==================== block 1
Fig. 1: block 1, routing congestion map
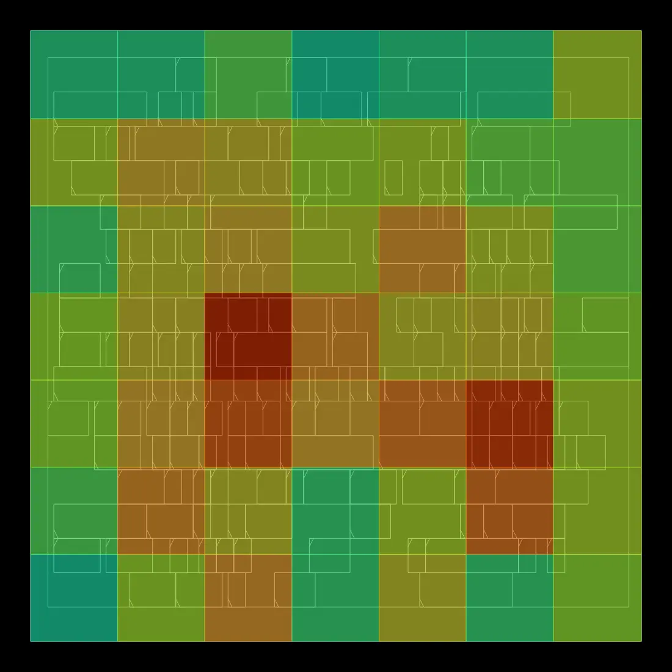

[src/rtl/req_arb_pkg.sv]
// Shared constants, state encoding and helpers for the request arbiter.
package req_arb_pkg;

  localparam int N_REQ = 8;
  localparam int ID_W  = 3;
  localparam int CNT_W = 8;

  typedef enum logic [0:0] {
    IDLE = 1'b0,
    BUSY = 1'b1
  } state_t;

  // Index to one-hot conversion used when registering a grant.
  function automatic logic [N_REQ-1:0] id_to_onehot(input logic [ID_W-1:0] id);
    return N_REQ'(1) << id;
  endfunction

endpackage

[src/rtl/req_arbiter_prio_enc8.sv]
// 8-to-3 priority encoder with a rotating start index.
// The search begins at 'start' and walks downwards (start, start-1, ...)
// wrapping modulo 8; the first set request wins.
import req_arb_pkg::*;

module prio_enc8 (
  input  logic [N_REQ-1:0] req,
  input  logic [ID_W-1:0]  start,
  output logic [ID_W-1:0]  id,
  output logic             found
);

  logic [ID_W-1:0] idx;

  // Walk from the lowest priority slot upwards so the last hit is the winner.
  always_comb begin
    id    = '0;
    found = 1'b0;
    idx   = '0;
    for (int i = N_REQ - 1; i >= 0; i--) begin
      idx = start - ID_W'(i);
      if (req[idx]) begin
        id    = idx;
        found = 1'b1;
      end
    end
  end

endmodule

[src/rtl/req_arbiter.sv]
// Single-owner request arbiter with done/timeout release.
// Build option: define REQ_ARB_RR_EN for round-robin priority; otherwise
// requester 7 always has the highest fixed priority.
//
// state | meaning
// ------+---------------------------------------------------------------
// IDLE  | no owner; grant the winning request when ena=1
// BUSY  | owner holds the grant until done or the timeout expires
import req_arb_pkg::*;

module req_arbiter #(
  parameter int TIMEOUT = 16
) (
  input  logic             clk,
  input  logic             rst_n,
  input  logic             ena,
  input  logic [N_REQ-1:0] req,
  input  logic             done,
  output logic [N_REQ-1:0] gnt,
  output logic [ID_W-1:0]  gnt_id,
  output logic             gnt_valid,
  output logic             tmo
);

  // A TIMEOUT of 0 disables forced release; the counter then just saturates.
  localparam bit TMO_EN = (TIMEOUT != 0);
  localparam logic [CNT_W-1:0] TMO_LAST = TMO_EN ? CNT_W'(TIMEOUT - 1) : '0;

  state_t             state, state_nxt;
  logic [ID_W-1:0]    start;
  logic [ID_W-1:0]    win_id;
  logic               win_found;
  logic               grant_now;
  logic               tmo_hit;
  logic [CNT_W-1:0]   cnt, cnt_nxt;
  logic [N_REQ-1:0]   gnt_nxt;
  logic [ID_W-1:0]    id_nxt;
  logic               tmo_nxt;

  prio_enc8 u_enc (
    .req   (req),
    .start (start),
    .id    (win_id),
    .found (win_found)
  );

  assign grant_now = (state == IDLE) && ena && win_found;
  // Count value during the last allowed BUSY cycle without done.
  assign tmo_hit   = TMO_EN && (cnt == TMO_LAST);

`ifdef REQ_ARB_RR_EN
  logic [ID_W-1:0] ptr;

  // Remember the last granted index; search restarts just below it.
  always_ff @(posedge clk) begin
    if (!rst_n)         ptr <= '0;
    else if (grant_now) ptr <= win_id;
  end

  assign start = ptr - ID_W'(1);
`else
  assign start = ID_W'(N_REQ - 1);
`endif

  // State register.
  always_ff @(posedge clk) begin
    if (!rst_n) state <= IDLE;
    else        state <= state_nxt;
  end

  // Next-state logic: grant from IDLE, release on done or timeout.
  always_comb begin
    state_nxt = state;
    case (state)
      IDLE: if (grant_now)        state_nxt = BUSY;
      BUSY: if (done || tmo_hit)  state_nxt = IDLE;
    endcase
  end

  // Output/counter next values; everything leaves through registers.
  always_comb begin
    gnt_nxt = gnt;
    id_nxt  = gnt_id;
    tmo_nxt = 1'b0;
    cnt_nxt = cnt;
    case (state)
      IDLE: begin
        cnt_nxt = '0;
        if (grant_now) begin
          gnt_nxt = id_to_onehot(win_id);
          id_nxt  = win_id;
        end else begin
          gnt_nxt = '0;
          id_nxt  = '0;
        end
      end
      BUSY: begin
        if (done) begin
          gnt_nxt = '0;
          id_nxt  = '0;
          cnt_nxt = '0;
        end else if (tmo_hit) begin
          gnt_nxt = '0;
          id_nxt  = '0;
          cnt_nxt = '0;
          tmo_nxt = 1'b1;
        end else if (cnt != '1) begin
          cnt_nxt = cnt + CNT_W'(1);
        end
      end
    endcase
  end

  // Output and counter registers.
  always_ff @(posedge clk) begin
    if (!rst_n) begin
      gnt    <= '0;
      gnt_id <= '0;
      tmo    <= 1'b0;
      cnt    <= '0;
    end else begin
      gnt    <= gnt_nxt;
      gnt_id <= id_nxt;
      tmo    <= tmo_nxt;
      cnt    <= cnt_nxt;
    end
  end

  // The state flop is itself the registered valid flag.
  assign gnt_valid = (state == BUSY);

endmodule
[config.mk]
export PLATFORM = sky130hd
export DESIGN_NAME = req_arbiter
export DESIGN_NICKNAME = d
export VERILOG_FILES = /design/src/rtl/req_arb_pkg.sv /design/src/rtl/req_arbiter_prio_enc8.sv /design/src/rtl/req_arbiter.sv
export SDC_FILE = /design/constraint.sdc
export NUM_CORES = 1
export LEC_CHECK = 0
export ABC_AREA = 1
export CORE_MARGIN = 1
export CORE_UTILIZATION = 47
export DETAILED_ROUTE_END_ITERATION = 10
export HOLD_SLACK_MARGIN = 0.15
export PLACE_DENSITY = 0.77
export SYNTH_ARGS = -nofsm -noshare
export SYNTH_HDL_FRONTEND = slang
export SYNTH_SLANG_ARGS = --single-unit
[constraint.sdc]
create_clock -name clk -period 1.8 [get_ports clk]
set_clock_uncertainty 0.2 [all_clocks]
set_input_delay 0.27 -clock clk [delete_from_list [all_inputs] [get_ports clk]]
set_output_delay 0.27 -clock clk [all_outputs]
set_load 0.03 [all_outputs]
==================== block 2
===== config.mk =====
export PLATFORM = sky130hd
export DESIGN_NAME = muldiv_unit
export DESIGN_NICKNAME = d
export VERILOG_FILES = /design/src/rtl/muldiv_pkg.sv /design/src/rtl/muldiv_unit_div_step.sv /design/src/rtl/muldiv_unit.sv
export SDC_FILE = /design/constraint.sdc
export NUM_CORES = 2
export LEC_CHECK = 0
export ABC_CLOCK_PERIOD_IN_PS = 10680
export CAP_MARGIN = 10
export CORE_ASPECT_RATIO = 0.9
export CORE_MARGIN = 3
export CORE_UTILIZATION = 49
export CTS_CLUSTER_DIAMETER = 50
export DETAILED_ROUTE_END_ITERATION = 10
export HOLD_SLACK_MARGIN = 0.1
export PLACE_DENSITY = 0.71
export SLEW_MARGIN = 15
export SYNTH_ARGS = -nofsm -noshare
export SYNTH_HDL_FRONTEND = slang
export SYNTH_SLANG_ARGS = --single-unit

===== constraint.sdc =====
create_clock -name Clk -period 10.68 [get_ports Clk]
set_clock_uncertainty 0.1 [all_clocks]
set_input_delay 2.136 -clock Clk [delete_from_list [all_inputs] [get_ports Clk]]
set_output_delay 2.136 -clock Clk [all_outputs]
set_load 0.005 [all_outputs]

===== src/rtl/muldiv_pkg.sv =====
// Shared definitions for the HI/LO multiply/divide unit: opcodes, FSM states
// and the default iterative divide length.
package muldiv_pkg;

  localparam int unsigned DIV_CYCLES_DEFAULT = 32;

  typedef enum logic [2:0] {
    OP_MULT  = 3'd0,
    OP_MULTU = 3'd1,
    OP_DIV   = 3'd2,
    OP_DIVU  = 3'd3,
    OP_MTHI  = 3'd4,
    OP_MTLO  = 3'd5,
    OP_MADD  = 3'd6,
    OP_MSUB  = 3'd7
  } op_e;

  typedef enum logic [2:0] {
    ST_IDLE = 3'd0,
    ST_MUL  = 3'd1,
    ST_DIV  = 3'd2,
    ST_FIX  = 3'd3,
    ST_DONE = 3'd4
  } state_e;

  function automatic logic [31:0] neg32(input logic [31:0] v);
    return ~v + 32'd1;
  endfunction

endpackage


===== src/rtl/muldiv_unit_div_step.sv =====
// One restoring-division step: shift in the next dividend bit, subtract the
// divisor when it fits, and emit the resulting quotient bit.
module div_step (
  input  logic [31:0] rem,
  input  logic        bit_in,
  input  logic [31:0] divisor,
  output logic [31:0] rem_next,
  output logic        q
);

  logic [32:0] partial;

  always_comb begin
    partial  = {rem, bit_in};
    q        = (partial >= {1'b0, divisor});
    rem_next = q ? 32'(partial - {1'b0, divisor}) : partial[31:0];
  end

endmodule


===== src/rtl/muldiv_unit.sv =====
// MIPS-style HI/LO multiply/divide unit with an iterative restoring divider.
// Define MULDIV_MADD_EN to enable MADD/MSUB (otherwise Op 6/7 are no-ops).
module muldiv_unit
  import muldiv_pkg::*;
#(
  parameter int unsigned DIV_CYCLES = DIV_CYCLES_DEFAULT
) (
  input  logic        Clk,
  input  logic        Reset,
  input  logic        Start,
  input  logic [2:0]  Op,
  input  logic [31:0] A,
  input  logic [31:0] B,
  input  logic        Flush,
  output logic        Busy,
  output logic        Done,
  output logic [31:0] ALUhi,
  output logic [31:0] ALUlo
);

  localparam int unsigned CNT_W = $clog2(DIV_CYCLES);

  state_e           state, state_next;
  op_e              op_in, op_q;
  logic [31:0]      a_q, b_q, hi_q, lo_q;
  logic [31:0]      rem_q, quo_q, dvs_q;
  logic [CNT_W-1:0] cnt_q;

  logic             start_ok, in_mul, in_div, in_madd, in_sdiv, cnt_last;
  logic [31:0]      a_mag, b_mag, step_rem, fix_hi, fix_lo;
  logic             step_q, sdiv_q;
  logic [63:0]      a_ext, b_ext, prod, mul_res;

  assign op_in = op_e'(Op);

  // Input decode and operand magnitudes captured at accept time
  always_comb begin
    start_ok = Start && !Flush;
`ifdef MULDIV_MADD_EN
    in_madd  = (op_in == OP_MADD) || (op_in == OP_MSUB);
`else
    in_madd  = 1'b0;
`endif
    in_mul   = (op_in == OP_MULT) || (op_in == OP_MULTU) || in_madd;
    in_div   = (op_in == OP_DIV) || (op_in == OP_DIVU);
    in_sdiv  = (op_in == OP_DIV);
    a_mag    = (in_sdiv && A[31]) ? neg32(A) : A;
    b_mag    = (in_sdiv && B[31]) ? neg32(B) : B;
  end

  assign cnt_last = (cnt_q == CNT_W'(DIV_CYCLES - 1));

  // FSM: state register
  always_ff @(posedge Clk or negedge Reset) begin
    if (!Reset) state <= ST_IDLE;
    else        state <= state_next;
  end

  // FSM: next state
  always_comb begin
    state_next = state;
    case (state)
      ST_IDLE: begin
        if (start_ok && in_mul)      state_next = ST_MUL;
        else if (start_ok && in_div) state_next = ST_DIV;
      end
      ST_MUL:  state_next = Flush ? ST_IDLE : ST_DONE;
      ST_DIV:  state_next = Flush ? ST_IDLE : (cnt_last ? ST_FIX : ST_DIV);
      ST_FIX:  state_next = Flush ? ST_IDLE : ST_DONE;
      ST_DONE: state_next = ST_IDLE;
      default: state_next = ST_IDLE;
    endcase
  end

  // FSM: outputs
  always_comb begin
    Busy = (state == ST_MUL) || (state == ST_DIV) || (state == ST_FIX);
    Done = (state == ST_DONE);
  end

  // Multiply path; MADD/MSUB accumulate onto the current HI/LO pair
  always_comb begin
    a_ext   = (op_q == OP_MULTU) ? {32'b0, a_q} : {{32{a_q[31]}}, a_q};
    b_ext   = (op_q == OP_MULTU) ? {32'b0, b_q} : {{32{b_q[31]}}, b_q};
    prod    = a_ext * b_ext;
    mul_res = prod;
`ifdef MULDIV_MADD_EN
    if (op_q == OP_MADD)      mul_res = {hi_q, lo_q} + prod;
    else if (op_q == OP_MSUB) mul_res = {hi_q, lo_q} - prod;
`endif
  end

  div_step u_div_step (
    .rem      (rem_q),
    .bit_in   (quo_q[31]),
    .divisor  (dvs_q),
    .rem_next (step_rem),
    .q        (step_q)
  );

  // Sign fix-up; divide-by-zero is special-cased since magnitudes lose A's sign
  always_comb begin
    sdiv_q = (op_q == OP_DIV);
    if (b_q == '0) begin
      fix_lo = '1;
      fix_hi = a_q;
    end else begin
      fix_lo = (sdiv_q && (a_q[31] ^ b_q[31])) ? neg32(quo_q) : quo_q;
      fix_hi = (sdiv_q && a_q[31]) ? neg32(rem_q) : rem_q;
    end
  end

  // Datapath registers
  always_ff @(posedge Clk or negedge Reset) begin
    if (!Reset) begin
      op_q  <= OP_MULT;
      a_q   <= '0;
      b_q   <= '0;
      hi_q  <= '0;
      lo_q  <= '0;
      rem_q <= '0;
      quo_q <= '0;
      dvs_q <= '0;
      cnt_q <= '0;
    end else begin
      case (state)
        ST_IDLE: begin
          if (start_ok) begin
            op_q  <= op_in;
            a_q   <= A;
            b_q   <= B;
            rem_q <= '0;
            quo_q <= a_mag;
            dvs_q <= b_mag;
            cnt_q <= '0;
            if (op_in == OP_MTHI) hi_q <= A;
            if (op_in == OP_MTLO) lo_q <= A;
          end
        end
        ST_MUL: begin
          if (!Flush) {hi_q, lo_q} <= mul_res;
        end
        ST_DIV: begin
          rem_q <= step_rem;
          quo_q <= {quo_q[30:0], step_q};
          cnt_q <= cnt_q + CNT_W'(1);
        end
        ST_FIX: begin
          if (!Flush) begin
            hi_q <= fix_hi;
            lo_q <= fix_lo;
          end
        end
        default: ;
      endcase
    end
  end

  assign ALUhi = hi_q;
  assign ALUlo = lo_q;

endmodule


==================== block 3
File: src/rtl/stream_packer_pkg.sv
// stream_packer_pkg: shared state encoding, framing constants and sizing helper for the stream packer
package stream_packer_pkg;
  typedef enum logic [1:0] {IDLE, HEADER, PAYLOAD, TRAILER} state_e;
  localparam logic [7:0] SYNC_HDR = 8'hA5;
  localparam logic [7:0] SYNC_TRL = 8'h5A;
  localparam logic [7:0] TRL_PAD = 8'h00;
  localparam int HDR_CH_W = 4;
  localparam int TRL_CNT_W = 16;
  function automatic int words_per_blk(input int in_w, input int out_w);
    return in_w / out_w;
  endfunction
endpackage

File: src/rtl/stream_packer_if.sv
// stream_packer_if: producer block handshake plus transmit-FIFO write port
interface stream_packer_if #(
  parameter int NUM_CH = 3,
  parameter int IN_W = 128,
  parameter int OUT_W = 32,
  parameter int TAG_W = 8
);
  logic [NUM_CH-1:0] ch_valid;
  logic [NUM_CH-1:0] ch_ready;
  logic [NUM_CH*IN_W-1:0] ch_data;
  logic [NUM_CH*TAG_W-1:0] ch_tag;
  logic frame_done;
  logic FIFO_tx_full;
  logic [OUT_W-1:0] FIFO_tx_din;
  logic FIFO_tx_enable;
  modport master (
    output ch_valid, ch_data, ch_tag, frame_done, FIFO_tx_full,
    input ch_ready, FIFO_tx_din, FIFO_tx_enable
  );
  modport slave (
    input ch_valid, ch_data, ch_tag, frame_done, FIFO_tx_full,
    output ch_ready, FIFO_tx_din, FIFO_tx_enable
  );
endinterface

File: src/rtl/stream_packer_rr_arbiter.sv
// rr_arbiter: round-robin grant among requests, searching upward from the last winner with wrap
module rr_arbiter #(
  parameter int N = 3,
  localparam int W = N > 1 ? $clog2(N) : 1
) (
  input  logic         clk,
  input  logic         rst,
  input  logic [N-1:0] req,
  input  logic         en,
  output logic         gnt_any,
  output logic [W-1:0] gnt_idx
);
  logic [W-1:0] ptr_q, ptr_d, c;
  always_comb begin
    gnt_any = 1'b0;
    gnt_idx = '0;
    c = ptr_q;
    for (int k = 0; k < N; k++) begin
      c = c == W'(N - 1) ? '0 : c + W'(1);
      if (req[c] && !gnt_any) begin
        gnt_any = 1'b1;
        gnt_idx = c;
      end
    end
    ptr_d = en && gnt_any ? gnt_idx : ptr_q;
  end
  always_ff @(posedge clk or posedge rst)
    if (rst) ptr_q <= W'(N - 1);
    else ptr_q <= ptr_d;
endmodule

File: src/rtl/stream_packer.sv
// stream_packer: frames per-channel result blocks into header/payload/trailer words for the USB transmit FIFO
module stream_packer
  import stream_packer_pkg::*;
#(
  parameter int NUM_CH = 3,
  parameter int IN_W = 128,
  parameter int OUT_W = 32,
  parameter int TAG_W = 8,
  parameter int SEQ_W = 12
) (
  input  logic                 clk,
  input  logic                 rst,
  stream_packer_if.slave       bus,
  output logic                 busy,
  output logic [TRL_CNT_W-1:0] frame_pkts
);
  localparam int WORDS = words_per_blk(IN_W, OUT_W);
  localparam int CW = NUM_CH > 1 ? $clog2(NUM_CH) : 1;
  localparam int IW = WORDS > 1 ? $clog2(WORDS) : 1;
  state_e state_q, state_d;
  logic [NUM_CH-1:0] hold_valid_q, hold_valid_d;
  logic [IN_W-1:0] hold_data_q [NUM_CH];
  logic [IN_W-1:0] hold_data_d [NUM_CH];
  logic [TAG_W-1:0] hold_tag_q [NUM_CH];
  logic [TAG_W-1:0] hold_tag_d [NUM_CH];
  logic [SEQ_W-1:0] seq_q [NUM_CH];
  logic [SEQ_W-1:0] seq_d [NUM_CH];
  logic [CW-1:0] ch_sel_q, ch_sel_d, gnt_idx;
  logic [IW-1:0] idx_q, idx_d;
  logic [OUT_W-1:0] din_q, din_d;
  logic [TRL_CNT_W-1:0] frame_pkts_q, frame_pkts_d;
  logic en_q, en_d, trailer_pending_q, trailer_pending_d;
  logic gnt_any, grant, wr_ok, last, trl_go;
  assign wr_ok = !bus.FIFO_tx_full;
  assign last = idx_q == IW'(WORDS - 1);
  assign grant = state_q == IDLE && gnt_any;
  assign trl_go = trailer_pending_q && !(|hold_valid_q) && !(|bus.ch_valid);
  rr_arbiter #(.N(NUM_CH)) u_arb (
    .clk(clk), .rst(rst), .req(hold_valid_q), .en(grant), .gnt_any(gnt_any), .gnt_idx(gnt_idx)
  );
  always_ff @(posedge clk or posedge rst)
    if (rst) state_q <= IDLE;
    else state_q <= state_d;
  always_comb begin
    case (state_q)
      IDLE:    state_d = gnt_any ? HEADER : trl_go ? TRAILER : IDLE;
      HEADER:  state_d = wr_ok ? PAYLOAD : HEADER;
      PAYLOAD: state_d = wr_ok && last ? IDLE : PAYLOAD;
      default: state_d = wr_ok ? IDLE : TRAILER;
    endcase
  end
  // Capture is gated by the old hold_valid, so a release never overlaps a new accept.
  always_comb begin
    hold_valid_d = hold_valid_q;
    hold_data_d = hold_data_q;
    hold_tag_d = hold_tag_q;
    seq_d = seq_q;
    ch_sel_d = grant ? gnt_idx : ch_sel_q;
    idx_d = idx_q;
    din_d = din_q;
    en_d = 1'b0;
    frame_pkts_d = frame_pkts_q;
    trailer_pending_d = trailer_pending_q | bus.frame_done;
    for (int i = 0; i < NUM_CH; i++)
      if (bus.ch_valid[i] && !hold_valid_q[i]) begin
        hold_valid_d[i] = 1'b1;
        hold_data_d[i] = bus.ch_data[i*IN_W +: IN_W];
        hold_tag_d[i] = bus.ch_tag[i*TAG_W +: TAG_W];
      end
    if (wr_ok && state_q != IDLE) begin
      en_d = 1'b1;
      case (state_q)
        HEADER: begin
          din_d = {SYNC_HDR, HDR_CH_W'(ch_sel_q), hold_tag_q[ch_sel_q], seq_q[ch_sel_q]};
          idx_d = '0;
        end
        PAYLOAD: begin
          din_d = hold_data_q[ch_sel_q][idx_q*OUT_W +: OUT_W];
          idx_d = idx_q + IW'(1);
          if (last) begin
            hold_valid_d[ch_sel_q] = 1'b0;
            seq_d[ch_sel_q] = seq_q[ch_sel_q] + SEQ_W'(1);
            frame_pkts_d = &frame_pkts_q ? frame_pkts_q : frame_pkts_q + TRL_CNT_W'(1);
          end
        end
        default: begin
          din_d = OUT_W'({SYNC_TRL, TRL_PAD, frame_pkts_q});
          frame_pkts_d = '0;
          trailer_pending_d = bus.frame_done;
        end
      endcase
    end
  end
  always_ff @(posedge clk or posedge rst)
    if (rst) begin
      hold_valid_q <= '0;
      hold_data_q <= '{default: '0};
      hold_tag_q <= '{default: '0};
      seq_q <= '{default: '0};
      ch_sel_q <= '0;
      idx_q <= '0;
      din_q <= '0;
      en_q <= 1'b0;
      frame_pkts_q <= '0;
      trailer_pending_q <= 1'b0;
    end else begin
      hold_valid_q <= hold_valid_d;
      hold_data_q <= hold_data_d;
      hold_tag_q <= hold_tag_d;
      seq_q <= seq_d;
      ch_sel_q <= ch_sel_d;
      idx_q <= idx_d;
      din_q <= din_d;
      en_q <= en_d;
      frame_pkts_q <= frame_pkts_d;
      trailer_pending_q <= trailer_pending_d;
    end
  assign bus.ch_ready = ~hold_valid_q;
  assign bus.FIFO_tx_din = din_q;
  assign bus.FIFO_tx_enable = en_q;
  assign frame_pkts = frame_pkts_q;
  assign busy = state_q != IDLE || |hold_valid_q || trailer_pending_q;
endmodule
File: src/flat_wrapper.sv
// flat-port wrapper written by rule: the top's interface ports become plain ports
module stream_packer_flat import stream_packer_pkg::*;
#(
  parameter int NUM_CH = 3,
  parameter int IN_W = 128,
  parameter int OUT_W = 32,
  parameter int TAG_W = 8,
  parameter int SEQ_W = 12
)
  (clk, rst, busy, frame_pkts, bus_ch_valid, bus_ch_data, bus_ch_tag, bus_frame_done, bus_FIFO_tx_full, bus_ch_ready, bus_FIFO_tx_din, bus_FIFO_tx_enable);
  stream_packer_if #(.NUM_CH(NUM_CH), .IN_W(IN_W), .OUT_W(OUT_W), .TAG_W(TAG_W)) bus_i ();
  input  logic clk;
  input  logic rst;
  output logic busy;
  output logic [TRL_CNT_W-1:0] frame_pkts;
  input wire logic [$bits(bus_i.ch_valid)-1:0] bus_ch_valid;
  input wire logic [$bits(bus_i.ch_data)-1:0] bus_ch_data;
  input wire logic [$bits(bus_i.ch_tag)-1:0] bus_ch_tag;
  input wire logic [$bits(bus_i.frame_done)-1:0] bus_frame_done;
  input wire logic [$bits(bus_i.FIFO_tx_full)-1:0] bus_FIFO_tx_full;
  output wire logic [$bits(bus_i.ch_ready)-1:0] bus_ch_ready;
  output wire logic [$bits(bus_i.FIFO_tx_din)-1:0] bus_FIFO_tx_din;
  output wire logic [$bits(bus_i.FIFO_tx_enable)-1:0] bus_FIFO_tx_enable;
  assign bus_i.ch_valid = bus_ch_valid;
  assign bus_i.ch_data = bus_ch_data;
  assign bus_i.ch_tag = bus_ch_tag;
  assign bus_i.frame_done = bus_frame_done;
  assign bus_i.FIFO_tx_full = bus_FIFO_tx_full;
  assign bus_ch_ready = bus_i.ch_ready;
  assign bus_FIFO_tx_din = bus_i.FIFO_tx_din;
  assign bus_FIFO_tx_enable = bus_i.FIFO_tx_enable;
  stream_packer #(.NUM_CH(NUM_CH), .IN_W(IN_W), .OUT_W(OUT_W), .TAG_W(TAG_W), .SEQ_W(SEQ_W)) u_core (.clk(clk), .rst(rst), .bus(bus_i), .busy(busy), .frame_pkts(frame_pkts));
endmodule
File: config.mk
export PLATFORM = sky130hd
export DESIGN_NAME = stream_packer_flat
export DESIGN_NICKNAME = d
export VERILOG_FILES = /design/src/rtl/stream_packer_pkg.sv /design/src/rtl/stream_packer_if.sv /design/src/rtl/stream_packer_rr_arbiter.sv /design/src/rtl/stream_packer.sv /design/src/flat_wrapper.sv
export SDC_FILE = /design/constraint.sdc
export NUM_CORES = 1
export LEC_CHECK = 0
export CAP_MARGIN = 25
export CORE_MARGIN = 5
export CORE_UTILIZATION = 56
export DETAILED_ROUTE_END_ITERATION = 10
export PLACE_DENSITY = 0.95
export SYNTH_ARGS = -nofsm -noshare
export SYNTH_HDL_FRONTEND = slang
export SYNTH_SLANG_ARGS = --single-unit
File: constraint.sdc
create_clock -name clk -period 35.3 [get_ports clk]
set_clock_uncertainty 0.15 [all_clocks]
set_input_delay 7.06 -clock clk [delete_from_list [all_inputs] [get_ports clk]]
set_output_delay 7.06 -clock clk [all_outputs]
set_load 0.01 [all_outputs]

==> screenshots <==
Metal 2.
Plate I
Scale: 1 px per um.
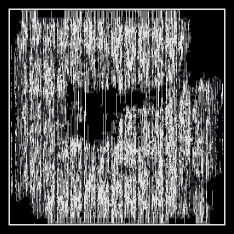
Plate II
Scale: 1 px per um.
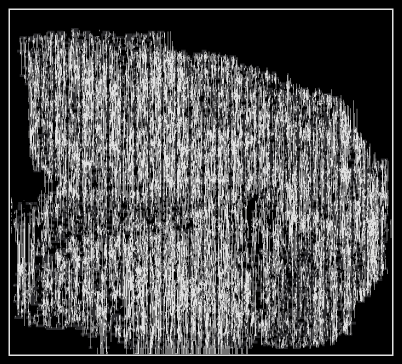
Plate III
Scale: 6 px per um.
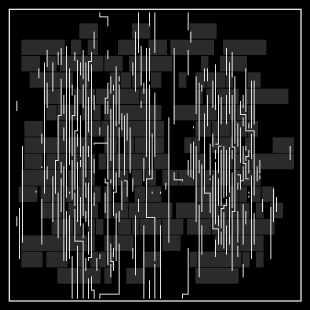
The one with the largest die is Plate II.
The one with the smallest die is Plate III.
| from | picture |
|---|---|
| block 2 | Plate II |
| block 1 | Plate III |
| block 3 | Plate I |

Key to Plate I:
- share of all routed wire: 47%
- longest straight run: 77.9 um
- main direction: vertical
- wire length on this layer: 36.5 mm
- nets with wire on the layer: 2459

Fig. 2: block 3, metal 3
Scale: 1 px per um.
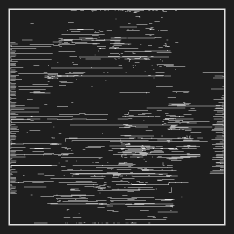
- main direction: horizontal
- share of all routed wire: 9.3%
- wire length on this layer: 7190 um
- longest straight run: 108 um

==> results.yml, block 3 <==
# implementation run metrics
final_layout:
  drive_gt1_share_pct: 28.7
  clkCellAreaFrac_pct: 5.74
  layout_top_cells: "mux2_2 (509), dfrtp_1 (499), clkdlybuf4s50_1 (467)"
  logic_area_um2: 10100
  diodes: 33
  post-route-util_pct: 73.6
clock_tree:
  cts_hold_buf: 0
  clkSlewWorstSetupHoldPaths_ns: 0.06
  clock-root-buffer: "clkbuf_16"
  cts_buffer_depth: 3
timing:
  whs_ns: 0.332
  setup_viol: 0
synth:
  enable_flop_cells: 0
  synthCells: 1785
  ys_cells: 1785
  synth_top_area_share_pct: 54.0
  synth_cell_types: 54
detailed_routing:
  firstDrtPassIters: 6
floorplanning:
  die_h_um: 214
  fp-row-count: 74
setup_path:
  reg2reg_to: "u_core.bus.FIFO_tx_din[17]$_DFFE_PP0P_"
  r2r-start: "u_core.u_arb.ptr_q[0]$_DFFE_PP0P_"
  crit_family: "simple AND/OR/NAND/NOR gates"
  slowest_stage: "clkdlybuf4s50_1"
grt:
  gr-total-overflow: 0
run_status:
  outcome: "complete, no violations"
## block 3: logic make-up after synthesis
group,share of synthesized area (%)
XOR/XNOR,0.489
AND/OR/NAND/NOR,5.00
flip-flops,54.2
AND-OR/OR-AND,9.51
adder cells (fa/ha/maj),0.376
multiplexers,27.7
buffers and inverters,2.73
## block 3: per-layer routing
| layer | vias up | wire length, um | track usage [%] | share of wire, % |
|---|---|---|---|---|
| met4 | 4 | 4440 | 17.5 | 5.8 |
| met3 | 251 | 7190 | 8.37 | 9.3 |
| met2 | 1102 | 36500 | 50.9 | 47 |
| met5 | - | 25 | 0 | 0.032 |
| met1 | 9140 | 28800 | 41.9 | 37 |
| li1 | 7557 | - | - | - |
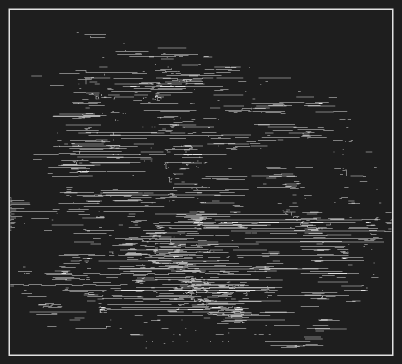
Fig. 3. Metal 3 (block 2).
Scale: 1 px per um.
- main direction: horizontal
- longest straight run: 154 um
- nets with wire on the layer: 621

==> results.yml, block 2 <==
# implementation run metrics
setup_path:
  path_max_fanout: 9
  r2r-start: "op_q[1]$_DFFE_PN0P_"
  critPathArrivalTime_ns: 10.55
  crit_cells: 31
  required_ns: 11.03
  critPathBufInv: 7
synth:
  enable_flop_cells: 0
  synth_cell_types: 84
  yosys.area_share.adder_pct: 52.6
  synth_nets: 8769
  synth.top_cells.by_count: "inv_1 (1569), fa_1 (1420), nand2_1 (1052), and2_1 (425), clkbuf_1 (365)"
  area_leaders: "fa_1 (46%), inv_1 (9.4%), dfrtp_1 (9.4%), ha_1 (7.0%), nand2_1 (6.3%)"
grt:
  grt_util_all_layers_pct: 29.8
  grt_pass1_wl_mm: 301
detailed_routing:
  antenna_left: 0
clock_tree:
  cts_resized: 0
  cts_buffers: 27
timing:
  finalClockPeriodUsage_pct: 95.5
  tightest_slew_ns: 1.24
  final_max_slew_viol_count: 0
  rsz0062_at_grt: "no"
run_status:
  outcome: "complete, no violations"
hold_path:
  hold_depth: 2
place:
  dpl.cell_count: 8501
final_layout:
  fillCellCount: 11600
## block 2: per-layer routing
layer / share of wire [%] / GRT usage [%] / vias up / wire length, um
met5: 0.022 / 0 / - / 42
met2: 47 / 48.8 / 2182 / 90000
met3: 8.8 / 5.18 / 404 / 16800
li1: - / - / 20600 / -
met4: 4.8 / 11.5 / 6 / 9160
met1: 40 / 39.9 / 24700 / 76000
## block 2: area by class of cell
type                       count  share of cell area [%]
antenna                        1                 0.00376
clock buffer                  34                    1.12
clock inverter                16                   0.254
inverter                    1570                    8.86
multi-input combinational   4735                    73.9
sequential                   234                    8.81
tap                         1687                    3.17
timing repair buffer         276                    3.88
## block 2: per-stage QoR
| step | area, um2 | utilization, % |
|---|---|---|
| floorplan | 62400 | - |
| global placement | 65600 | 52.2 |
| detailed placement | 65600 | 52.2 |
| CTS | 66500 | 52.9 |
| global route | 66500 | 53.0 |
| finish | 66500 | 53.0 |
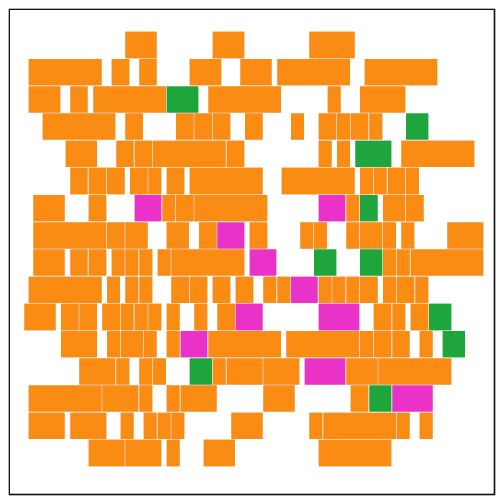
Fig. 4. Sizing map (block 1).
Scale: 10 px per um.
- x1 and smaller: orange (cells 152; share 88%; most used nand3_1)
- x3 and x4: magenta (cells 10; share 5.8%; most used buf_4)
- x2: green (cells 10; share 5.8%; most used nor2_2)

Notes on Fig. 1 above:
fin util: 65.8%
grt met1 use: 22.5%
gr usage total: 22.1%
met2 Use GR: 41.8%
GR Util met3: 5.66%

==> results.yml, block 1 <==
# implementation run metrics
run_status:
  outcome: "complete, no violations"
detailed_routing:
  firstDrtPassIters: 5
  wl_per_cell_um: 11.6
clock_tree:
  cts_hold_buf: 0
  clock-root-buffer: "clkbuf_4"
  cts_tree: "done"
  clock_sinks: 21
  cts.htree.levels: 1
  cts_setup_buffers: 0
synth:
  ys_ff: 21
  netlist_area_um2: 1010
  synthCells: 143
  top_cell: "nand3_1"
  yosys.area_share.adder_pct: 1.24
  compound_area_share_pct: 9.28
  synth_cell_types: 20
  synth.top_cells.by_count: "nand3_1 (24), nand2_1 (22), dfxtp_1 (21), inv_1 (21), a21oi_1 (16)"
final_layout:
  layout_top_cells: "nand3_1 (24), nand2_1 (22), inv_1 (21), dfxtp_1 (21), a21oi_1 (16)"
  design_area_um2: 1320
grt:
  antenna_found_initial: 0
  grt_pass1_vias: 982
floorplanning:
  fp-row-count: 16
  ioPinCount: 25
timing:
  fin_setup_tns_ns: 0
  slew_headroom_pct: 79.2
  clock.fmax_mhz: 616
setup_path:
  critPathBufInv: 0
place:
  dpl-instance-area_um2: 1300
[block 1: sequential cells by signal, summed over array words and instances, names as in the netlist]
register	flops
gnt	8
gnt_valid	1
gnt_id	3
cnt	8
tmo	1
[block 1: how the worst max path moves through the flow]
stage | slack [ns] | from | cells after the start | to
after floorplan | 0.31 | cnt[0]$_SDFFE_PN0P_ | 7 | gnt[0]$_SDFFE_PN0P_
after global placement | 0.06 | req[2] | 7 | gnt_id[1]$_SDFFE_PN0P_
after detailed placement | 0.01 | req[7] | 6 | gnt[2]$_SDFFE_PN0P_
after CTS | 0.02 | tmo$_SDFF_PP0_ | 1 | tmo
after global routing | 0.04 | cnt[0]$_SDFFE_PN0P_ | 9 | cnt[3]$_SDFFE_PN0P_
final | 0.18 | cnt[0]$_SDFFE_PN0P_ | 9 | cnt[4]$_SDFFE_PN0P_
[block 1: cell type report]
| cell class | instances | area [um2] | share of cell area (%) |
|---|---|---|---|
| clock inverter | 1 | 5.00 | 0.380 |
| clock buffer | 3 | 22.5 | 1.71 |
| multi-input combinational | 98 | 498 | 37.8 |
| sequential | 21 | 420 | 31.9 |
| tap | 27 | 33.8 | 2.57 |
| inverter | 21 | 78.8 | 5.99 |
| timing repair buffer | 28 | 258 | 19.6 |

==================== block 4
Fig. 5: block 4, metal 3
Scale: 2 px per um.
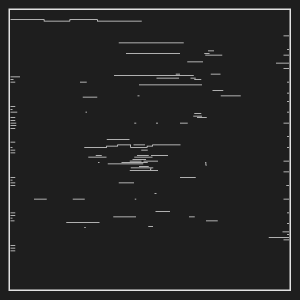

===== config.mk =====
export PLATFORM = sky130hd
export DESIGN_NAME = float_to_int
export DESIGN_NICKNAME = d
export VERILOG_FILES = /design/src/rtl/float_pkg.sv /design/src/rtl/float_unpack.sv /design/src/rtl/float_to_int.sv
export SDC_FILE = /design/constraint.sdc
export NUM_CORES = 1
export LEC_CHECK = 0
export CORE_UTILIZATION = 41
export CTS_BUF_LIST = sky130_fd_sc_hd__clkbuf_2
export DETAILED_ROUTE_END_ITERATION = 12
export HOLD_SLACK_MARGIN = 0.03
export MAX_ROUTING_LAYER = met4
export SETUP_SLACK_MARGIN = 0.1
export SLEW_MARGIN = 20
export SYNTH_ARGS = -nofsm -noshare
export SYNTH_HDL_FRONTEND = slang
export SYNTH_HIERARCHICAL = 1
export SYNTH_SLANG_ARGS = --single-unit

===== constraint.sdc =====
create_clock -name clk -period 8.4 [get_ports clk]
set_input_delay 1.26 -clock clk [delete_from_list [all_inputs] [get_ports clk]]
set_output_delay 1.26 -clock clk [all_outputs]
set_load 0.1 [all_outputs]

===== src/rtl/float_pkg.sv =====
// Shared FPU types and constants.
// Used by float_unpack and float_to_int.
package float_pkg;

    typedef struct packed {
        logic       sign;
        logic [7:0] exponent;
        logic [22:0] fraction;
    } float32_t;

    typedef enum logic [2:0] {
        ZERO,
        SMALL,
        NORMAL,
        BIG,
        INF,
        NAN
    } floatClass_t;

    localparam int FLOAT_BIAS = 127;
    localparam int EXP_NORM_MIN = FLOAT_BIAS - 1;
    localparam int EXP_NORM_MAX = FLOAT_BIAS + 30;

    localparam logic [31:0] INT32_MAX = 32'h7FFFFFFF;
    localparam logic [31:0] INT32_MIN = 32'h80000000;

endpackage


===== src/rtl/float_unpack.sv =====
// Combinational unpack/classify of a single-precision float.
// Reusable by any FPU consumer that needs the operand class.
module float_unpack
    import float_pkg::*;
(
    input  float32_t         a,
    output logic             sign,
    output logic [7:0]       exponent,
    output logic [23:0]      mantissa,
    output floatClass_t      cls
);

    logic fracNz;

    assign sign     = a.sign;
    assign exponent = a.exponent;
    assign mantissa = {1'b1, a.fraction};
    assign fracNz   = |a.fraction;

    // Exclusive classification by exponent range
    always_comb begin
        cls = ZERO;
        unique case (1'b1)
            (a.exponent == 8'd0):
                cls = ZERO;
            (a.exponent == 8'hFF && fracNz):
                cls = NAN;
            (a.exponent == 8'hFF && !fracNz):
                cls = INF;
            (a.exponent != 8'd0 &&
             a.exponent < 8'(EXP_NORM_MIN)):
                cls = SMALL;
            (a.exponent >= 8'(EXP_NORM_MIN) &&
             a.exponent <= 8'(EXP_NORM_MAX)):
                cls = NORMAL;
            (a.exponent > 8'(EXP_NORM_MAX) &&
             a.exponent != 8'hFF):
                cls = BIG;
            default:
                cls = ZERO;
        endcase
    end

endmodule


===== src/rtl/float_to_int.sv =====
// 3-stage float32 -> int32 converter, round-to-nearest-even, saturating.
// Define FLOAT_TO_INT_FLAGS_EN to build the invalid/inexact flag ports.
module float_to_int
    import float_pkg::*;
(
    input  logic        clk,
    input  logic        reset,
    input  logic [31:0] a,
    input  logic        in_valid,
    output logic        in_ready,
    output logic [31:0] result,
    output logic        out_valid,
    input  logic        out_ready
`ifdef FLOAT_TO_INT_FLAGS_EN
    ,
    output logic        invalid,
    output logic        inexact
`endif
);

    logic advance;
    assign advance  = !out_valid || out_ready;
    assign in_ready = advance;

    logic        uSign;
    logic [7:0]  uExp;
    logic [23:0] uMant;
    floatClass_t uCls;

    float_unpack unpack (
        .a        (float32_t'(a)),
        .sign     (uSign),
        .exponent (uExp),
        .mantissa (uMant),
        .cls      (uCls)
    );

    logic        s1Valid;
    logic        s1Sign;
    logic [7:0]  s1Exp;
    logic [23:0] s1Mant;
    floatClass_t s1Cls;

    // Stage 1 register: unpacked operand
    always_ff @(posedge clk or posedge reset) begin
        if (reset) begin
            s1Valid <= 1'b0;
            s1Sign  <= 1'b0;
            s1Exp   <= 8'd0;
            s1Mant  <= 24'd0;
            s1Cls   <= ZERO;
        end else if (advance) begin
            s1Valid <= in_valid;
            s1Sign  <= uSign;
            s1Exp   <= uExp;
            s1Mant  <= uMant;
            s1Cls   <= uCls;
        end
    end

    logic [4:0]  shiftAmt;
    logic [63:0] alignW;
    logic [31:0] aMag;
    logic        aRnd;
    logic        aSt;

    assign shiftAmt = 5'(8'(EXP_NORM_MAX) - s1Exp);
    assign alignW   = {1'b0, s1Mant, 39'b0} >> shiftAmt;

    // Align: split into integer magnitude, round and sticky
    always_comb begin
        aMag = 32'd0;
        aRnd = 1'b0;
        aSt  = 1'b0;
        unique case (s1Cls)
            NORMAL: begin
                aMag = alignW[63:32];
                aRnd = alignW[31];
                aSt  = |alignW[30:0];
            end
            ZERO, SMALL:
                aSt = (s1Exp != 8'd0) ||
                      (s1Mant[22:0] != 23'd0);
            default: ;
        endcase
    end

    logic        s2Valid;
    logic        s2Sign;
    logic [31:0] s2Mag;
    logic        s2Rnd;
    logic        s2St;
    floatClass_t s2Cls;

    // Stage 2 register: aligned magnitude
    always_ff @(posedge clk or posedge reset) begin
        if (reset) begin
            s2Valid <= 1'b0;
            s2Sign  <= 1'b0;
            s2Mag   <= 32'd0;
            s2Rnd   <= 1'b0;
            s2St    <= 1'b0;
            s2Cls   <= ZERO;
        end else if (advance) begin
            s2Valid <= s1Valid;
            s2Sign  <= s1Sign;
            s2Mag   <= aMag;
            s2Rnd   <= aRnd;
            s2St    <= aSt;
            s2Cls   <= s1Cls;
        end
    end

    logic        rndUp;
    logic [31:0] magR;
    logic [31:0] nxtResult;

    assign rndUp = s2Rnd && (s2St || s2Mag[0]);
    assign magR  = s2Mag + {31'd0, rndUp};

    // Round, apply sign, saturate specials
    always_comb begin
        nxtResult = 32'd0;
        unique case (s2Cls)
            NAN:
                nxtResult = INT32_MAX;
            INF, BIG:
                nxtResult = s2Sign ? INT32_MIN : INT32_MAX;
            default:
                nxtResult = s2Sign ? -magR : magR;
        endcase
    end

    // Output register
    always_ff @(posedge clk or posedge reset) begin
        if (reset) begin
            out_valid <= 1'b0;
            result    <= 32'd0;
        end else if (advance) begin
            out_valid <= s2Valid;
            result    <= nxtResult;
        end
    end

`ifdef FLOAT_TO_INT_FLAGS_EN
    logic s2NegMin;
    logic aNegMin;
    logic nxtInvalid;
    logic nxtInexact;

    // -2^31 is exactly representable: not an invalid conversion
    assign aNegMin = s1Sign && (s1Exp == 8'(EXP_NORM_MAX + 1)) &&
                     (s1Mant[22:0] == 23'd0);

    assign nxtInvalid = (s2Cls == NAN) || (s2Cls == INF) ||
                        ((s2Cls == BIG) && !s2NegMin);
    assign nxtInexact = (s2Rnd || s2St) && !nxtInvalid;

    // Flag pipeline tracks the data pipeline
    always_ff @(posedge clk or posedge reset) begin
        if (reset) begin
            s2NegMin <= 1'b0;
            invalid  <= 1'b0;
            inexact  <= 1'b0;
        end else if (advance) begin
            s2NegMin <= aNegMin;
            invalid  <= nxtInvalid;
            inexact  <= nxtInexact;
        end
    end
`endif

endmodule


==================== block 5
[config.mk]
export PLATFORM = sky130hd
export DESIGN_NAME = game_sequencer_flat
export DESIGN_NICKNAME = d
export VERILOG_FILES = /design/src/rtl/game_sequencer_if.sv /design/src/rtl/game_sequencer.sv /design/src/flat_wrapper.sv
export SDC_FILE = /design/constraint.sdc
export NUM_CORES = 1
export LEC_CHECK = 0
export ABC_AREA = 1
export CORE_MARGIN = 4
export CORE_UTILIZATION = 44
export CTS_BUF_LIST = sky130_fd_sc_hd__clkbuf_16
export DETAILED_ROUTE_END_ITERATION = 16
export GPL_TIMING_DRIVEN = 0
export PLACE_DENSITY = 0.74
export SETUP_SLACK_MARGIN = 0.4
export SYNTH_ARGS = -nofsm -noshare
export SYNTH_HDL_FRONTEND = slang
export SYNTH_SLANG_ARGS = --single-unit
[constraint.sdc]
create_clock -name clk -period 1.3 [get_ports clk]
set_input_delay 0.26 -clock clk [delete_from_list [all_inputs] [get_ports clk]]
set_output_delay 0.26 -clock clk [all_outputs]
set_load 0.03 [all_outputs]
[src/rtl/game_sequencer_if.sv]
// Event/status bundle between the game sequencer and its timer/play logic.
// The sequencer uses the slave view; the environment uses the master view.
interface game_sequencer_if;
  logic            start_key;
  logic            one_sec;
  logic            out_of_time;
  logic            player_hit;
  logic            level_done;
  logic            timer_load;
  logic [1:0][3:0] time_to_add;
  logic [1:0]      num_of_hearts;
  logic [1:0][3:0] level_num;
  logic            gameOver;
  logic [2:0]      state_out;

  modport master (
    output start_key, one_sec, out_of_time, player_hit, level_done,
    input  timer_load, time_to_add, num_of_hearts, level_num, gameOver, state_out
  );

  modport slave (
    input  start_key, one_sec, out_of_time, player_hit, level_done,
    output timer_load, time_to_add, num_of_hearts, level_num, gameOver, state_out
  );
endinterface

[src/rtl/game_sequencer.sv]
// Game flow FSM (hearts, BCD level, hit pause); all outputs registered, one cycle after the input.
// No backpressure. Define LEVEL_BONUS_HEART_EN to award a heart (max 3) on every level-up.
module game_sequencer #(
  parameter int unsigned START_HEARTS = 3,
  parameter logic [7:0]  LEVEL_TIME   = 8'h60,
  parameter int unsigned PAUSE_SEC    = 2
) (
  input  logic            clk,
  input  logic            reset,
  game_sequencer_if.slave bus
);
  typedef enum logic [2:0] {
    IDLE      = 3'd0,
    LOAD      = 3'd1,
    PLAY      = 3'd2,
    HIT_PAUSE = 3'd3,
    LEVEL_UP  = 3'd4,
    GAME_OVER = 3'd5
  } state_e;

  localparam logic [1:0] START_H    = 2'(START_HEARTS);
  localparam logic [3:0] PAUSE_LAST = 4'(PAUSE_SEC - 1);

  state_e     state_q;
  logic [1:0] hearts_q;
  logic [7:0] level_q;
  logic [3:0] pause_cnt_q;
  logic       start_prev_q;
  logic       timer_load_q;
  logic       game_over_q;

  logic [1:0] hearts_dec_d;
  logic [7:0] level_inc_d;
  logic       start_rise_d;
  logic       hit_d;

  always_comb begin
    hearts_dec_d = (hearts_q == 2'd0) ? 2'd0 : hearts_q - 2'd1;
    start_rise_d = bus.start_key && !start_prev_q;
    // A simultaneous hit and timeout is one damage event.
    hit_d        = bus.player_hit || bus.out_of_time;
    if (level_q == 8'h99) begin
      level_inc_d = level_q;
    end else if (level_q[3:0] >= 4'd9) begin
      level_inc_d = {level_q[7:4] + 4'd1, 4'd0};
    end else begin
      level_inc_d = {level_q[7:4], level_q[3:0] + 4'd1};
    end
  end

  // Outputs are set on the transition into the state they belong to.
  always_ff @(posedge clk) begin
    if (reset) begin
      state_q      <= IDLE;
      hearts_q     <= 2'd0;
      level_q      <= 8'h00;
      pause_cnt_q  <= 4'd0;
      start_prev_q <= 1'b1;
      timer_load_q <= 1'b0;
      game_over_q  <= 1'b0;
    end else begin
      start_prev_q <= bus.start_key;
      timer_load_q <= 1'b0;
      case (state_q)
        IDLE: begin
          if (bus.start_key) begin
            hearts_q     <= START_H;
            level_q      <= 8'h01;
            state_q      <= LOAD;
            timer_load_q <= 1'b1;
          end
        end
        LOAD: state_q <= PLAY;
        PLAY: begin
          if (bus.level_done) begin
            state_q <= LEVEL_UP;
          end else if (hit_d) begin
            hearts_q <= hearts_dec_d;
            if (hearts_dec_d == 2'd0) begin
              state_q     <= GAME_OVER;
              game_over_q <= 1'b1;
            end else begin
              state_q     <= HIT_PAUSE;
              pause_cnt_q <= 4'd0;
            end
          end
        end
        HIT_PAUSE: begin
          if (bus.one_sec) begin
            if (pause_cnt_q == PAUSE_LAST) begin
              pause_cnt_q  <= 4'd0;
              state_q      <= LOAD;
              timer_load_q <= 1'b1;
            end else begin
              pause_cnt_q <= pause_cnt_q + 4'd1;
            end
          end
        end
        LEVEL_UP: begin
          level_q      <= level_inc_d;
`ifdef LEVEL_BONUS_HEART_EN
          hearts_q     <= (hearts_q == 2'd3) ? 2'd3 : hearts_q + 2'd1;
`else
          hearts_q     <= hearts_q;
`endif
          state_q      <= LOAD;
          timer_load_q <= 1'b1;
        end
        GAME_OVER: begin
          if (start_rise_d) begin
            hearts_q     <= START_H;
            level_q      <= 8'h01;
            game_over_q  <= 1'b0;
            state_q      <= LOAD;
            timer_load_q <= 1'b1;
          end
        end
        default: begin
          state_q     <= IDLE;
          game_over_q <= 1'b0;
        end
      endcase
    end
  end

  assign bus.timer_load    = timer_load_q;
  assign bus.time_to_add   = LEVEL_TIME;
  assign bus.num_of_hearts = hearts_q;
  assign bus.level_num     = level_q;
  assign bus.gameOver      = game_over_q;
  assign bus.state_out     = state_q;
endmodule

[src/flat_wrapper.sv]
// flat-port wrapper written by rule: the top's interface ports become plain ports
module game_sequencer_flat 
#(
  parameter int unsigned START_HEARTS = 3,
  parameter logic [7:0]  LEVEL_TIME   = 8'h60,
  parameter int unsigned PAUSE_SEC    = 2
)
  (clk, reset, bus_start_key, bus_one_sec, bus_out_of_time, bus_player_hit, bus_level_done, bus_timer_load, bus_time_to_add, bus_num_of_hearts, bus_level_num, bus_gameOver, bus_state_out);
  game_sequencer_if bus_i ();
  input  logic clk;
  input  logic reset;
  input wire logic [$bits(bus_i.start_key)-1:0] bus_start_key;
  input wire logic [$bits(bus_i.one_sec)-1:0] bus_one_sec;
  input wire logic [$bits(bus_i.out_of_time)-1:0] bus_out_of_time;
  input wire logic [$bits(bus_i.player_hit)-1:0] bus_player_hit;
  input wire logic [$bits(bus_i.level_done)-1:0] bus_level_done;
  output wire logic [$bits(bus_i.timer_load)-1:0] bus_timer_load;
  output wire logic [$bits(bus_i.time_to_add)-1:0] bus_time_to_add;
  output wire logic [$bits(bus_i.num_of_hearts)-1:0] bus_num_of_hearts;
  output wire logic [$bits(bus_i.level_num)-1:0] bus_level_num;
  output wire logic [$bits(bus_i.gameOver)-1:0] bus_gameOver;
  output wire logic [$bits(bus_i.state_out)-1:0] bus_state_out;
  assign bus_i.start_key = bus_start_key;
  assign bus_i.one_sec = bus_one_sec;
  assign bus_i.out_of_time = bus_out_of_time;
  assign bus_i.player_hit = bus_player_hit;
  assign bus_i.level_done = bus_level_done;
  assign bus_timer_load = bus_i.timer_load;
  assign bus_time_to_add = bus_i.time_to_add;
  assign bus_num_of_hearts = bus_i.num_of_hearts;
  assign bus_level_num = bus_i.level_num;
  assign bus_gameOver = bus_i.gameOver;
  assign bus_state_out = bus_i.state_out;
  game_sequencer #(.START_HEARTS(START_HEARTS), .LEVEL_TIME(LEVEL_TIME), .PAUSE_SEC(PAUSE_SEC)) u_core (.clk(clk), .reset(reset), .bus(bus_i));
endmodule

==> layout pictures side by side <==
Gate-type map.
shot_01.png
Scale: 3 px per um.
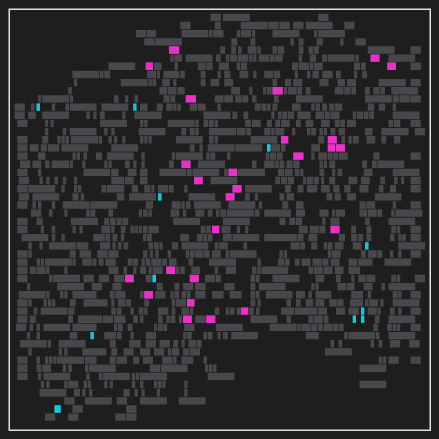
shot_02.png
Scale: 8 px per um.
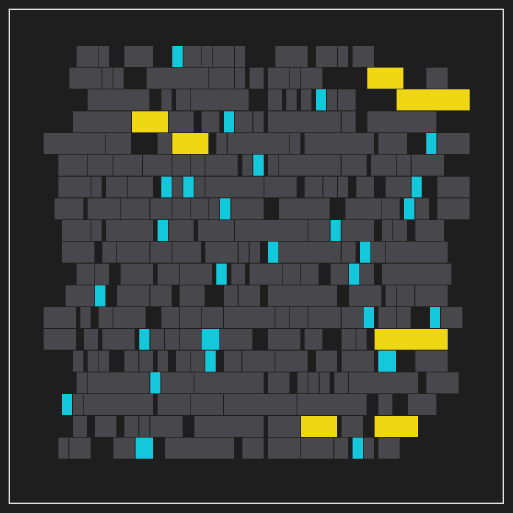
Of these, most cells: shot_01.png
Of these, largest die: shot_01.png
block 5 -> shot_02.png
block 4 -> shot_01.png

Key to shot_02.png:
- inv cells: cyan (cells 27)
- fa/ha/maj cells: yellow (cells 7)

Fig. 6: block 5, routing congestion map
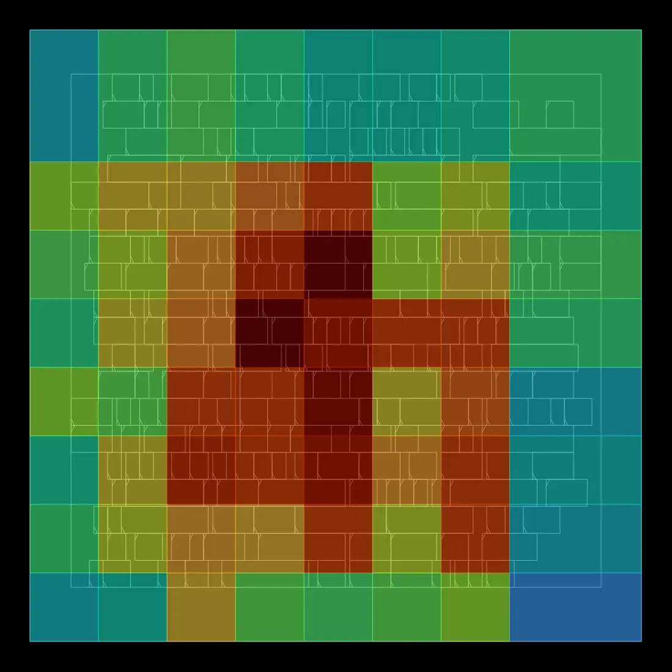
busiest grt layer: met2
met2 Use GR: 37.8%

==> results.yml, block 5 <==
# implementation run metrics
setup_path:
  slowest_delay_ns: 0.38
  crit_start: "u_core.bus.state_out[0]$_SDFFE_PP0P_"
  crit_cells: 7
power_and_ir_drop:
  finalPower_mw: 4.42
synth:
  mux_area_share_pct: 0
  synth.top_cells.by_count: "nand2_1 (38), inv_1 (26), nor2_1 (23), dfxtp_1 (20), a21oi_1 (14)"
  top_cell: "nand2_1"
  yosysTopAreaCell: "dfxtp_1"
  netlist_area_um2: 1260
  synth-simple-area-share_pct: 31.5
  synth-async-reset-ratio_pct: 0
  ff_type: "dfxtp_1"
  compound_area_share_pct: 14.1
timing:
  finalHoldViolCount: 0
  setup_viol: 18
  period_needed_ns: 1.40
  timing.final.ws_setup_ns: -0.104
clock_tree:
  clock-root-buffer: "clkbuf_16"
  cts.htree.levels: 1
run_status:
  outcome: "finished with violations"
  violations: "setup timing"
final_layout:
  finalNetCount: 261
  design_area_um2: 2190
  flop_area_um2: 447
  drive_gt1_share_pct: 55.3
detailed_routing:
  finalWirelength_mm: 4.15
  drt-initial-drc-count: 76
grt:
  grt_pass1_wl_mm: 5.59
  grt_pass1_vias: 1349
hold_path:
  hold_depth: 3
==> block 5: worst register-to-register path: cells and delay by family (launching register included) <==
family | cells | cell delay (ns)
simple gates | 4 | 0.53
flops | 1 | 0.38
buf+inv | 2 | 0.24
compound gates | 1 | 0.17
==> block 5: repair_timing <==
action,4_1_cts,5_1_grt
hold buffers,0,0
gates resized,137,54
setup endpoints to repair,35,34
setup buffers,13,12
pin swaps,18,20
==> block 5: stage by stage <==
stage                     utilization (%)  setup slack [ns]  hold WS [ns]
after floorplan                         -         -0.000549         0.368
after global placement               59.7            -0.514         0.475
after detailed placement             59.7            -0.549         0.481
after CTS                            70.1           -0.0297         0.475
after global routing                 79.3            -0.201         0.363
final                                79.3            -0.104         0.335
==> block 5: power groups by stage <==
stage / Clock [mW] / Sequential [mW] / Combinational (mW)
finish: 0.655 / 0.993 / 2.78
global route: 0.680 / 1.01 / 2.99
global placement: 0 / 0.938 / 1.64
detailed placement: 0 / 0.945 / 1.68
CTS: 0.643 / 0.957 / 2.21
floorplan: 0 / 1.13 / 1.04
==> block 5: routing by layer <==
layer / global-route usage [%] / part of all wire (%)
met1: 20.2 / 37
met2: 37.8 / 54
met3: 3.14 / 4.0
met4: 10.0 / 5.6
met5: 0 / 0
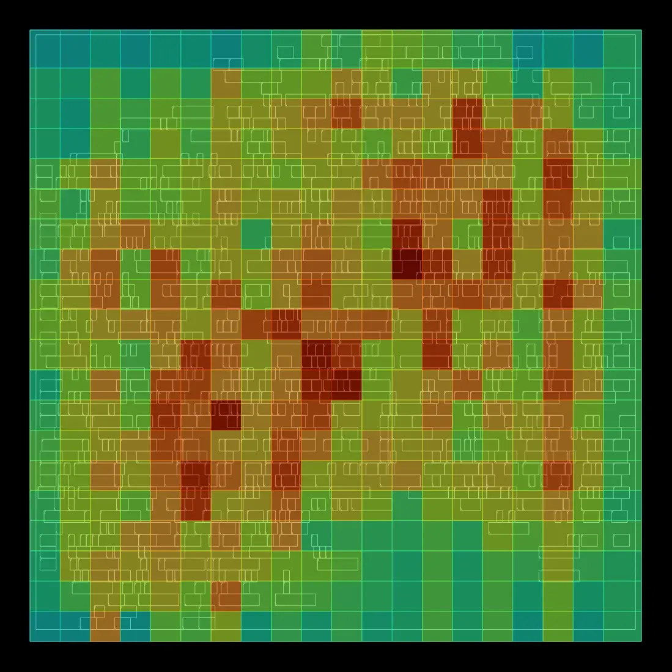
Fig. 7. Routing congestion map (block 4).
GR Util met3: 2.44%
busiest grt layer: met2
routed length per instance: 16.4 um

About Fig. 5:
- wire length on this layer: 641 um
- share of all routed wire: 3.3%

==> results.yml, block 4 <==
# implementation run metrics
setup_path:
  critPathCaptureType: "output port"
  rrSetupSlack_ns: 4.36
  slowest_stage: "clkdlybuf4s50_1"
  slowest_delay_ns: 1.13
  reg2reg_to: "s2St$_DFFE_PP0P_"
synth:
  enable_flop_cells: 0
  area_leaders: "dfrtp_1 (35%), nand2_1 (10%), mux2i_1 (5.7%), xnor2_1 (3.9%), nor2_1 (3.8%)"
  synth_top_area_share_pct: 34.7
  synth_xor_xnor_area_share_pct: 6.19
  ff_type: "dfrtp_1"
  ys_ff: 108
detailed_routing:
  firstDrtPassIters: 4
  vias: 6783
floorplanning:
  fp_util_pct: 41.8
place:
  dp_hpwl_mm: 14.4
power_and_ir_drop:
  p_sw_mw: 1.84
  finalPower_mw: 3.30
  leakage_nw: 3.60
clock_tree:
  cts_buffer_depth: 2
  cts_setup_buffers: 0
  clock_sinks: 108
  clock-root-buffer: "clkbuf_2"
final_layout:
  largest_registers: "result x32, s2Mag x31, s1Mant x24"
  design_area_um2: 8440
  comb_share_pct: 53.5
  drive_gt1_share_pct: 6.92
  n_sequential_cell: 108
  nClkBuffers: 10
timing:
  clock.fmax_mhz: 208
  setup_viol: 0
  final_max_slew_viol_count: 0
  rsz0062_at_grt: "no"
  period_needed_ns: 4.81
  slew_headroom_pct: 35.1
  tightest_slew_ns: 0.970
grt:
  gr-total-overflow: 0
  grt_util_all_layers_pct: 21.9
  antenna_found_initial: 1
hold_path:
  min_to: "out_valid$_DFFE_PP0P_"
  hold_class: "reg -> reg"
run_status:
  outcome: "complete, no violations"
==> block 4: power groups by stage <==
stage / combinational [mW] / sequential, mW / clock (mW)
after global placement: 2.19 / 0.846 / 0
after CTS: 2.21 / 0.837 / 0.262
final: 2.21 / 0.836 / 0.254
after global routing: 2.39 / 0.869 / 0.280
after detailed placement: 2.21 / 0.850 / 0
after floorplan: 1.22 / 1.35 / 0
==> block 4: metal layers <==
metal  share of wire, %  GRT usage, %
met5                  0             -
met2                 46          34.6
met4                1.9          7.17
met1                 48          29.1
met3                3.3          2.44
==> block 4: synthesized netlist by cell type (all sizes together), types with 11 or more instances <==
master and count:
buf 48, a31oi 11, mux2i 44, nor2 79, nor3 21, nand4 22, nand3 29, nand2 209
nor4 22, xnor2 35, a21oi 53, clkbuf 45, dfrtp 108, o21ai 55, o22ai 11, xor2 20
==> block 4: cells by family (layout without fill, tap and decap cells) <==
group | count (synthesis) | after routing
and+or+nand+nor | 440 | 440
muxes | 59 | 59
buffers and inverters | 106 | 107
DFF | 108 | 108
other | 1 | 3
adders and majority gates | 4 | 4
AOI/OAI and AO/OA | 194 | 194
xor gates and xnor gates | 55 | 55

==================== block 6
Fig. 8: block 6, sizing map
Scale: 8 px per um.
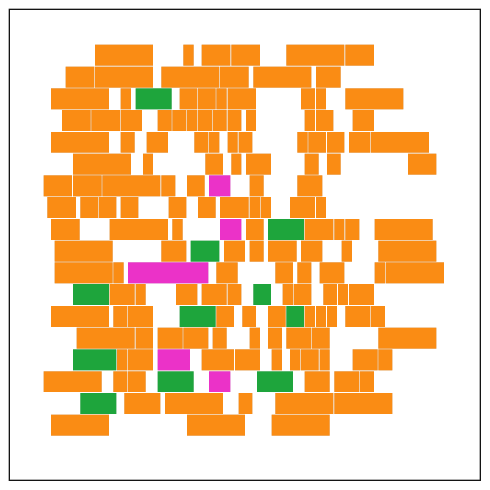

--- src/rtl/pll_lock_sequencer.sv ---
// Power-up / recovery sequencer for the 48 MHz USB PLL, clocked from the 12 MHz reference.
// Releases the PLL, qualifies lock, then releases the USB core reset and finally the D+ pull-up.
module pll_lock_sequencer #(
    parameter int unsigned PLL_RESET_CYCLES    = 16,
    parameter int unsigned LOCK_TIMEOUT_CYCLES = 12000,
    parameter int unsigned LOCK_STABLE_CYCLES  = 1200,
    parameter int unsigned PULLUP_DELAY_CYCLES = 600,
    parameter int unsigned MAX_RETRIES         = 3
) (
    input  logic       i_clk_12mhz,
    input  logic       i_rstn,
    input  logic       i_pll_locked,
    input  logic       i_restart,
    output logic       o_pll_resetb,
    output logic       o_core_resetn,
    output logic       o_usb_pu,
    output logic [2:0] o_state,
    output logic [1:0] o_retry_count,
    output logic       o_fault,
    output logic       o_lock_lost
);

    localparam int unsigned MaxAB  = (PLL_RESET_CYCLES > LOCK_TIMEOUT_CYCLES) ?
                                     PLL_RESET_CYCLES : LOCK_TIMEOUT_CYCLES;
    localparam int unsigned MaxCD  = (LOCK_STABLE_CYCLES > PULLUP_DELAY_CYCLES) ?
                                     LOCK_STABLE_CYCLES : PULLUP_DELAY_CYCLES;
    localparam int unsigned MaxCyc = (MaxAB > MaxCD) ? MaxAB : MaxCD;
    localparam int unsigned CntW   = (MaxCyc > 1) ? $clog2(MaxCyc) : 1;
    localparam int unsigned RetW   = (MAX_RETRIES > 0) ? $clog2(MAX_RETRIES + 1) : 1;

    localparam logic [CntW-1:0] CntOne      = CntW'(1);
    localparam logic [CntW-1:0] PllRstLast  = CntW'(PLL_RESET_CYCLES - 1);
    localparam logic [CntW-1:0] TimeoutLast = CntW'(LOCK_TIMEOUT_CYCLES - 1);
    localparam logic [CntW-1:0] StableLast  = CntW'(LOCK_STABLE_CYCLES - 1);
    localparam logic [CntW-1:0] PullupLast  = CntW'(PULLUP_DELAY_CYCLES - 1);
    localparam logic [RetW-1:0] RetOne      = RetW'(1);
    localparam logic [RetW-1:0] RetMax      = RetW'(MAX_RETRIES);

    typedef enum logic [2:0] {
        StPllRst   = 3'd0,
        StWaitLock = 3'd1,
        StStable   = 3'd2,
        StPuDelay  = 3'd3,
        StRun      = 3'd4,
        StFault    = 3'd5
    } state_e;

    state_e          r_state;
    state_e          w_state_d;
    logic [CntW-1:0] r_cnt;
    logic [CntW-1:0] w_cnt_d;
    logic [RetW-1:0] r_retries;
    logic [RetW-1:0] w_retries_d;
    logic            r_sync1;
    logic            r_lock_sync;
    logic            r_lock_lost;
    logic            w_lock_lost_d;
    logic            r_pll_resetb;
    logic            r_core_resetn;
    logic            r_usb_pu;
    logic            r_fault;
    logic [1:0]      r_retry_count;
    logic            w_pll_resetb_d;
    logic            w_core_resetn_d;
    logic            w_usb_pu_d;
    logic            w_fault_d;
    logic [1:0]      w_retry_count_d;
    logic [31:0]     w_ret_wide;

    always_ff @(posedge i_clk_12mhz) begin
        if (!i_rstn) begin
            r_state       <= StPllRst;
            r_cnt         <= '0;
            r_retries     <= '0;
            r_sync1       <= 1'b0;
            r_lock_sync   <= 1'b0;
            r_lock_lost   <= 1'b0;
            r_pll_resetb  <= 1'b0;
            r_core_resetn <= 1'b0;
            r_usb_pu      <= 1'b0;
            r_fault       <= 1'b0;
            r_retry_count <= 2'd0;
        end else begin
            r_state       <= w_state_d;
            r_cnt         <= w_cnt_d;
            r_retries     <= w_retries_d;
            r_sync1       <= i_pll_locked;
            r_lock_sync   <= r_sync1;
            r_lock_lost   <= w_lock_lost_d;
            r_pll_resetb  <= w_pll_resetb_d;
            r_core_resetn <= w_core_resetn_d;
            r_usb_pu      <= w_usb_pu_d;
            r_fault       <= w_fault_d;
            r_retry_count <= w_retry_count_d;
        end
    end

    always_comb begin
        w_state_d     = r_state;
        w_cnt_d       = r_cnt + CntOne;
        w_retries_d   = r_retries;
        w_lock_lost_d = r_lock_lost;

        unique case (r_state)
            StPllRst: begin
                if (r_cnt == PllRstLast) w_state_d = StWaitLock;
            end
            StWaitLock: begin
                // Lock takes priority over a timeout landing on the same edge.
                if (r_lock_sync) begin
                    w_state_d = StStable;
                end else if (r_cnt == TimeoutLast) begin
                    if (r_retries == RetMax) begin
                        w_state_d = StFault;
                    end else begin
                        w_retries_d = r_retries + RetOne;
                        w_state_d   = StPllRst;
                    end
                end
            end
            StStable: begin
                if (!r_lock_sync) w_state_d = StWaitLock;
                else if (r_cnt == StableLast) w_state_d = StPuDelay;
            end
            StPuDelay, StRun: begin
                if (!r_lock_sync) begin
                    w_state_d     = StPllRst;
                    w_retries_d   = '0;
                    w_lock_lost_d = 1'b1;
                end else if (r_state == StPuDelay && r_cnt == PullupLast) begin
                    w_state_d = StRun;
                end
            end
            StFault: begin
                w_state_d = StFault;
            end
            default: begin
                w_state_d = StPllRst;
            end
        endcase

        // Counter only runs in timed states and restarts on every transition.
        if (w_state_d != r_state || r_state == StRun || r_state == StFault) w_cnt_d = '0;

        if (i_restart) begin
            w_state_d     = StPllRst;
            w_cnt_d       = '0;
            w_retries_d   = '0;
            w_lock_lost_d = 1'b0;
        end

        w_pll_resetb_d  = 1'b0;
        w_core_resetn_d = 1'b0;
        w_usb_pu_d      = 1'b0;
        w_fault_d       = 1'b0;
        unique case (w_state_d)
            StWaitLock, StStable: w_pll_resetb_d = 1'b1;
            StPuDelay: begin
                w_pll_resetb_d  = 1'b1;
                w_core_resetn_d = 1'b1;
            end
            StRun: begin
                w_pll_resetb_d  = 1'b1;
                w_core_resetn_d = 1'b1;
                w_usb_pu_d      = 1'b1;
            end
            StFault: w_fault_d = 1'b1;
            default: w_pll_resetb_d = 1'b0;
        endcase

        w_ret_wide      = 32'(w_retries_d);
        w_retry_count_d = (w_ret_wide >= 32'd3) ? 2'd3 : w_ret_wide[1:0];
    end

    assign o_pll_resetb  = r_pll_resetb;
    assign o_core_resetn = r_core_resetn;
    assign o_usb_pu      = r_usb_pu;
    assign o_state       = r_state;
    assign o_retry_count = r_retry_count;
    assign o_fault       = r_fault;
    assign o_lock_lost   = r_lock_lost;

endmodule

--- config.mk ---
export PLATFORM = sky130hd
export DESIGN_NAME = pll_lock_sequencer
export DESIGN_NICKNAME = d
export VERILOG_FILES = /design/src/rtl/pll_lock_sequencer.sv
export SDC_FILE = /design/constraint.sdc
export NUM_CORES = 1
export LEC_CHECK = 0
export CORE_MARGIN = 4
export CORE_UTILIZATION = 55
export DETAILED_ROUTE_END_ITERATION = 10
export PLACE_DENSITY_LB_ADDON = 0.12
export SKIP_CTS_REPAIR_TIMING = 1
export SLEW_MARGIN = 5
export SYNTH_ARGS = -nofsm -noshare
export SYNTH_HDL_FRONTEND = slang
export SYNTH_SLANG_ARGS = --single-unit
--- constraint.sdc ---
create_clock -name i_clk_12mhz -period 2.9 [get_ports i_clk_12mhz]
set_input_delay 0.58 -clock i_clk_12mhz [delete_from_list [all_inputs] [get_ports i_clk_12mhz]]
set_output_delay 0.58 -clock i_clk_12mhz [all_outputs]
set_load 0.01 [all_outputs]
==================== block 7
$ cat src/rtl/cam_pixel_capture_pkg.sv
// Shared types and constants for the OV7670 pixel capture stage.
//   cap_state_t : capture controller states
//   pix_fmt_t   : output pixel format selection
//   PIX_DATA_W  : frame-buffer write data width
//   decode_fmt  : maps the raw 2-bit format input onto pix_fmt_t (reserved -> RGB444)
package cam_pkg;

    typedef enum logic [1:0] {
        WAIT_CFG = 2'd0,
        SKIP     = 2'd1,
        IDLE     = 2'd2,
        CAPTURE  = 2'd3
    } cap_state_t;

    typedef enum logic [1:0] {
        FMT_RGB444 = 2'd0,
        FMT_RGB565 = 2'd1,
        FMT_Y      = 2'd2
    } pix_fmt_t;

    localparam int PIX_DATA_W = 16;

    function automatic pix_fmt_t decode_fmt(input logic [1:0] fmt);
        pix_fmt_t f;
        case (fmt)
            2'd1:    f = FMT_RGB565;
            2'd2:    f = FMT_Y;
            default: f = FMT_RGB444;
        endcase
        return f;
    endfunction

endpackage

$ cat src/rtl/cam_pixel_capture_if.sv
// Frame-buffer write port.
//   o_pix_addr : write address
//   o_pix_data : write data (zero-extended in the MSBs)
//   o_wr       : one-cycle write strobe
// master = capture stage (drives), slave = frame buffer (receives).
interface cam_pixel_capture_if #(
    parameter int ADDR_W = 19
);
    logic [ADDR_W-1:0]              o_pix_addr;
    logic [cam_pkg::PIX_DATA_W-1:0] o_pix_data;
    logic                           o_wr;

    modport master (output o_pix_addr, output o_pix_data, output o_wr);
    modport slave  (input  o_pix_addr, input  o_pix_data, input  o_wr);
endinterface

$ cat src/rtl/cam_pixel_capture_byte_pack.sv
// Byte pairing and format mux for the camera parallel bus.
//   i_pclk, i_rst_n : clock, async active-low reset
//   i_href          : active-byte qualifier
//   i_drop          : discard the current byte and restart on byte 0
//   i_D             : camera data byte
//   i_fmt           : latched pixel format
//   o_phase         : current byte phase (1 = byte 0 held, waiting for byte 1)
//   o_pix_valid     : byte 1 present this cycle, o_pix_data is a full pixel
//   o_pix_data      : assembled pixel (combinational)
module cam_byte_pack
    import cam_pkg::*;
(
    input  logic                  i_pclk,
    input  logic                  i_rst_n,
    input  logic                  i_href,
    input  logic                  i_drop,
    input  logic [7:0]            i_D,
    input  pix_fmt_t              i_fmt,
    output logic                  o_phase,
    output logic                  o_pix_valid,
    output logic [PIX_DATA_W-1:0] o_pix_data
);
    logic       r_phase;
    logic [7:0] r_byte0;

    always_ff @(posedge i_pclk or negedge i_rst_n) begin
        if (!i_rst_n) begin
            r_phase <= 1'b0;
            r_byte0 <= 8'd0;
        end else if (!i_href || i_drop) begin
            // every line starts on byte 0; a dangling byte 0 is simply forgotten
            r_phase <= 1'b0;
        end else begin
            r_phase <= ~r_phase;
            if (!r_phase) begin
                r_byte0 <= i_D;
            end
        end
    end

    always_comb begin
        o_pix_data = '0;
        case (i_fmt)
            FMT_RGB565: o_pix_data = {r_byte0, i_D};
            FMT_Y:      o_pix_data = {8'd0, r_byte0};
            default:    o_pix_data = {4'd0, r_byte0[3:0], i_D};
        endcase
    end

    assign o_phase     = r_phase;
    assign o_pix_valid = i_href & r_phase & ~i_drop;
endmodule

$ cat src/rtl/cam_pixel_capture.sv
// OV7670 pixel capture stage, pixel-clock domain, feeding a frame-buffer write port.
//   i_pclk, i_rst_n        : clock, async active-low reset
//   i_vsync, i_href, i_D   : camera parallel bus
//   i_cam_done             : camera register configuration complete
//   i_en                   : capture enable (sampled at frame start)
//   i_fmt, i_decim         : format / 2:1 decimation (latched at frame start)
//   fb                     : frame-buffer write port (master)
//   o_frame_done           : pulse at end of each captured frame
//   o_line_err/o_frame_err : geometry error pulses
//   o_frame_cnt            : captured frame counter (wraps)
//
// state    | meaning
// WAIT_CFG | camera not configured yet, waiting for first frame start after i_cam_done
// SKIP     | discarding start-up frames until SKIP_FRAMES frame ends have passed
// IDLE     | between frames, waiting for a frame start with i_en high
// CAPTURE  | writing the current frame to the frame buffer
module cam_pixel_capture
    import cam_pkg::*;
#(
    parameter int H_ACTIVE    = 640,
    parameter int V_ACTIVE    = 480,
    parameter int ADDR_W      = 19,
    parameter int SKIP_FRAMES = 2,
    parameter int FCNT_W      = 8
) (
    input  logic                      i_pclk,
    input  logic                      i_rst_n,
    input  logic                      i_vsync,
    input  logic                      i_href,
    input  logic [7:0]                i_D,
    input  logic                      i_cam_done,
    input  logic                      i_en,
    input  logic [1:0]                i_fmt,
    input  logic                      i_decim,
    cam_pixel_capture_if.master       fb,
    output logic                      o_frame_done,
    output logic                      o_line_err,
    output logic                      o_frame_err,
    output logic [FCNT_W-1:0]         o_frame_cnt
);
    localparam int COL_W     = $clog2(H_ACTIVE + 2);
    localparam int LINE_W    = $clog2(V_ACTIVE + 2);
    localparam int SKIP_W    = (SKIP_FRAMES > 1) ? $clog2(SKIP_FRAMES) : 1;
    localparam int SKIP_LAST = (SKIP_FRAMES > 0) ? SKIP_FRAMES - 1 : 0;

    cap_state_t        r_state, w_state_nxt;
    logic              r_vsync_d, r_href_d;
    logic [SKIP_W-1:0] r_skip_cnt;
    logic [COL_W-1:0]  r_col;
    logic [LINE_W-1:0] r_line;
    logic [ADDR_W-1:0] r_addr;
    pix_fmt_t          r_fmt;
    logic              r_decim;

    logic                  w_frame_start, w_frame_end, w_href_fall;
    logic                  w_start_cap, w_end_cap, w_wr_ok;
    logic                  w_phase, w_pix_valid;
    logic [PIX_DATA_W-1:0] w_pix_data;

    assign w_frame_start = r_vsync_d & ~i_vsync;
    assign w_frame_end   = ~r_vsync_d & i_vsync;
    assign w_href_fall   = r_href_d & ~i_href;

    cam_byte_pack u_byte_pack (
        .i_pclk      (i_pclk),
        .i_rst_n     (i_rst_n),
        .i_href      (i_href),
        .i_drop      (w_frame_start),
        .i_D         (i_D),
        .i_fmt       (r_fmt),
        .o_phase     (w_phase),
        .o_pix_valid (w_pix_valid),
        .o_pix_data  (w_pix_data)
    );

    always_ff @(posedge i_pclk or negedge i_rst_n) begin
        if (!i_rst_n) begin
            r_state    <= WAIT_CFG;
            r_vsync_d  <= 1'b0;
            r_href_d   <= 1'b0;
            r_skip_cnt <= '0;
        end else begin
            r_state   <= w_state_nxt;
            r_vsync_d <= i_vsync;
            r_href_d  <= i_href;
            if (r_state == SKIP && w_frame_end) begin
                r_skip_cnt <= r_skip_cnt + 1'b1;
            end else if (r_state != SKIP) begin
                r_skip_cnt <= '0;
            end
        end
    end

    always_comb begin
        w_state_nxt = r_state;
        w_start_cap = 1'b0;
        w_end_cap   = 1'b0;
        case (r_state)
            WAIT_CFG: if (w_frame_start && i_cam_done) begin
                w_state_nxt = (SKIP_FRAMES == 0) ? IDLE : SKIP;
            end
            SKIP: if (w_frame_end && r_skip_cnt == SKIP_W'(SKIP_LAST)) begin
                w_state_nxt = IDLE;
            end
            IDLE: if (w_frame_start && i_en) begin
                w_state_nxt = CAPTURE;
                w_start_cap = 1'b1;
            end
            CAPTURE: if (w_frame_end) begin
                w_state_nxt = IDLE;
                w_end_cap   = 1'b1;
            end
            default: w_state_nxt = WAIT_CFG;
        endcase
    end

    // decimation keeps only even columns of even lines
    assign w_wr_ok = w_pix_valid
                   && (r_col < COL_W'(H_ACTIVE))
                   && (r_line < LINE_W'(V_ACTIVE))
                   && (!r_decim || (!r_col[0] && !r_line[0]));

    always_ff @(posedge i_pclk or negedge i_rst_n) begin
        if (!i_rst_n) begin
            r_col         <= '0;
            r_line        <= '0;
            r_addr        <= '0;
            r_fmt         <= FMT_RGB444;
            r_decim       <= 1'b0;
            fb.o_pix_addr <= '0;
            fb.o_pix_data <= '0;
            fb.o_wr       <= 1'b0;
            o_frame_done  <= 1'b0;
            o_line_err    <= 1'b0;
            o_frame_err   <= 1'b0;
            o_frame_cnt   <= '0;
        end else begin
            fb.o_wr      <= 1'b0;
            o_frame_done <= 1'b0;
            o_line_err   <= 1'b0;
            o_frame_err  <= 1'b0;
            if (w_start_cap) begin
                r_col   <= '0;
                r_line  <= '0;
                r_addr  <= '0;
                r_fmt   <= decode_fmt(i_fmt);
                r_decim <= i_decim;
            end else if (r_state == CAPTURE) begin
                if (w_pix_valid && r_col != COL_W'(H_ACTIVE + 1)) begin
                    r_col <= r_col + 1'b1;
                end
                if (w_wr_ok) begin
                    fb.o_wr       <= 1'b1;
                    fb.o_pix_addr <= r_addr;
                    fb.o_pix_data <= w_pix_data;
                    r_addr        <= r_addr + 1'b1;
                end
                if (w_href_fall) begin
                    r_col <= '0;
                    if (r_line != LINE_W'(V_ACTIVE + 1)) begin
                        r_line <= r_line + 1'b1;
                    end
                    if (r_col != COL_W'(H_ACTIVE) || w_phase) begin
                        o_line_err <= 1'b1;
                    end
                end
                if (w_end_cap) begin
                    o_frame_done <= 1'b1;
                    o_frame_cnt  <= o_frame_cnt + 1'b1;
                    if (r_line != LINE_W'(V_ACTIVE)) begin
                        o_frame_err <= 1'b1;
                    end
                end
            end
        end
    end
endmodule
$ cat src/flat_wrapper.sv
// flat-port wrapper written by rule: the top's interface ports become plain ports
module cam_pixel_capture_flat import cam_pkg::*;
#(
    parameter int H_ACTIVE    = 640,
    parameter int V_ACTIVE    = 480,
    parameter int ADDR_W      = 19,
    parameter int SKIP_FRAMES = 2,
    parameter int FCNT_W      = 8
)
  (i_pclk, i_rst_n, i_vsync, i_href, i_D, i_cam_done, i_en, i_fmt, i_decim, o_frame_done, o_line_err, o_frame_err, o_frame_cnt, fb_o_pix_addr, fb_o_pix_data, fb_o_wr);
  cam_pixel_capture_if #(.ADDR_W(ADDR_W)) fb_i ();
  input  logic i_pclk;
  input  logic i_rst_n;
  input  logic i_vsync;
  input  logic i_href;
  input  logic [7:0] i_D;
  input  logic i_cam_done;
  input  logic i_en;
  input  logic [1:0] i_fmt;
  input  logic i_decim;
  output logic o_frame_done;
  output logic o_line_err;
  output logic o_frame_err;
  output logic [FCNT_W-1:0] o_frame_cnt;
  output wire logic [$bits(fb_i.o_pix_addr)-1:0] fb_o_pix_addr;
  output wire logic [$bits(fb_i.o_pix_data)-1:0] fb_o_pix_data;
  output wire logic [$bits(fb_i.o_wr)-1:0] fb_o_wr;
  assign fb_o_pix_addr = fb_i.o_pix_addr;
  assign fb_o_pix_data = fb_i.o_pix_data;
  assign fb_o_wr = fb_i.o_wr;
  cam_pixel_capture #(.H_ACTIVE(H_ACTIVE), .V_ACTIVE(V_ACTIVE), .ADDR_W(ADDR_W), .SKIP_FRAMES(SKIP_FRAMES), .FCNT_W(FCNT_W)) u_core (.i_pclk(i_pclk), .i_rst_n(i_rst_n), .i_vsync(i_vsync), .i_href(i_href), .i_D(i_D), .i_cam_done(i_cam_done), .i_en(i_en), .i_fmt(i_fmt), .i_decim(i_decim), .fb(fb_i), .o_frame_done(o_frame_done), .o_line_err(o_line_err), .o_frame_err(o_frame_err), .o_frame_cnt(o_frame_cnt));
endmodule
$ cat config.mk
export PLATFORM = sky130hd
export DESIGN_NAME = cam_pixel_capture_flat
export DESIGN_NICKNAME = d
export VERILOG_FILES = /design/src/rtl/cam_pixel_capture_pkg.sv /design/src/rtl/cam_pixel_capture_if.sv /design/src/rtl/cam_pixel_capture_byte_pack.sv /design/src/rtl/cam_pixel_capture.sv /design/src/flat_wrapper.sv
export SDC_FILE = /design/constraint.sdc
export NUM_CORES = 1
export LEC_CHECK = 0
export ABC_AREA = 0
export CORE_MARGIN = 1.5
export CORE_UTILIZATION = 34
export CTS_CLUSTER_DIAMETER = 120
export DETAILED_ROUTE_END_ITERATION = 16
export PLACE_DENSITY_LB_ADDON = 0.08
export SLEW_MARGIN = 20
export SYNTH_ARGS = -nofsm -noshare
export SYNTH_HDL_FRONTEND = slang
export SYNTH_SLANG_ARGS = --single-unit
$ cat constraint.sdc
create_clock -name i_pclk -period 2.6 [get_ports i_pclk]
set_input_delay 0.52 -clock i_pclk [delete_from_list [all_inputs] [get_ports i_pclk]]
set_output_delay 0.52 -clock i_pclk [all_outputs]
set_load 0.02 [all_outputs]
==================== block 8
===== src/rtl/error_scheduler_pkg.sv =====
// Shared definitions for the error scheduler: FSM encoding and a width helper.
package error_scheduler_pkg;

  localparam logic [1:0] ST_IDLE  = 2'd0;
  localparam logic [1:0] ST_ISSUE = 2'd1;
  localparam logic [1:0] ST_WAIT  = 2'd2;
  localparam logic [1:0] ST_HOLD  = 2'd3;

  // Smallest r with 2**r >= n; used to validate the channel index width.
  function automatic int clog2(input int n);
    int r;
    r = 0;
    while ((1 << r) < n) r++;
    return r;
  endfunction

endpackage


===== src/rtl/error_rr_arbiter.sv =====
// Combinational round-robin arbiter: searches from last_grant_i+1, wrapping.
module error_rr_arbiter #(
  parameter int NUM_CH = 4,
  parameter int CH_W   = 2
) (
  input  logic [NUM_CH-1:0] req_i,
  input  logic [CH_W-1:0]   last_grant_i,
  input  logic              en_i,
  output logic [NUM_CH-1:0] grant_o,
  output logic [CH_W-1:0]   idx_o
);

  // Walk the channels starting just after the previous winner; first requester wins.
  always_comb begin
    int c;
    logic found;
    grant_o = '0;
    idx_o   = '0;
    found   = 1'b0;
    c       = 0;
    if (en_i) begin
      for (int i = 1; i <= NUM_CH; i++) begin
        c = (int'(last_grant_i) + i) % NUM_CH;
        if (!found && req_i[CH_W'(c)]) begin
          found                = 1'b1;
          grant_o[CH_W'(c)]    = 1'b1;
          idx_o                = CH_W'(c);
        end
      end
    end
  end

endmodule


===== src/rtl/error_scheduler.sv =====
// Shares one external registered subtractor among NUM_CH channels and owns
// the setpoint register file. One transaction at a time: grant, issue, wait
// for the result, hold it until the downstream accepts.
module error_scheduler
  import error_scheduler_pkg::*;
#(
  parameter int NUM_BITS = 32,
  parameter int NUM_CH   = 4,
  parameter int CH_W     = 2
) (
  input  logic                       clk,
  input  logic                       rst,
  input  logic                       cfg_we,
  input  logic [CH_W-1:0]            cfg_ch,
  input  logic [NUM_BITS-1:0]        cfg_data,
  input  logic [NUM_CH-1:0]          meas_valid,
  input  logic [NUM_CH*NUM_BITS-1:0] meas_data,
  output logic [NUM_CH-1:0]          meas_ready,
  output logic                       sub_en,
  output logic [NUM_BITS-1:0]        sub_a,
  output logic [NUM_BITS-1:0]        sub_b,
  input  logic                       sub_valid,
  input  logic [NUM_BITS-1:0]        sub_result,
  output logic                       err_valid,
  output logic [CH_W-1:0]            err_ch,
  output logic [NUM_BITS-1:0]        err_data,
  input  logic                       err_ready,
  output logic                       busy
);

  // Handshake: a sample on channel i is consumed in the cycle where
  // meas_valid[i] && meas_ready[i]; an error is consumed in the cycle where
  // err_valid && err_ready. err_ch/err_data stay stable while err_valid waits.

  if (CH_W != clog2(NUM_CH)) begin : g_bad_ch_w
    $error("error_scheduler: CH_W must equal clog2(NUM_CH)");
  end

  logic [1:0]          state_q, state_d;
  logic [CH_W-1:0]     last_grant_q, last_grant_d;
  logic [CH_W-1:0]     tag_q, tag_d;
  logic                sub_en_q, sub_en_d;
  logic [NUM_BITS-1:0] sub_a_q, sub_a_d;
  logic [NUM_BITS-1:0] sub_b_q, sub_b_d;
  logic                err_valid_q, err_valid_d;
  logic [CH_W-1:0]     err_ch_q, err_ch_d;
  logic [NUM_BITS-1:0] err_data_q, err_data_d;
  logic [NUM_BITS-1:0] setpoint_q [NUM_CH];

  logic [NUM_CH-1:0]   grant;
  logic [CH_W-1:0]     grant_idx;
  logic                arb_en;

  // Arbitration only happens in IDLE and never while reset is held.
  assign arb_en = (state_q == ST_IDLE) && !rst;

  error_rr_arbiter #(
    .NUM_CH (NUM_CH),
    .CH_W   (CH_W)
  ) u_arb (
    .req_i        (meas_valid),
    .last_grant_i (last_grant_q),
    .en_i         (arb_en),
    .grant_o      (grant),
    .idx_o        (grant_idx)
  );

  assign meas_ready = grant;
  assign sub_en     = sub_en_q;
  assign sub_a      = sub_a_q;
  assign sub_b      = sub_b_q;
  assign err_valid  = err_valid_q;
  assign err_ch     = err_ch_q;
  assign err_data   = err_data_q;
  assign busy       = (state_q != ST_IDLE);

  // Next-state and datapath update for the grant/issue/wait/hold sequence.
  always_comb begin
    state_d      = state_q;
    last_grant_d = last_grant_q;
    tag_d        = tag_q;
    sub_en_d     = sub_en_q;
    sub_a_d      = sub_a_q;
    sub_b_d      = sub_b_q;
    err_valid_d  = err_valid_q;
    err_ch_d     = err_ch_q;
    err_data_d   = err_data_q;
    case (state_q)
      ST_IDLE: begin
        if (|grant) begin
          // Setpoint is read before any same-cycle write lands, so the old value is issued.
          sub_a_d      = setpoint_q[grant_idx];
          sub_b_d      = meas_data[int'(grant_idx)*NUM_BITS +: NUM_BITS];
          sub_en_d     = 1'b1;
          tag_d        = grant_idx;
          last_grant_d = grant_idx;
          state_d      = ST_ISSUE;
        end
      end
      ST_ISSUE: begin
        sub_en_d = 1'b0;
        state_d  = ST_WAIT;
      end
      ST_WAIT: begin
        if (sub_valid) begin
          err_data_d  = sub_result;
          err_ch_d    = tag_q;
          err_valid_d = 1'b1;
          state_d     = ST_HOLD;
        end
      end
      ST_HOLD: begin
        if (err_ready) begin
          err_valid_d = 1'b0;
          state_d     = ST_IDLE;
        end
      end
      default: state_d = ST_IDLE;
    endcase
  end

  // Control and datapath registers; reset drops any in-flight result.
  always_ff @(posedge clk or posedge rst) begin
    if (rst) begin
      state_q      <= ST_IDLE;
      last_grant_q <= CH_W'(NUM_CH - 1);
      tag_q        <= '0;
      sub_en_q     <= 1'b0;
      sub_a_q      <= '0;
      sub_b_q      <= '0;
      err_valid_q  <= 1'b0;
      err_ch_q     <= '0;
      err_data_q   <= '0;
    end else begin
      state_q      <= state_d;
      last_grant_q <= last_grant_d;
      tag_q        <= tag_d;
      sub_en_q     <= sub_en_d;
      sub_a_q      <= sub_a_d;
      sub_b_q      <= sub_b_d;
      err_valid_q  <= err_valid_d;
      err_ch_q     <= err_ch_d;
      err_data_q   <= err_data_d;
    end
  end

  // Setpoint file: writable in every state, out-of-range indices dropped.
  always_ff @(posedge clk or posedge rst) begin
    if (rst) begin
      for (int i = 0; i < NUM_CH; i++) setpoint_q[i] <= '0;
    end else if (cfg_we && (int'(cfg_ch) < NUM_CH)) begin
      setpoint_q[cfg_ch] <= cfg_data;
    end
  end

endmodule

===== config.mk =====
export PLATFORM = sky130hd
export DESIGN_NAME = error_scheduler
export DESIGN_NICKNAME = d
export VERILOG_FILES = /design/src/rtl/error_scheduler_pkg.sv /design/src/rtl/error_rr_arbiter.sv /design/src/rtl/error_scheduler.sv
export SDC_FILE = /design/constraint.sdc
export NUM_CORES = 1
export LEC_CHECK = 0
export CAP_MARGIN = 20
export CORE_AREA = 2 2 162 164
export CTS_BUF_LIST = sky130_fd_sc_hd__clkbuf_2 sky130_fd_sc_hd__clkbuf_4 sky130_fd_sc_hd__clkbuf_8
export DETAILED_ROUTE_END_ITERATION = 8
export DIE_AREA = 0 0 164 166
export GPL_TIMING_DRIVEN = 1
export PLACE_DENSITY = 0.77
export SYNTH_ARGS = -nofsm -noshare
export SYNTH_HDL_FRONTEND = slang
export SYNTH_SLANG_ARGS = --single-unit

===== constraint.sdc =====
create_clock -name clk -period 14.1 [get_ports clk]
set_input_delay 4.23 -clock clk [delete_from_list [all_inputs] [get_ports clk]]
set_output_delay 4.23 -clock clk [all_outputs]
set_load 0.03 [all_outputs]

==================== block 9
[src/rtl/stage_rom_arbiter.sv]
// stage_rom_arbiter: shares the stage-map ROM between the pixel renderer and
// two tile-query requesters. Render owns the slot by default, queries fill
// idle slots round-robin, and a query that waits MAX_WAIT cycles preempts
// the renderer for one slot. Row data and query answers return two cycles
// after the grant through a pipeline matched to the ROM's latency.
module stage_rom_arbiter #(
    parameter int unsigned AW         = 9,
    parameter int unsigned DW         = 32,
    parameter int unsigned NUM_STAGES = 16,
    parameter int unsigned MAX_WAIT   = 64,
    localparam int unsigned SW        = 4,
    localparam int unsigned TW        = 5
) (
    input  logic          clk,
    input  logic          rst_n,

    output logic [AW-1:0] rom_addr,
    input  logic [DW-1:0] rom_data,

    input  logic          r_en,
    input  logic [AW-1:0] r_addr,
    output logic          r_valid,
    output logic [DW-1:0] r_data,

    input  logic          q0_req,
    input  logic [SW-1:0] q0_stage,
    input  logic [TW-1:0] q0_tx,
    input  logic [TW-1:0] q0_ty,
    output logic          q0_ack,
    output logic          q0_hit,

    input  logic          q1_req,
    input  logic [SW-1:0] q1_stage,
    input  logic [TW-1:0] q1_tx,
    input  logic [TW-1:0] q1_ty,
    output logic          q1_ack,
    output logic          q1_hit
);

    localparam int unsigned CW = $clog2(MAX_WAIT + 1);
    localparam logic [CW-1:0] WAIT_MAX = CW'(MAX_WAIT);

    // Slot owner encoding
    localparam logic [1:0] OWN_NONE   = 2'd0;
    localparam logic [1:0] OWN_RENDER = 2'd1;
    localparam logic [1:0] OWN_Q0     = 2'd2;
    localparam logic [1:0] OWN_Q1     = 2'd3;

    // Per-slot bookkeeping carried alongside the ROM access
    typedef struct packed {
        logic [1:0]    owner;
        logic [TW-1:0] tx;
        logic          oor;
    } slotInfoT;

    logic [CW-1:0] wait0;
    logic [CW-1:0] wait1;
    logic [CW-1:0] wait0Next;
    logic [CW-1:0] wait1Next;
    logic          rrPtr;      // 0: q0 preferred, 1: q1 preferred
    logic          rrPtrNext;
    logic          gnt0Last;   // port granted in the previous cycle
    logic          gnt1Last;

    logic          elig0;
    logic          elig1;
    logic          starve0;
    logic          starve1;
    logic          oor0;
    logic          oor1;
    logic [1:0]    owner;

    logic [AW-1:0] addrNext;
    slotInfoT      slotNext;
    slotInfoT      slotQ;

    logic [DW-1:0] rowRev;
    logic          hitBit;

    // Column 0 is the MSB of a row; reverse so tx indexes directly
    assign rowRev = {<<{rom_data}};
    assign hitBit = rowRev[slotQ.tx];

    // Slot arbitration: starving query, then render, then round-robin queries
    always_comb begin
        elig0   = q0_req && !gnt0Last;
        elig1   = q1_req && !gnt1Last;
        starve0 = elig0 && (wait0 == WAIT_MAX);
        starve1 = elig1 && (wait1 == WAIT_MAX);
        oor0    = 32'(q0_stage) >= NUM_STAGES;
        oor1    = 32'(q1_stage) >= NUM_STAGES;
        owner   = OWN_NONE;

        if (starve0 && starve1) begin
            owner = rrPtr ? OWN_Q1 : OWN_Q0;
        end else if (starve0) begin
            owner = OWN_Q0;
        end else if (starve1) begin
            owner = OWN_Q1;
        end else if (r_en) begin
            owner = OWN_RENDER;
        end else if (elig0 && elig1) begin
            owner = rrPtr ? OWN_Q1 : OWN_Q0;
        end else if (elig0) begin
            owner = OWN_Q0;
        end else if (elig1) begin
            owner = OWN_Q1;
        end
    end

    // Next address, slot payload, round-robin pointer and wait counters
    always_comb begin
        addrNext       = rom_addr;
        slotNext.owner = owner;
        slotNext.tx    = '0;
        slotNext.oor   = 1'b0;
        rrPtrNext      = rrPtr;
        wait0Next      = wait0;
        wait1Next      = wait1;

        case (owner)
            OWN_RENDER: begin
                addrNext = r_addr;
            end
            OWN_Q0: begin
                addrNext     = AW'({q0_stage, q0_ty});
                slotNext.tx  = q0_tx;
                slotNext.oor = oor0;
                rrPtrNext    = 1'b1;
            end
            OWN_Q1: begin
                addrNext     = AW'({q1_stage, q1_ty});
                slotNext.tx  = q1_tx;
                slotNext.oor = oor1;
                rrPtrNext    = 1'b0;
            end
            default: begin
            end
        endcase

        if (!q0_req || (owner == OWN_Q0)) begin
            wait0Next = '0;
        end else if (wait0 != WAIT_MAX) begin
            wait0Next = wait0 + CW'(1);
        end

        if (!q1_req || (owner == OWN_Q1)) begin
            wait1Next = '0;
        end else if (wait1 != WAIT_MAX) begin
            wait1Next = wait1 + CW'(1);
        end
    end

    // Grant stage: ROM address, slot payload and arbitration state
    always_ff @(posedge clk or negedge rst_n) begin
        if (!rst_n) begin
            rom_addr <= '0;
            slotQ    <= '0;
            rrPtr    <= 1'b0;
            wait0    <= '0;
            wait1    <= '0;
            gnt0Last <= 1'b0;
            gnt1Last <= 1'b0;
        end else begin
            rom_addr <= addrNext;
            slotQ    <= slotNext;
            rrPtr    <= rrPtrNext;
            wait0    <= wait0Next;
            wait1    <= wait1Next;
            gnt0Last <= (owner == OWN_Q0);
            gnt1Last <= (owner == OWN_Q1);
        end
    end

    // Return stage: deliver ROM data to whichever user owned the slot
    always_ff @(posedge clk or negedge rst_n) begin
        if (!rst_n) begin
            r_valid <= 1'b0;
            r_data  <= '0;
            q0_ack  <= 1'b0;
            q0_hit  <= 1'b0;
            q1_ack  <= 1'b0;
            q1_hit  <= 1'b0;
        end else begin
            r_valid <= (slotQ.owner == OWN_RENDER);
            if (slotQ.owner == OWN_RENDER) begin
                r_data <= rom_data;
            end
            q0_ack <= (slotQ.owner == OWN_Q0);
            q0_hit <= (slotQ.owner == OWN_Q0) && (slotQ.oor || hitBit);
            q1_ack <= (slotQ.owner == OWN_Q1);
            q1_hit <= (slotQ.owner == OWN_Q1) && (slotQ.oor || hitBit);
        end
    end

endmodule

[config.mk]
export PLATFORM = sky130hd
export DESIGN_NAME = stage_rom_arbiter
export DESIGN_NICKNAME = d
export VERILOG_FILES = /design/src/rtl/stage_rom_arbiter.sv
export SDC_FILE = /design/constraint.sdc
export NUM_CORES = 1
export LEC_CHECK = 0
export CAP_MARGIN = 20
export CORE_ASPECT_RATIO = 0.75
export CORE_MARGIN = 2
export CORE_UTILIZATION = 40
export DETAILED_ROUTE_END_ITERATION = 8
export PLACE_DENSITY = 0.76
export SLEW_MARGIN = 5
export SYNTH_ARGS = -nofsm -noshare
export SYNTH_HDL_FRONTEND = slang
export SYNTH_SLANG_ARGS = --single-unit
[constraint.sdc]
create_clock -name clk -period 5.9 [get_ports clk]
set_input_delay 0.59 -clock clk [delete_from_list [all_inputs] [get_ports clk]]
set_output_delay 0.59 -clock clk [all_outputs]
set_load 0.02 [all_outputs]
Fig. 9: block 9, metal 2
Scale: 2 px per um.
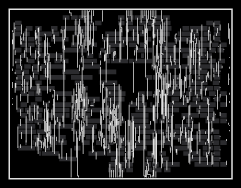
- nets with wire on the layer: 413
- share of all routed wire: 46%
- wire length on this layer: 3480 um
- main direction: vertical

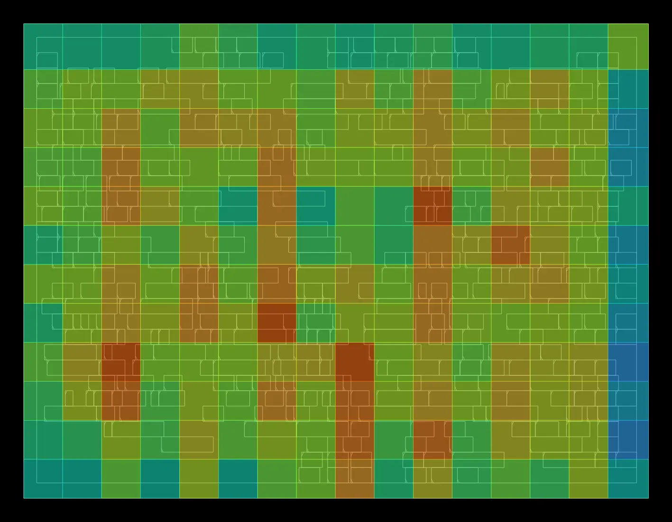
Fig. 10. Routing congestion map (block 9).
fin util: 59.6%
routed length per instance: 15.2 um
GR Util met3: 6.03%
busiest grt layer: met2

==> results.yml, block 9 <==
# implementation run metrics
run_status:
  outcome: "complete, no violations"
final_layout:
  flop_area_um2: 1750
  signal_buffers: 121
  logic_area_um2: 1600
  final-nonclk-buf-share_pct: 24.1
  n_sequential_cell: 70
  seq_share_pct: 35.1
  fin_cells: 502
grt:
  met1_usage_pct: 23.1
  antenna_found_initial: 0
  grt_pass1_wl_mm: 12.7
  grtUsageMet2_pct: 26.8
detailed_routing:
  wl_met3_um: 499
  met2_length_mm: 3.48
  drcViolationCount: 0
  drt-initial-drc-count: 100
clock_tree:
  cts_resized: 0
  cts_buffer_depth: 2
  cts_buffers: 9
  cts_setup_buffers: 0
synth:
  synthCells: 270
  ff_type: "dfrtp_1"
  top_cell: "dfrtp_1"
  ys_ff: 70
floorplanning:
  fp-row-count: 29
  die_w_um: 111
power_and_ir_drop:
  p_int_mw: 1.09
  finalPower_mw: 1.49
  power.group.top: "sequential cells"
  p_sw_mw: 0.408
  clock_net_power_mw: 0.505
timing:
  rsz0062_at_grt: "no"
  clock.fmax_mhz: 351
setup_path:
  slowest_delay_ns: 0.77
  critPathBufInv: 1
  crit_type: "in -> reg"
  path_max_fanout: 10
place:
  dpl-instance-area_um2: 4710
[block 9: registers in the layout, indices dropped and copies added (netlist names), 7 cells and up]
register / flops
r_data: 32
wait0: 7
slotQ: 7
wait1: 7
rom_addr: 9
[block 9: cells in the final DEF (no fill, tap or decap), drive strengths merged]
cell	netlist	routed
clkdlybuf4s50	0	118
mux2	34	34
a211oi	5	5
clkinv	0	3
ha	4	4
nor2b	9	9
clkinvlp	0	1
nor2	13	13
xnor2	10	10
inv	7	7
a21oi	5	5
nor3b	7	7
nor3	2	2
nand2b	5	5
bufinv	0	1
a22oi	1	1
and3	2	2
nand2	13	13
clkbuf	5	9
or4b	1	1
o21ai	2	2
a22o	7	7
a21boi	2	2
o211ai	1	1
o21ba	1	1
o21bai	1	1
maj3	1	1
nand3	4	4
mux2i	40	40
a221oi	4	4
o211a	1	1
a31oi	1	1
xor2	1	1
dfrtp	70	70
buf	6	3
nor4b	2	2
and2	3	3
[block 9: cells by family after synthesis]
| kind of cell | share of synthesized area [%] |
|---|---|
| buf+inv | 2.46 |
| compound gates | 7.74 |
| simple gates | 10.9 |
| flops | 51.3 |
| fa+ha+maj | 1.87 |
| xor+xnor | 2.82 |
| mux | 22.9 |
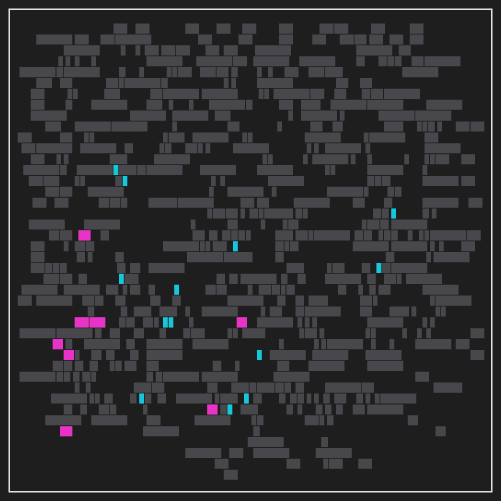
Fig. 11. Gate-type map (block 7).
Scale: 4 px per um.
- inv cells: cyan (cells 13)
- non-inverting ao/oa cells: magenta (cells 8)

==> results.yml, block 7 <==
# implementation run metrics
run_status:
  outcome: "complete, no violations"
detailed_routing:
  antenna_left: 0
  firstDrtPassIters: 4
floorplanning:
  fp_util_pct: 35.0
  fp-row-count: 42
setup_path:
  critPathCaptureType: "flip-flop"
  rrSetupSlack_ns: 0.56
  crit_top_cell: "or3_1"
  slowest_stage: "clkdlybuf4s50_1"
synth:
  area_leaders: "dfrtp_1 (55%), nand2_1 (7.6%), xnor2_1 (3.7%), nor2_1 (3.1%), nand3_1 (2.8%)"
  synth-simple-area-share_pct: 23.5
  yosysTopAreaCell: "dfrtp_1"
  synth_area_per_cell_um2: 9.90
  netlist_area_um2: 4670
hold_path:
  hold_class: "in -> async"
clock_tree:
  clock_sinks: 102
  cts_resized: 0
  cts_buffer_depth: 2
  cts_buffers: 9
final_layout:
  n_sequential_cell: 102
  seq_share_pct: 43.3
  post-route-util_pct: 44.2
  largest_class: "sequential cells"
power_and_ir_drop:
  swShare_pct: 33.7
  p_clk_share_pct: 26.3
grt:
  gr-total-overflow: 0
## block 7: power by group through the flow
stage                     logic (mW)  registers (mW)  clock network, mW
final                           1.48            2.22               1.32
after global routing            1.64            2.28               1.43
after CTS                       1.50            2.23               1.38
after detailed placement        1.50            2.26                  0
after global placement          1.49            2.25                  0
after floorplan                0.663            2.39                  0
## block 7: registers in the layout, summed over array words and instances, names as in the netlist, 2 cells and up
signal / count
u_core.r_col: 10
u_core.r_line: 9
u_core.u_byte_pack.r_byte0: 8
u_core.r_fmt: 2
u_core.o_frame_cnt: 8
u_core.fb.o_pix_addr: 19
u_core.fb.o_pix_data: 16
u_core.r_addr: 19
u_core.r_state: 2
## block 7: routing by layer
| layer | global-route usage [%] | vias to the layer above |
|---|---|---|
| met1 | 21.0 | 1793 |
| met5 | 0 | - |
| li1 | - | 1765 |
| met3 | 4.48 | 6 |
| met2 | 25.7 | 61 |
| met4 | 4.41 | 0 |
## block 7: worst register-to-register path, stage by stage (launching register included)
cell and delay (ns):
dfrtp_1 0.45, ha_1 0.25, and2_1 0.18, nand4_2 0.13
or3_1 0.45, or3_1 0.35, a21oi_1 0.15
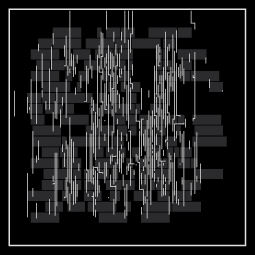
Fig. 12. Metal 2 (block 6).
Scale: 4 px per um.
- wire length on this layer: 1350 um
- main direction: vertical
- nets with wire on the layer: 148

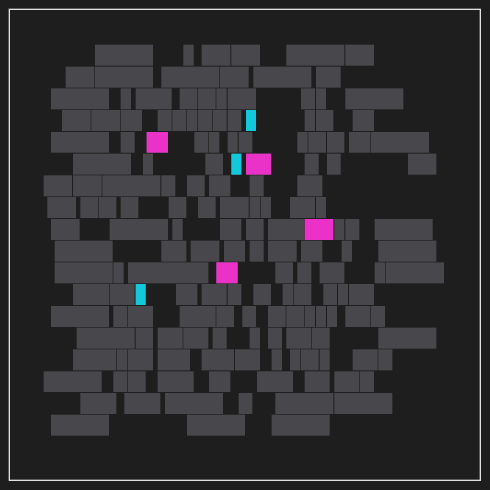
Fig. 13. Gate-type map (block 6).
Scale: 8 px per um.
- non-inverting ao/oa cells: magenta (cells 4; where centre)
- inv cells: cyan (cells 3)

Notes on Fig. 8 above:
- x3 and x4: magenta (cells 5; share 3.0%; most used clkbuf_4)
- x1 and smaller: orange (cells 151; share 90%; most used dfxtp_1)
- x2: green (cells 11; share 6.6%; most used nor4_2)

==> results.yml, block 6 <==
# implementation run metrics
run_status:
  outcome: "complete, no violations"
setup_path:
  slowest_stage: "dfxtp_1"
  crit_family: "simple AND/OR/NAND/NOR gates"
  path_max_fanout: 15
  crit_type: "reg -> reg"
final_layout:
  drive_gt1_share_pct: 9.58
  syn_to_final_growth_pct: 10.2
grt:
  antenna_found_initial: 0
  grtUsageMet2_pct: 29.0
clock_tree:
  clock-root-buffer: "clkbuf_4"
  clock_sinks: 27
synth:
  ys_cells: 159
  synth_area_per_cell_um2: 8.89
  yosys_area_um2: 1410
timing:
  slew_headroom_pct: 59.1
  fin_skew_ns: 0.00996
  rsz0062_at_grt: "no"
  final_max_slew_viol_count: 0
job:
  maxCapViolCount: 0
floorplanning:
  fp_util_pct: 57.6
  dieArea_um2: 3450
power_and_ir_drop:
  vdd_drop_max_v: 0.000232
  finalPower_mw: 0.554
hold_path:
  min_to: "r_lock_sync$_SDFF_PN0_"
detailed_routing:
  finalWirelength_mm: 2.97
## block 6: routing by layer
| metal | part of all wire, % | routed length [um] |
|---|---|---|
| met1 | 50 | 1470 |
| met2 | 45 | 1350 |
| met3 | 3.8 | 113 |
| met4 | 1.3 | 39 |
| met5 | 0 | 0 |
## block 6: power breakdown
group | switching [mW] | internal [mW]
combinational | 0.00906 | 0.00797
clock | 0.106 | 0.0539
sequential | 0.00334 | 0.374
## block 6: cell families (layout without fill, tap and decap cells)
| group | after synthesis | in the layout | share of synthesized area [%] |
|---|---|---|---|
| compound gates | 26 | 26 | 13.5 |
| flops | 27 | 27 | 38.2 |
| buf+inv | 12 | 20 | 4.34 |
| xor+xnor | 12 | 12 | 7.43 |
| fa+ha+maj | 1 | 1 | 0.885 |
| simple gates | 81 | 81 | 35.7 |
## block 6: final cells by class
type / instances / area, um2 / share of cell area, %
Clock buffer: 4 / 26.3 / 1.69
Inverter: 3 / 11.3 / 0.723
Multi-Input combinational cell: 120 / 812 / 52.1
Sequential cell: 27 / 541 / 34.7
Tap cell: 30 / 37.5 / 2.41
Timing Repair Buffer: 13 / 130 / 8.35
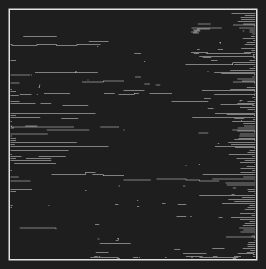
Fig. 14. Metal 3 (block 8).
Scale: 1.5 px per um.
- longest straight run: 65.1 um
- main direction: horizontal
- nets with wire on the layer: 206

==> results.yml, block 8 <==
# implementation run metrics
run_status:
  outcome: "complete, no violations"
timing:
  fin_setup_tns_ns: 0
  finalClockPeriodUsage_pct: 80.3
power_and_ir_drop:
  leakage_nw: 6.76
synth:
  synth_top_area_share_pct: 51.4
  ys_cells: 1031
final_layout:
  diodes: 4
  logic_gates: 711
  lay_top_count: "clkdlybuf4s50_1"
  post-route-util_pct: 60.5
  nClkBuffers: 59
setup_path:
  critPathCapture: "meas_ready[3]"
  reg2regPathDepth: 10
  crit_type: "in -> out"
grt:
  grt_pass1_vias: 9068
floorplanning:
  nWellTaps: 335
  die_w_um: 164
  die_h_um: 166
clock_tree:
  clock_sinks: 234
  cts_resized: 0
detailed_routing:
  antenna_left: 0
job:
  maxCapViolCount: 0
-- block 8: stage by stage --
step / total power [mW] / hold WS (ns) / cells / worst slack [ns]
floorplan: 1.86 / 0.446 / 1031 / 1.10
CTS: 3.02 / 0.477 / 1677 / 2.85
finish: 2.99 / 0.471 / 1683 / 2.78
detailed placement: 2.38 / 0.464 / 1612 / 2.86
global route: 3.17 / 0.496 / 1682 / 2.61
global placement: 2.35 / 0.459 / 1612 / 2.84
-- block 8: logic make-up (layout without fill, tap and decap cells) --
family	Yosys count	in the layout	synth area share, %
AOI/OAI and AO/OA	161	161	10.8
adders and majority gates	13	13	1.44
muxes	170	170	17.2
and+or+nand+nor	367	367	15.7
other	0	4	0
buffers and inverters	86	399	3.00
DFF	234	234	51.9
-- block 8: power by group through the flow --
stage	registers (mW)	logic, mW	clock network [mW]
finish	1.01	1.35	0.626
global route	1.04	1.46	0.677
CTS	1.01	1.36	0.645
detailed placement	1.02	1.36	0
global placement	1.01	1.34	0
floorplan	1.26	0.597	0
-- block 8: state kept, by name (all words and copies together) (netlist names), 2 cells and up --
name / count
sub_a: 32
last_grant_q: 2
setpoint_q: 128
sub_b: 32
state_q: 2
err_data: 32
tag_q: 2
err_ch: 2

==> gallery <==
Sizing map.
(a)
Scale: 4 px per um.
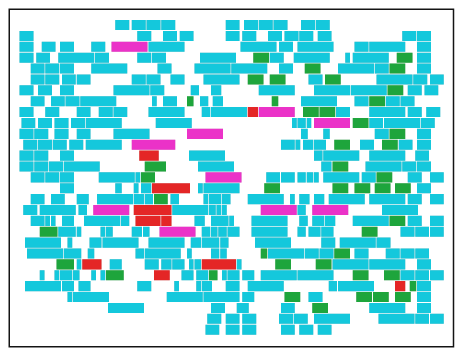
(b)
Scale: 4 px per um.
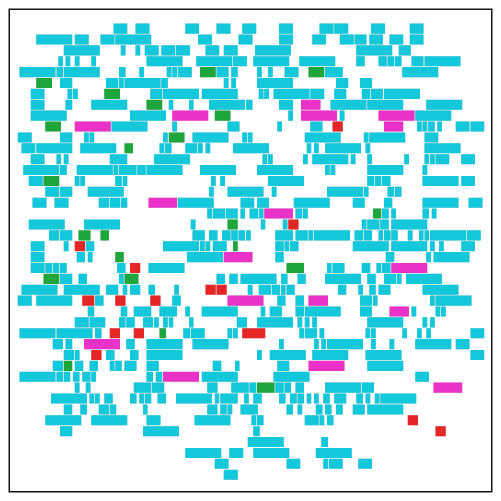
(c)
Scale: 3 px per um.
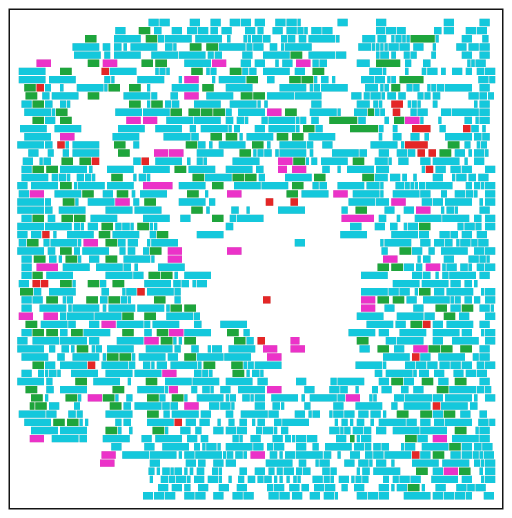
block 8 -> (c)
block 7 -> (b)
block 9 -> (a)
- smallest die: (a)


==================== block 10
## src/rtl/cu_pkg.sv

```systemverilog
// Shared opcode, ALU-function and state definitions for the sequencer control unit.
package cu_pkg;

  localparam logic [2:0] OP_MV  = 3'b000;
  localparam logic [2:0] OP_MVI = 3'b001;
  localparam logic [2:0] OP_ADD = 3'b010;
  localparam logic [2:0] OP_SUB = 3'b011;
  localparam logic [2:0] OP_AND = 3'b100;
  localparam logic [2:0] OP_OR  = 3'b101;

  localparam logic [1:0] ALU_ADD = 2'b00;
  localparam logic [1:0] ALU_SUB = 2'b01;
  localparam logic [1:0] ALU_AND = 2'b10;
  localparam logic [1:0] ALU_OR  = 2'b11;

  typedef enum logic [1:0] {
    S_IDLE = 2'd0,
    S_T1   = 2'd1,
    S_T2   = 2'd2,
    S_T3   = 2'd3
  } state_t;

  function automatic logic [1:0] alu_of(input logic [2:0] op);
    case (op)
      OP_SUB:  alu_of = ALU_SUB;
      OP_AND:  alu_of = ALU_AND;
      OP_OR:   alu_of = ALU_OR;
      default: alu_of = ALU_ADD;
    endcase
  endfunction

endpackage

```

## src/rtl/onehot_dec.sv

```systemverilog
// Index-to-one-hot decoder with enable; all-zero output when disabled.
module onehot_dec #(
  parameter int NREGS = 8
) (
  input  logic [$clog2(NREGS)-1:0] idx_i,
  input  logic                     en_i,
  output logic [NREGS-1:0]         onehot_o
);

  always_comb begin
    onehot_o = '0;
    if (en_i) onehot_o[idx_i] = 1'b1;
  end

endmodule

```

## src/rtl/seq_control_unit.sv

```systemverilog
// Multi-cycle control sequencer: latches an instruction in IDLE and steps T1..T3,
// decoding datapath selects/enables from state and IR only.
module seq_control_unit
  import cu_pkg::*;
#(
  parameter  int NREGS = 8,
  localparam int RW    = $clog2(NREGS),
  localparam int IW    = 3 + 2 * RW
) (
  input  logic             clk,
  input  logic             reset,
  input  logic             run,
  input  logic             stall,
  input  logic [IW-1:0]    instr,
  output logic             ready,
  output logic             done,
  output logic             err,
  output logic [1:0]       alu_op,
  output logic             imm_sel,
  output logic             g_sel,
  output logic [NREGS-1:0] reg_sel,
  output logic [NREGS-1:0] reg_en,
  output logic             a_en,
  output logic             g_en,
  output logic [15:0]      retired,
  output state_t           dbg_state
);

  // Handshake: an instruction transfers on any rising edge where ready=1 and run=1;
  // run is ignored at every other edge and instr is only sampled at that edge.

  state_t          state_q, state_d;
  logic [IW-1:0]   ir_q;
  logic [15:0]     retired_q;

  logic [2:0]      op;
  logic [RW-1:0]   rx, ry;
  logic            is_alu;

  logic [RW-1:0]   sel_idx;
  logic            sel_en;
  logic            wr_raw, a_raw, g_raw, done_raw, err_raw;

  assign op     = ir_q[IW-1 -: 3];
  assign rx     = ir_q[2*RW-1 -: RW];
  assign ry     = ir_q[RW-1:0];
  assign is_alu = (op >= OP_ADD) && (op <= OP_OR);

  always_comb begin
    state_d  = state_q;
    ready    = 1'b0;
    imm_sel  = 1'b0;
    g_sel    = 1'b0;
    alu_op   = ALU_ADD;
    sel_idx  = ry;
    sel_en   = 1'b0;
    wr_raw   = 1'b0;
    a_raw    = 1'b0;
    g_raw    = 1'b0;
    done_raw = 1'b0;
    err_raw  = 1'b0;
    case (state_q)
      S_IDLE: ready = 1'b1;
      S_T1: begin
        if (op == OP_MV) begin
          sel_en   = 1'b1;
          wr_raw   = 1'b1;
          done_raw = 1'b1;
          state_d  = S_IDLE;
        end else if (op == OP_MVI) begin
          imm_sel  = 1'b1;
          wr_raw   = 1'b1;
          done_raw = 1'b1;
          state_d  = S_IDLE;
        end else if (is_alu) begin
          sel_idx  = rx;
          sel_en   = 1'b1;
          a_raw    = 1'b1;
          state_d  = S_T2;
        end else begin
          err_raw  = 1'b1;
          done_raw = 1'b1;
          state_d  = S_IDLE;
        end
      end
      S_T2: begin
        sel_en  = 1'b1;
        g_raw   = 1'b1;
        alu_op  = alu_of(op);
        state_d = S_T3;
      end
      S_T3: begin
        g_sel    = 1'b1;
        wr_raw   = 1'b1;
        done_raw = 1'b1;
        state_d  = S_IDLE;
      end
      default: state_d = S_IDLE;
    endcase
  end

  // Stall suppresses every side effect but leaves the bus selects visible.
  assign a_en = a_raw    & ~stall;
  assign g_en = g_raw    & ~stall;
  assign done = done_raw & ~stall;
  assign err  = err_raw  & ~stall;

  onehot_dec #(.NREGS(NREGS)) u_sel_dec (
    .idx_i    (sel_idx),
    .en_i     (sel_en),
    .onehot_o (reg_sel)
  );

  onehot_dec #(.NREGS(NREGS)) u_wr_dec (
    .idx_i    (rx),
    .en_i     (wr_raw & ~stall),
    .onehot_o (reg_en)
  );

  always_ff @(posedge clk) begin
    if (reset) begin
      state_q   <= S_IDLE;
      ir_q      <= '0;
      retired_q <= '0;
    end else begin
      if (state_q == S_IDLE) begin
        if (run) begin
          ir_q    <= instr;
          state_q <= S_T1;
        end
      end else if (!stall) begin
        state_q <= state_d;
      end
      if (done && !err) retired_q <= retired_q + 16'd1;
    end
  end

  assign retired   = retired_q;
  assign dbg_state = state_q;

endmodule

```

## config.mk

```make
export PLATFORM = sky130hd
export DESIGN_NAME = seq_control_unit
export DESIGN_NICKNAME = d
export VERILOG_FILES = /design/src/rtl/cu_pkg.sv /design/src/rtl/onehot_dec.sv /design/src/rtl/seq_control_unit.sv
export SDC_FILE = /design/constraint.sdc
export NUM_CORES = 1
export LEC_CHECK = 0
export ABC_AREA = 1
export ABC_CLOCK_PERIOD_IN_PS = 2000
export CORE_MARGIN = 5
export CORE_UTILIZATION = 45
export DETAILED_ROUTE_END_ITERATION = 8
export PLACE_DENSITY_LB_ADDON = 0.25
export SETUP_SLACK_MARGIN = 0.02
export SYNTH_ARGS = -nofsm -noshare
export SYNTH_HDL_FRONTEND = slang
export SYNTH_SLANG_ARGS = --single-unit
```

## constraint.sdc

```tcl
create_clock -name clk -period 2 [get_ports clk]
set_input_delay 0.2 -clock clk [delete_from_list [all_inputs] [get_ports clk]]
set_output_delay 0.2 -clock clk [all_outputs]
set_load 0.1 [all_outputs]
```

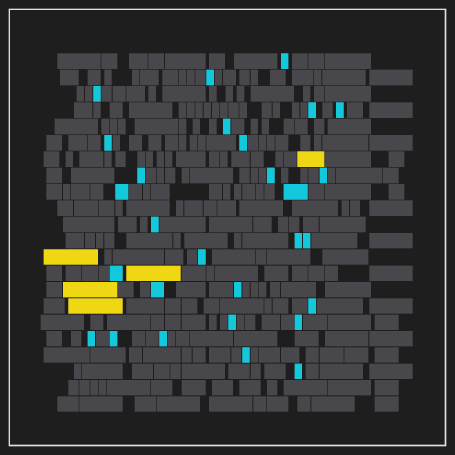
Fig. 15. Gate-type map (block 10).
Scale: 6 px per um.
- inv cells: cyan (cells 28)
- fa/ha/maj cells: yellow (cells 5; where middle left)

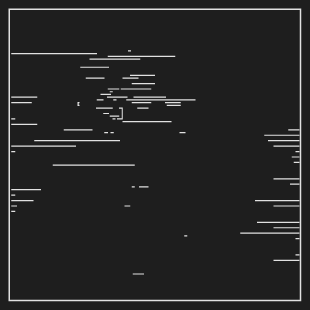
Fig. 16. Metal 3 (block 10).
Scale: 4 px per um.
- wire length on this layer: 358 um
- nets with wire on the layer: 56

[worst max-delay path by stage]
stage / endpoint / startpoint / slack, ns
6_report: reg_en[1] / dbg_state[1]$_SDFFE_PP0P_ / -0.06
5_1_grt: reg_en[1] / dbg_state[1]$_SDFFE_PP0P_ / -0.11
4_1_cts: reg_en[3] / dbg_state[1]$_SDFFE_PP0P_ / 0.006
3_5_place_dp: reg_en[3] / stall / 0.04
3_3_place_gp: reg_en[0] / stall / 0.07
2_1_floorplan: reg_en[0] / dbg_state[1]$_SDFFE_PP0P_ / -0.53
[layout make-up]
| cell class | instances | area [um2] | area share, % |
|---|---|---|---|
| clock inverters | 1 | 5.00 | 0.162 |
| clock buffers | 3 | 41.3 | 1.34 |
| flip-flops and latches | 27 | 558 | 18.1 |
| repair buffers | 72 | 891 | 28.9 |
| well taps | 48 | 60.1 | 1.95 |
| multi-input cells | 201 | 1410 | 45.6 |
| inverters | 28 | 120 | 3.90 |
[timing repair]
item | in CTS | in global routing
setup endpoints to repair | 16 | 16
setup buffers | 6 | 3
pin swaps | 3 | 10
cloned | 0 | 0
hold endpoints to repair | 0 | 0
gates resized | 19 | 17
==> results.yml <==
# implementation run metrics
clock_tree:
  clkSlewWorstSetupHoldPaths_ns: 0.09
  clock_latency_ns: 0.28
  cts_buffer_depth: 2
  clock_sinks: 27
  cts_hold_buf: 0
  cts_tree: "done"
floorplanning:
  die_w_um: 72.5
  fp-row-count: 22
  ioPinCount: 56
synth:
  ff_type: "dfxtp_1"
  top_cell: "nand2_1"
  synth_cell_types: 30
  yosys.area_share.adder_pct: 3.56
setup_path:
  reg2reg_to: "retired[8]$_SDFFE_PP0P_"
  crit_family: "buffers and inverters"
  required_ns: 1.80
  rrSetupSlack_ns: 0.29
  r2r-start: "dbg_state[1]$_SDFFE_PP0P_"
  crit_type: "reg -> out"
  path_cells: "inv_4 > ha_4 > inv_4 > nor2_4 > a21boi_4 > buf_12 > nor4_4 > buf_12"
timing:
  final_max_slew_viol_count: 0
  timing.final.ws_setup_ns: -0.0606
  fin_setup_tns_ns: -0.181
  fin_skew_ns: 0.00569
  finalHoldViolCount: 0
  period_needed_ns: 2.06
  setup_viol: 5
final_layout:
  fillCellCount: 223
  finalNetCount: 351
grt:
  use_met3_pct: 2.49
  grt_util_all_layers_pct: 20.8
  gr-max-usage-layer: "met2"
  grt_max_degree: 18
detailed_routing:
  vias: 2060
  vias_per_cell: 5.42
power_and_ir_drop:
  power.group.top: "sequential cells"
run_status:
  violations: "setup timing"
  outcome: "finished with violations"


==> screenshots <==
Gate-type map.
panel A
Scale: 3 px per um.
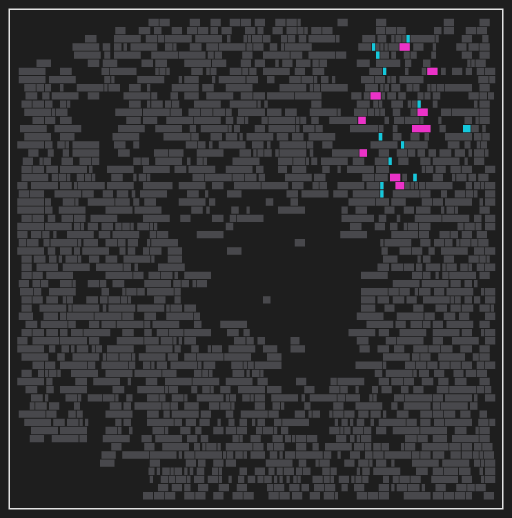
panel B
Scale: 2 px per um.
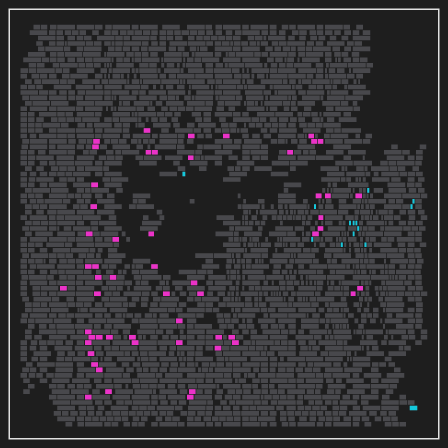
panel C
Scale: 4 px per um.
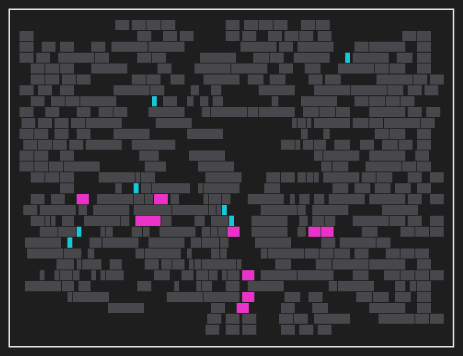
panel D
Scale: 10 px per um.
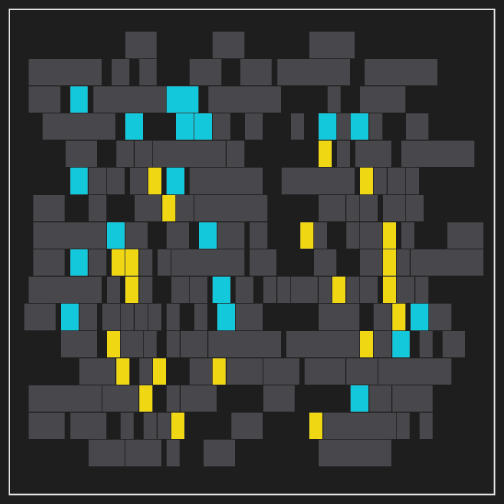
The one with the largest die is panel B.
The one with the smallest die is panel D.
Panel D comes from block 1.
Panel C comes from block 9.
Panel A comes from block 8.
Panel B comes from block 3.


## Gallery

Sizing map.
picture 1
Scale: 6 px per um.
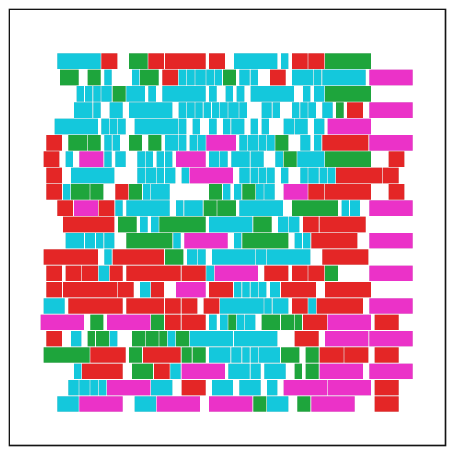
picture 2
Scale: 8 px per um.
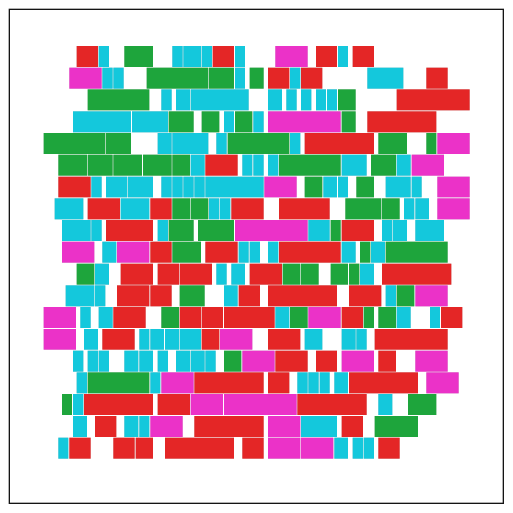
picture 3
Scale: 3 px per um.
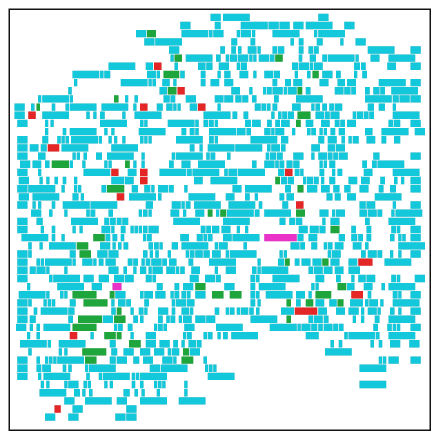
picture 4
Scale: 2 px per um.
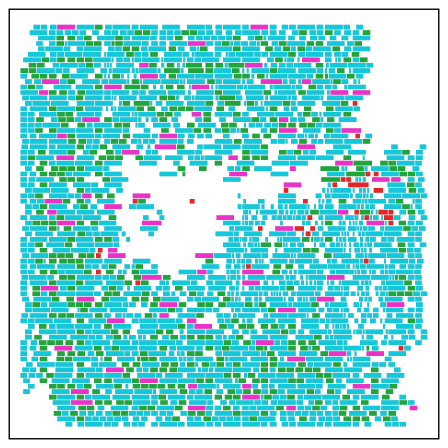
picture 1: block 10
picture 3: block 4
picture 4: block 3
picture 2: block 5

Key to picture 1:
- x6 and larger: magenta (cells 32; share 9.6%; most used buf_12)
- x2: green (cells 54; share 16%; most used nand2_2)
- x3 and x4: red (cells 69; share 21%; most used buf_4)
- x1 and smaller: cyan (cells 177; share 53%; most used nand2_1)

Power and IR drop assume default switching activity.
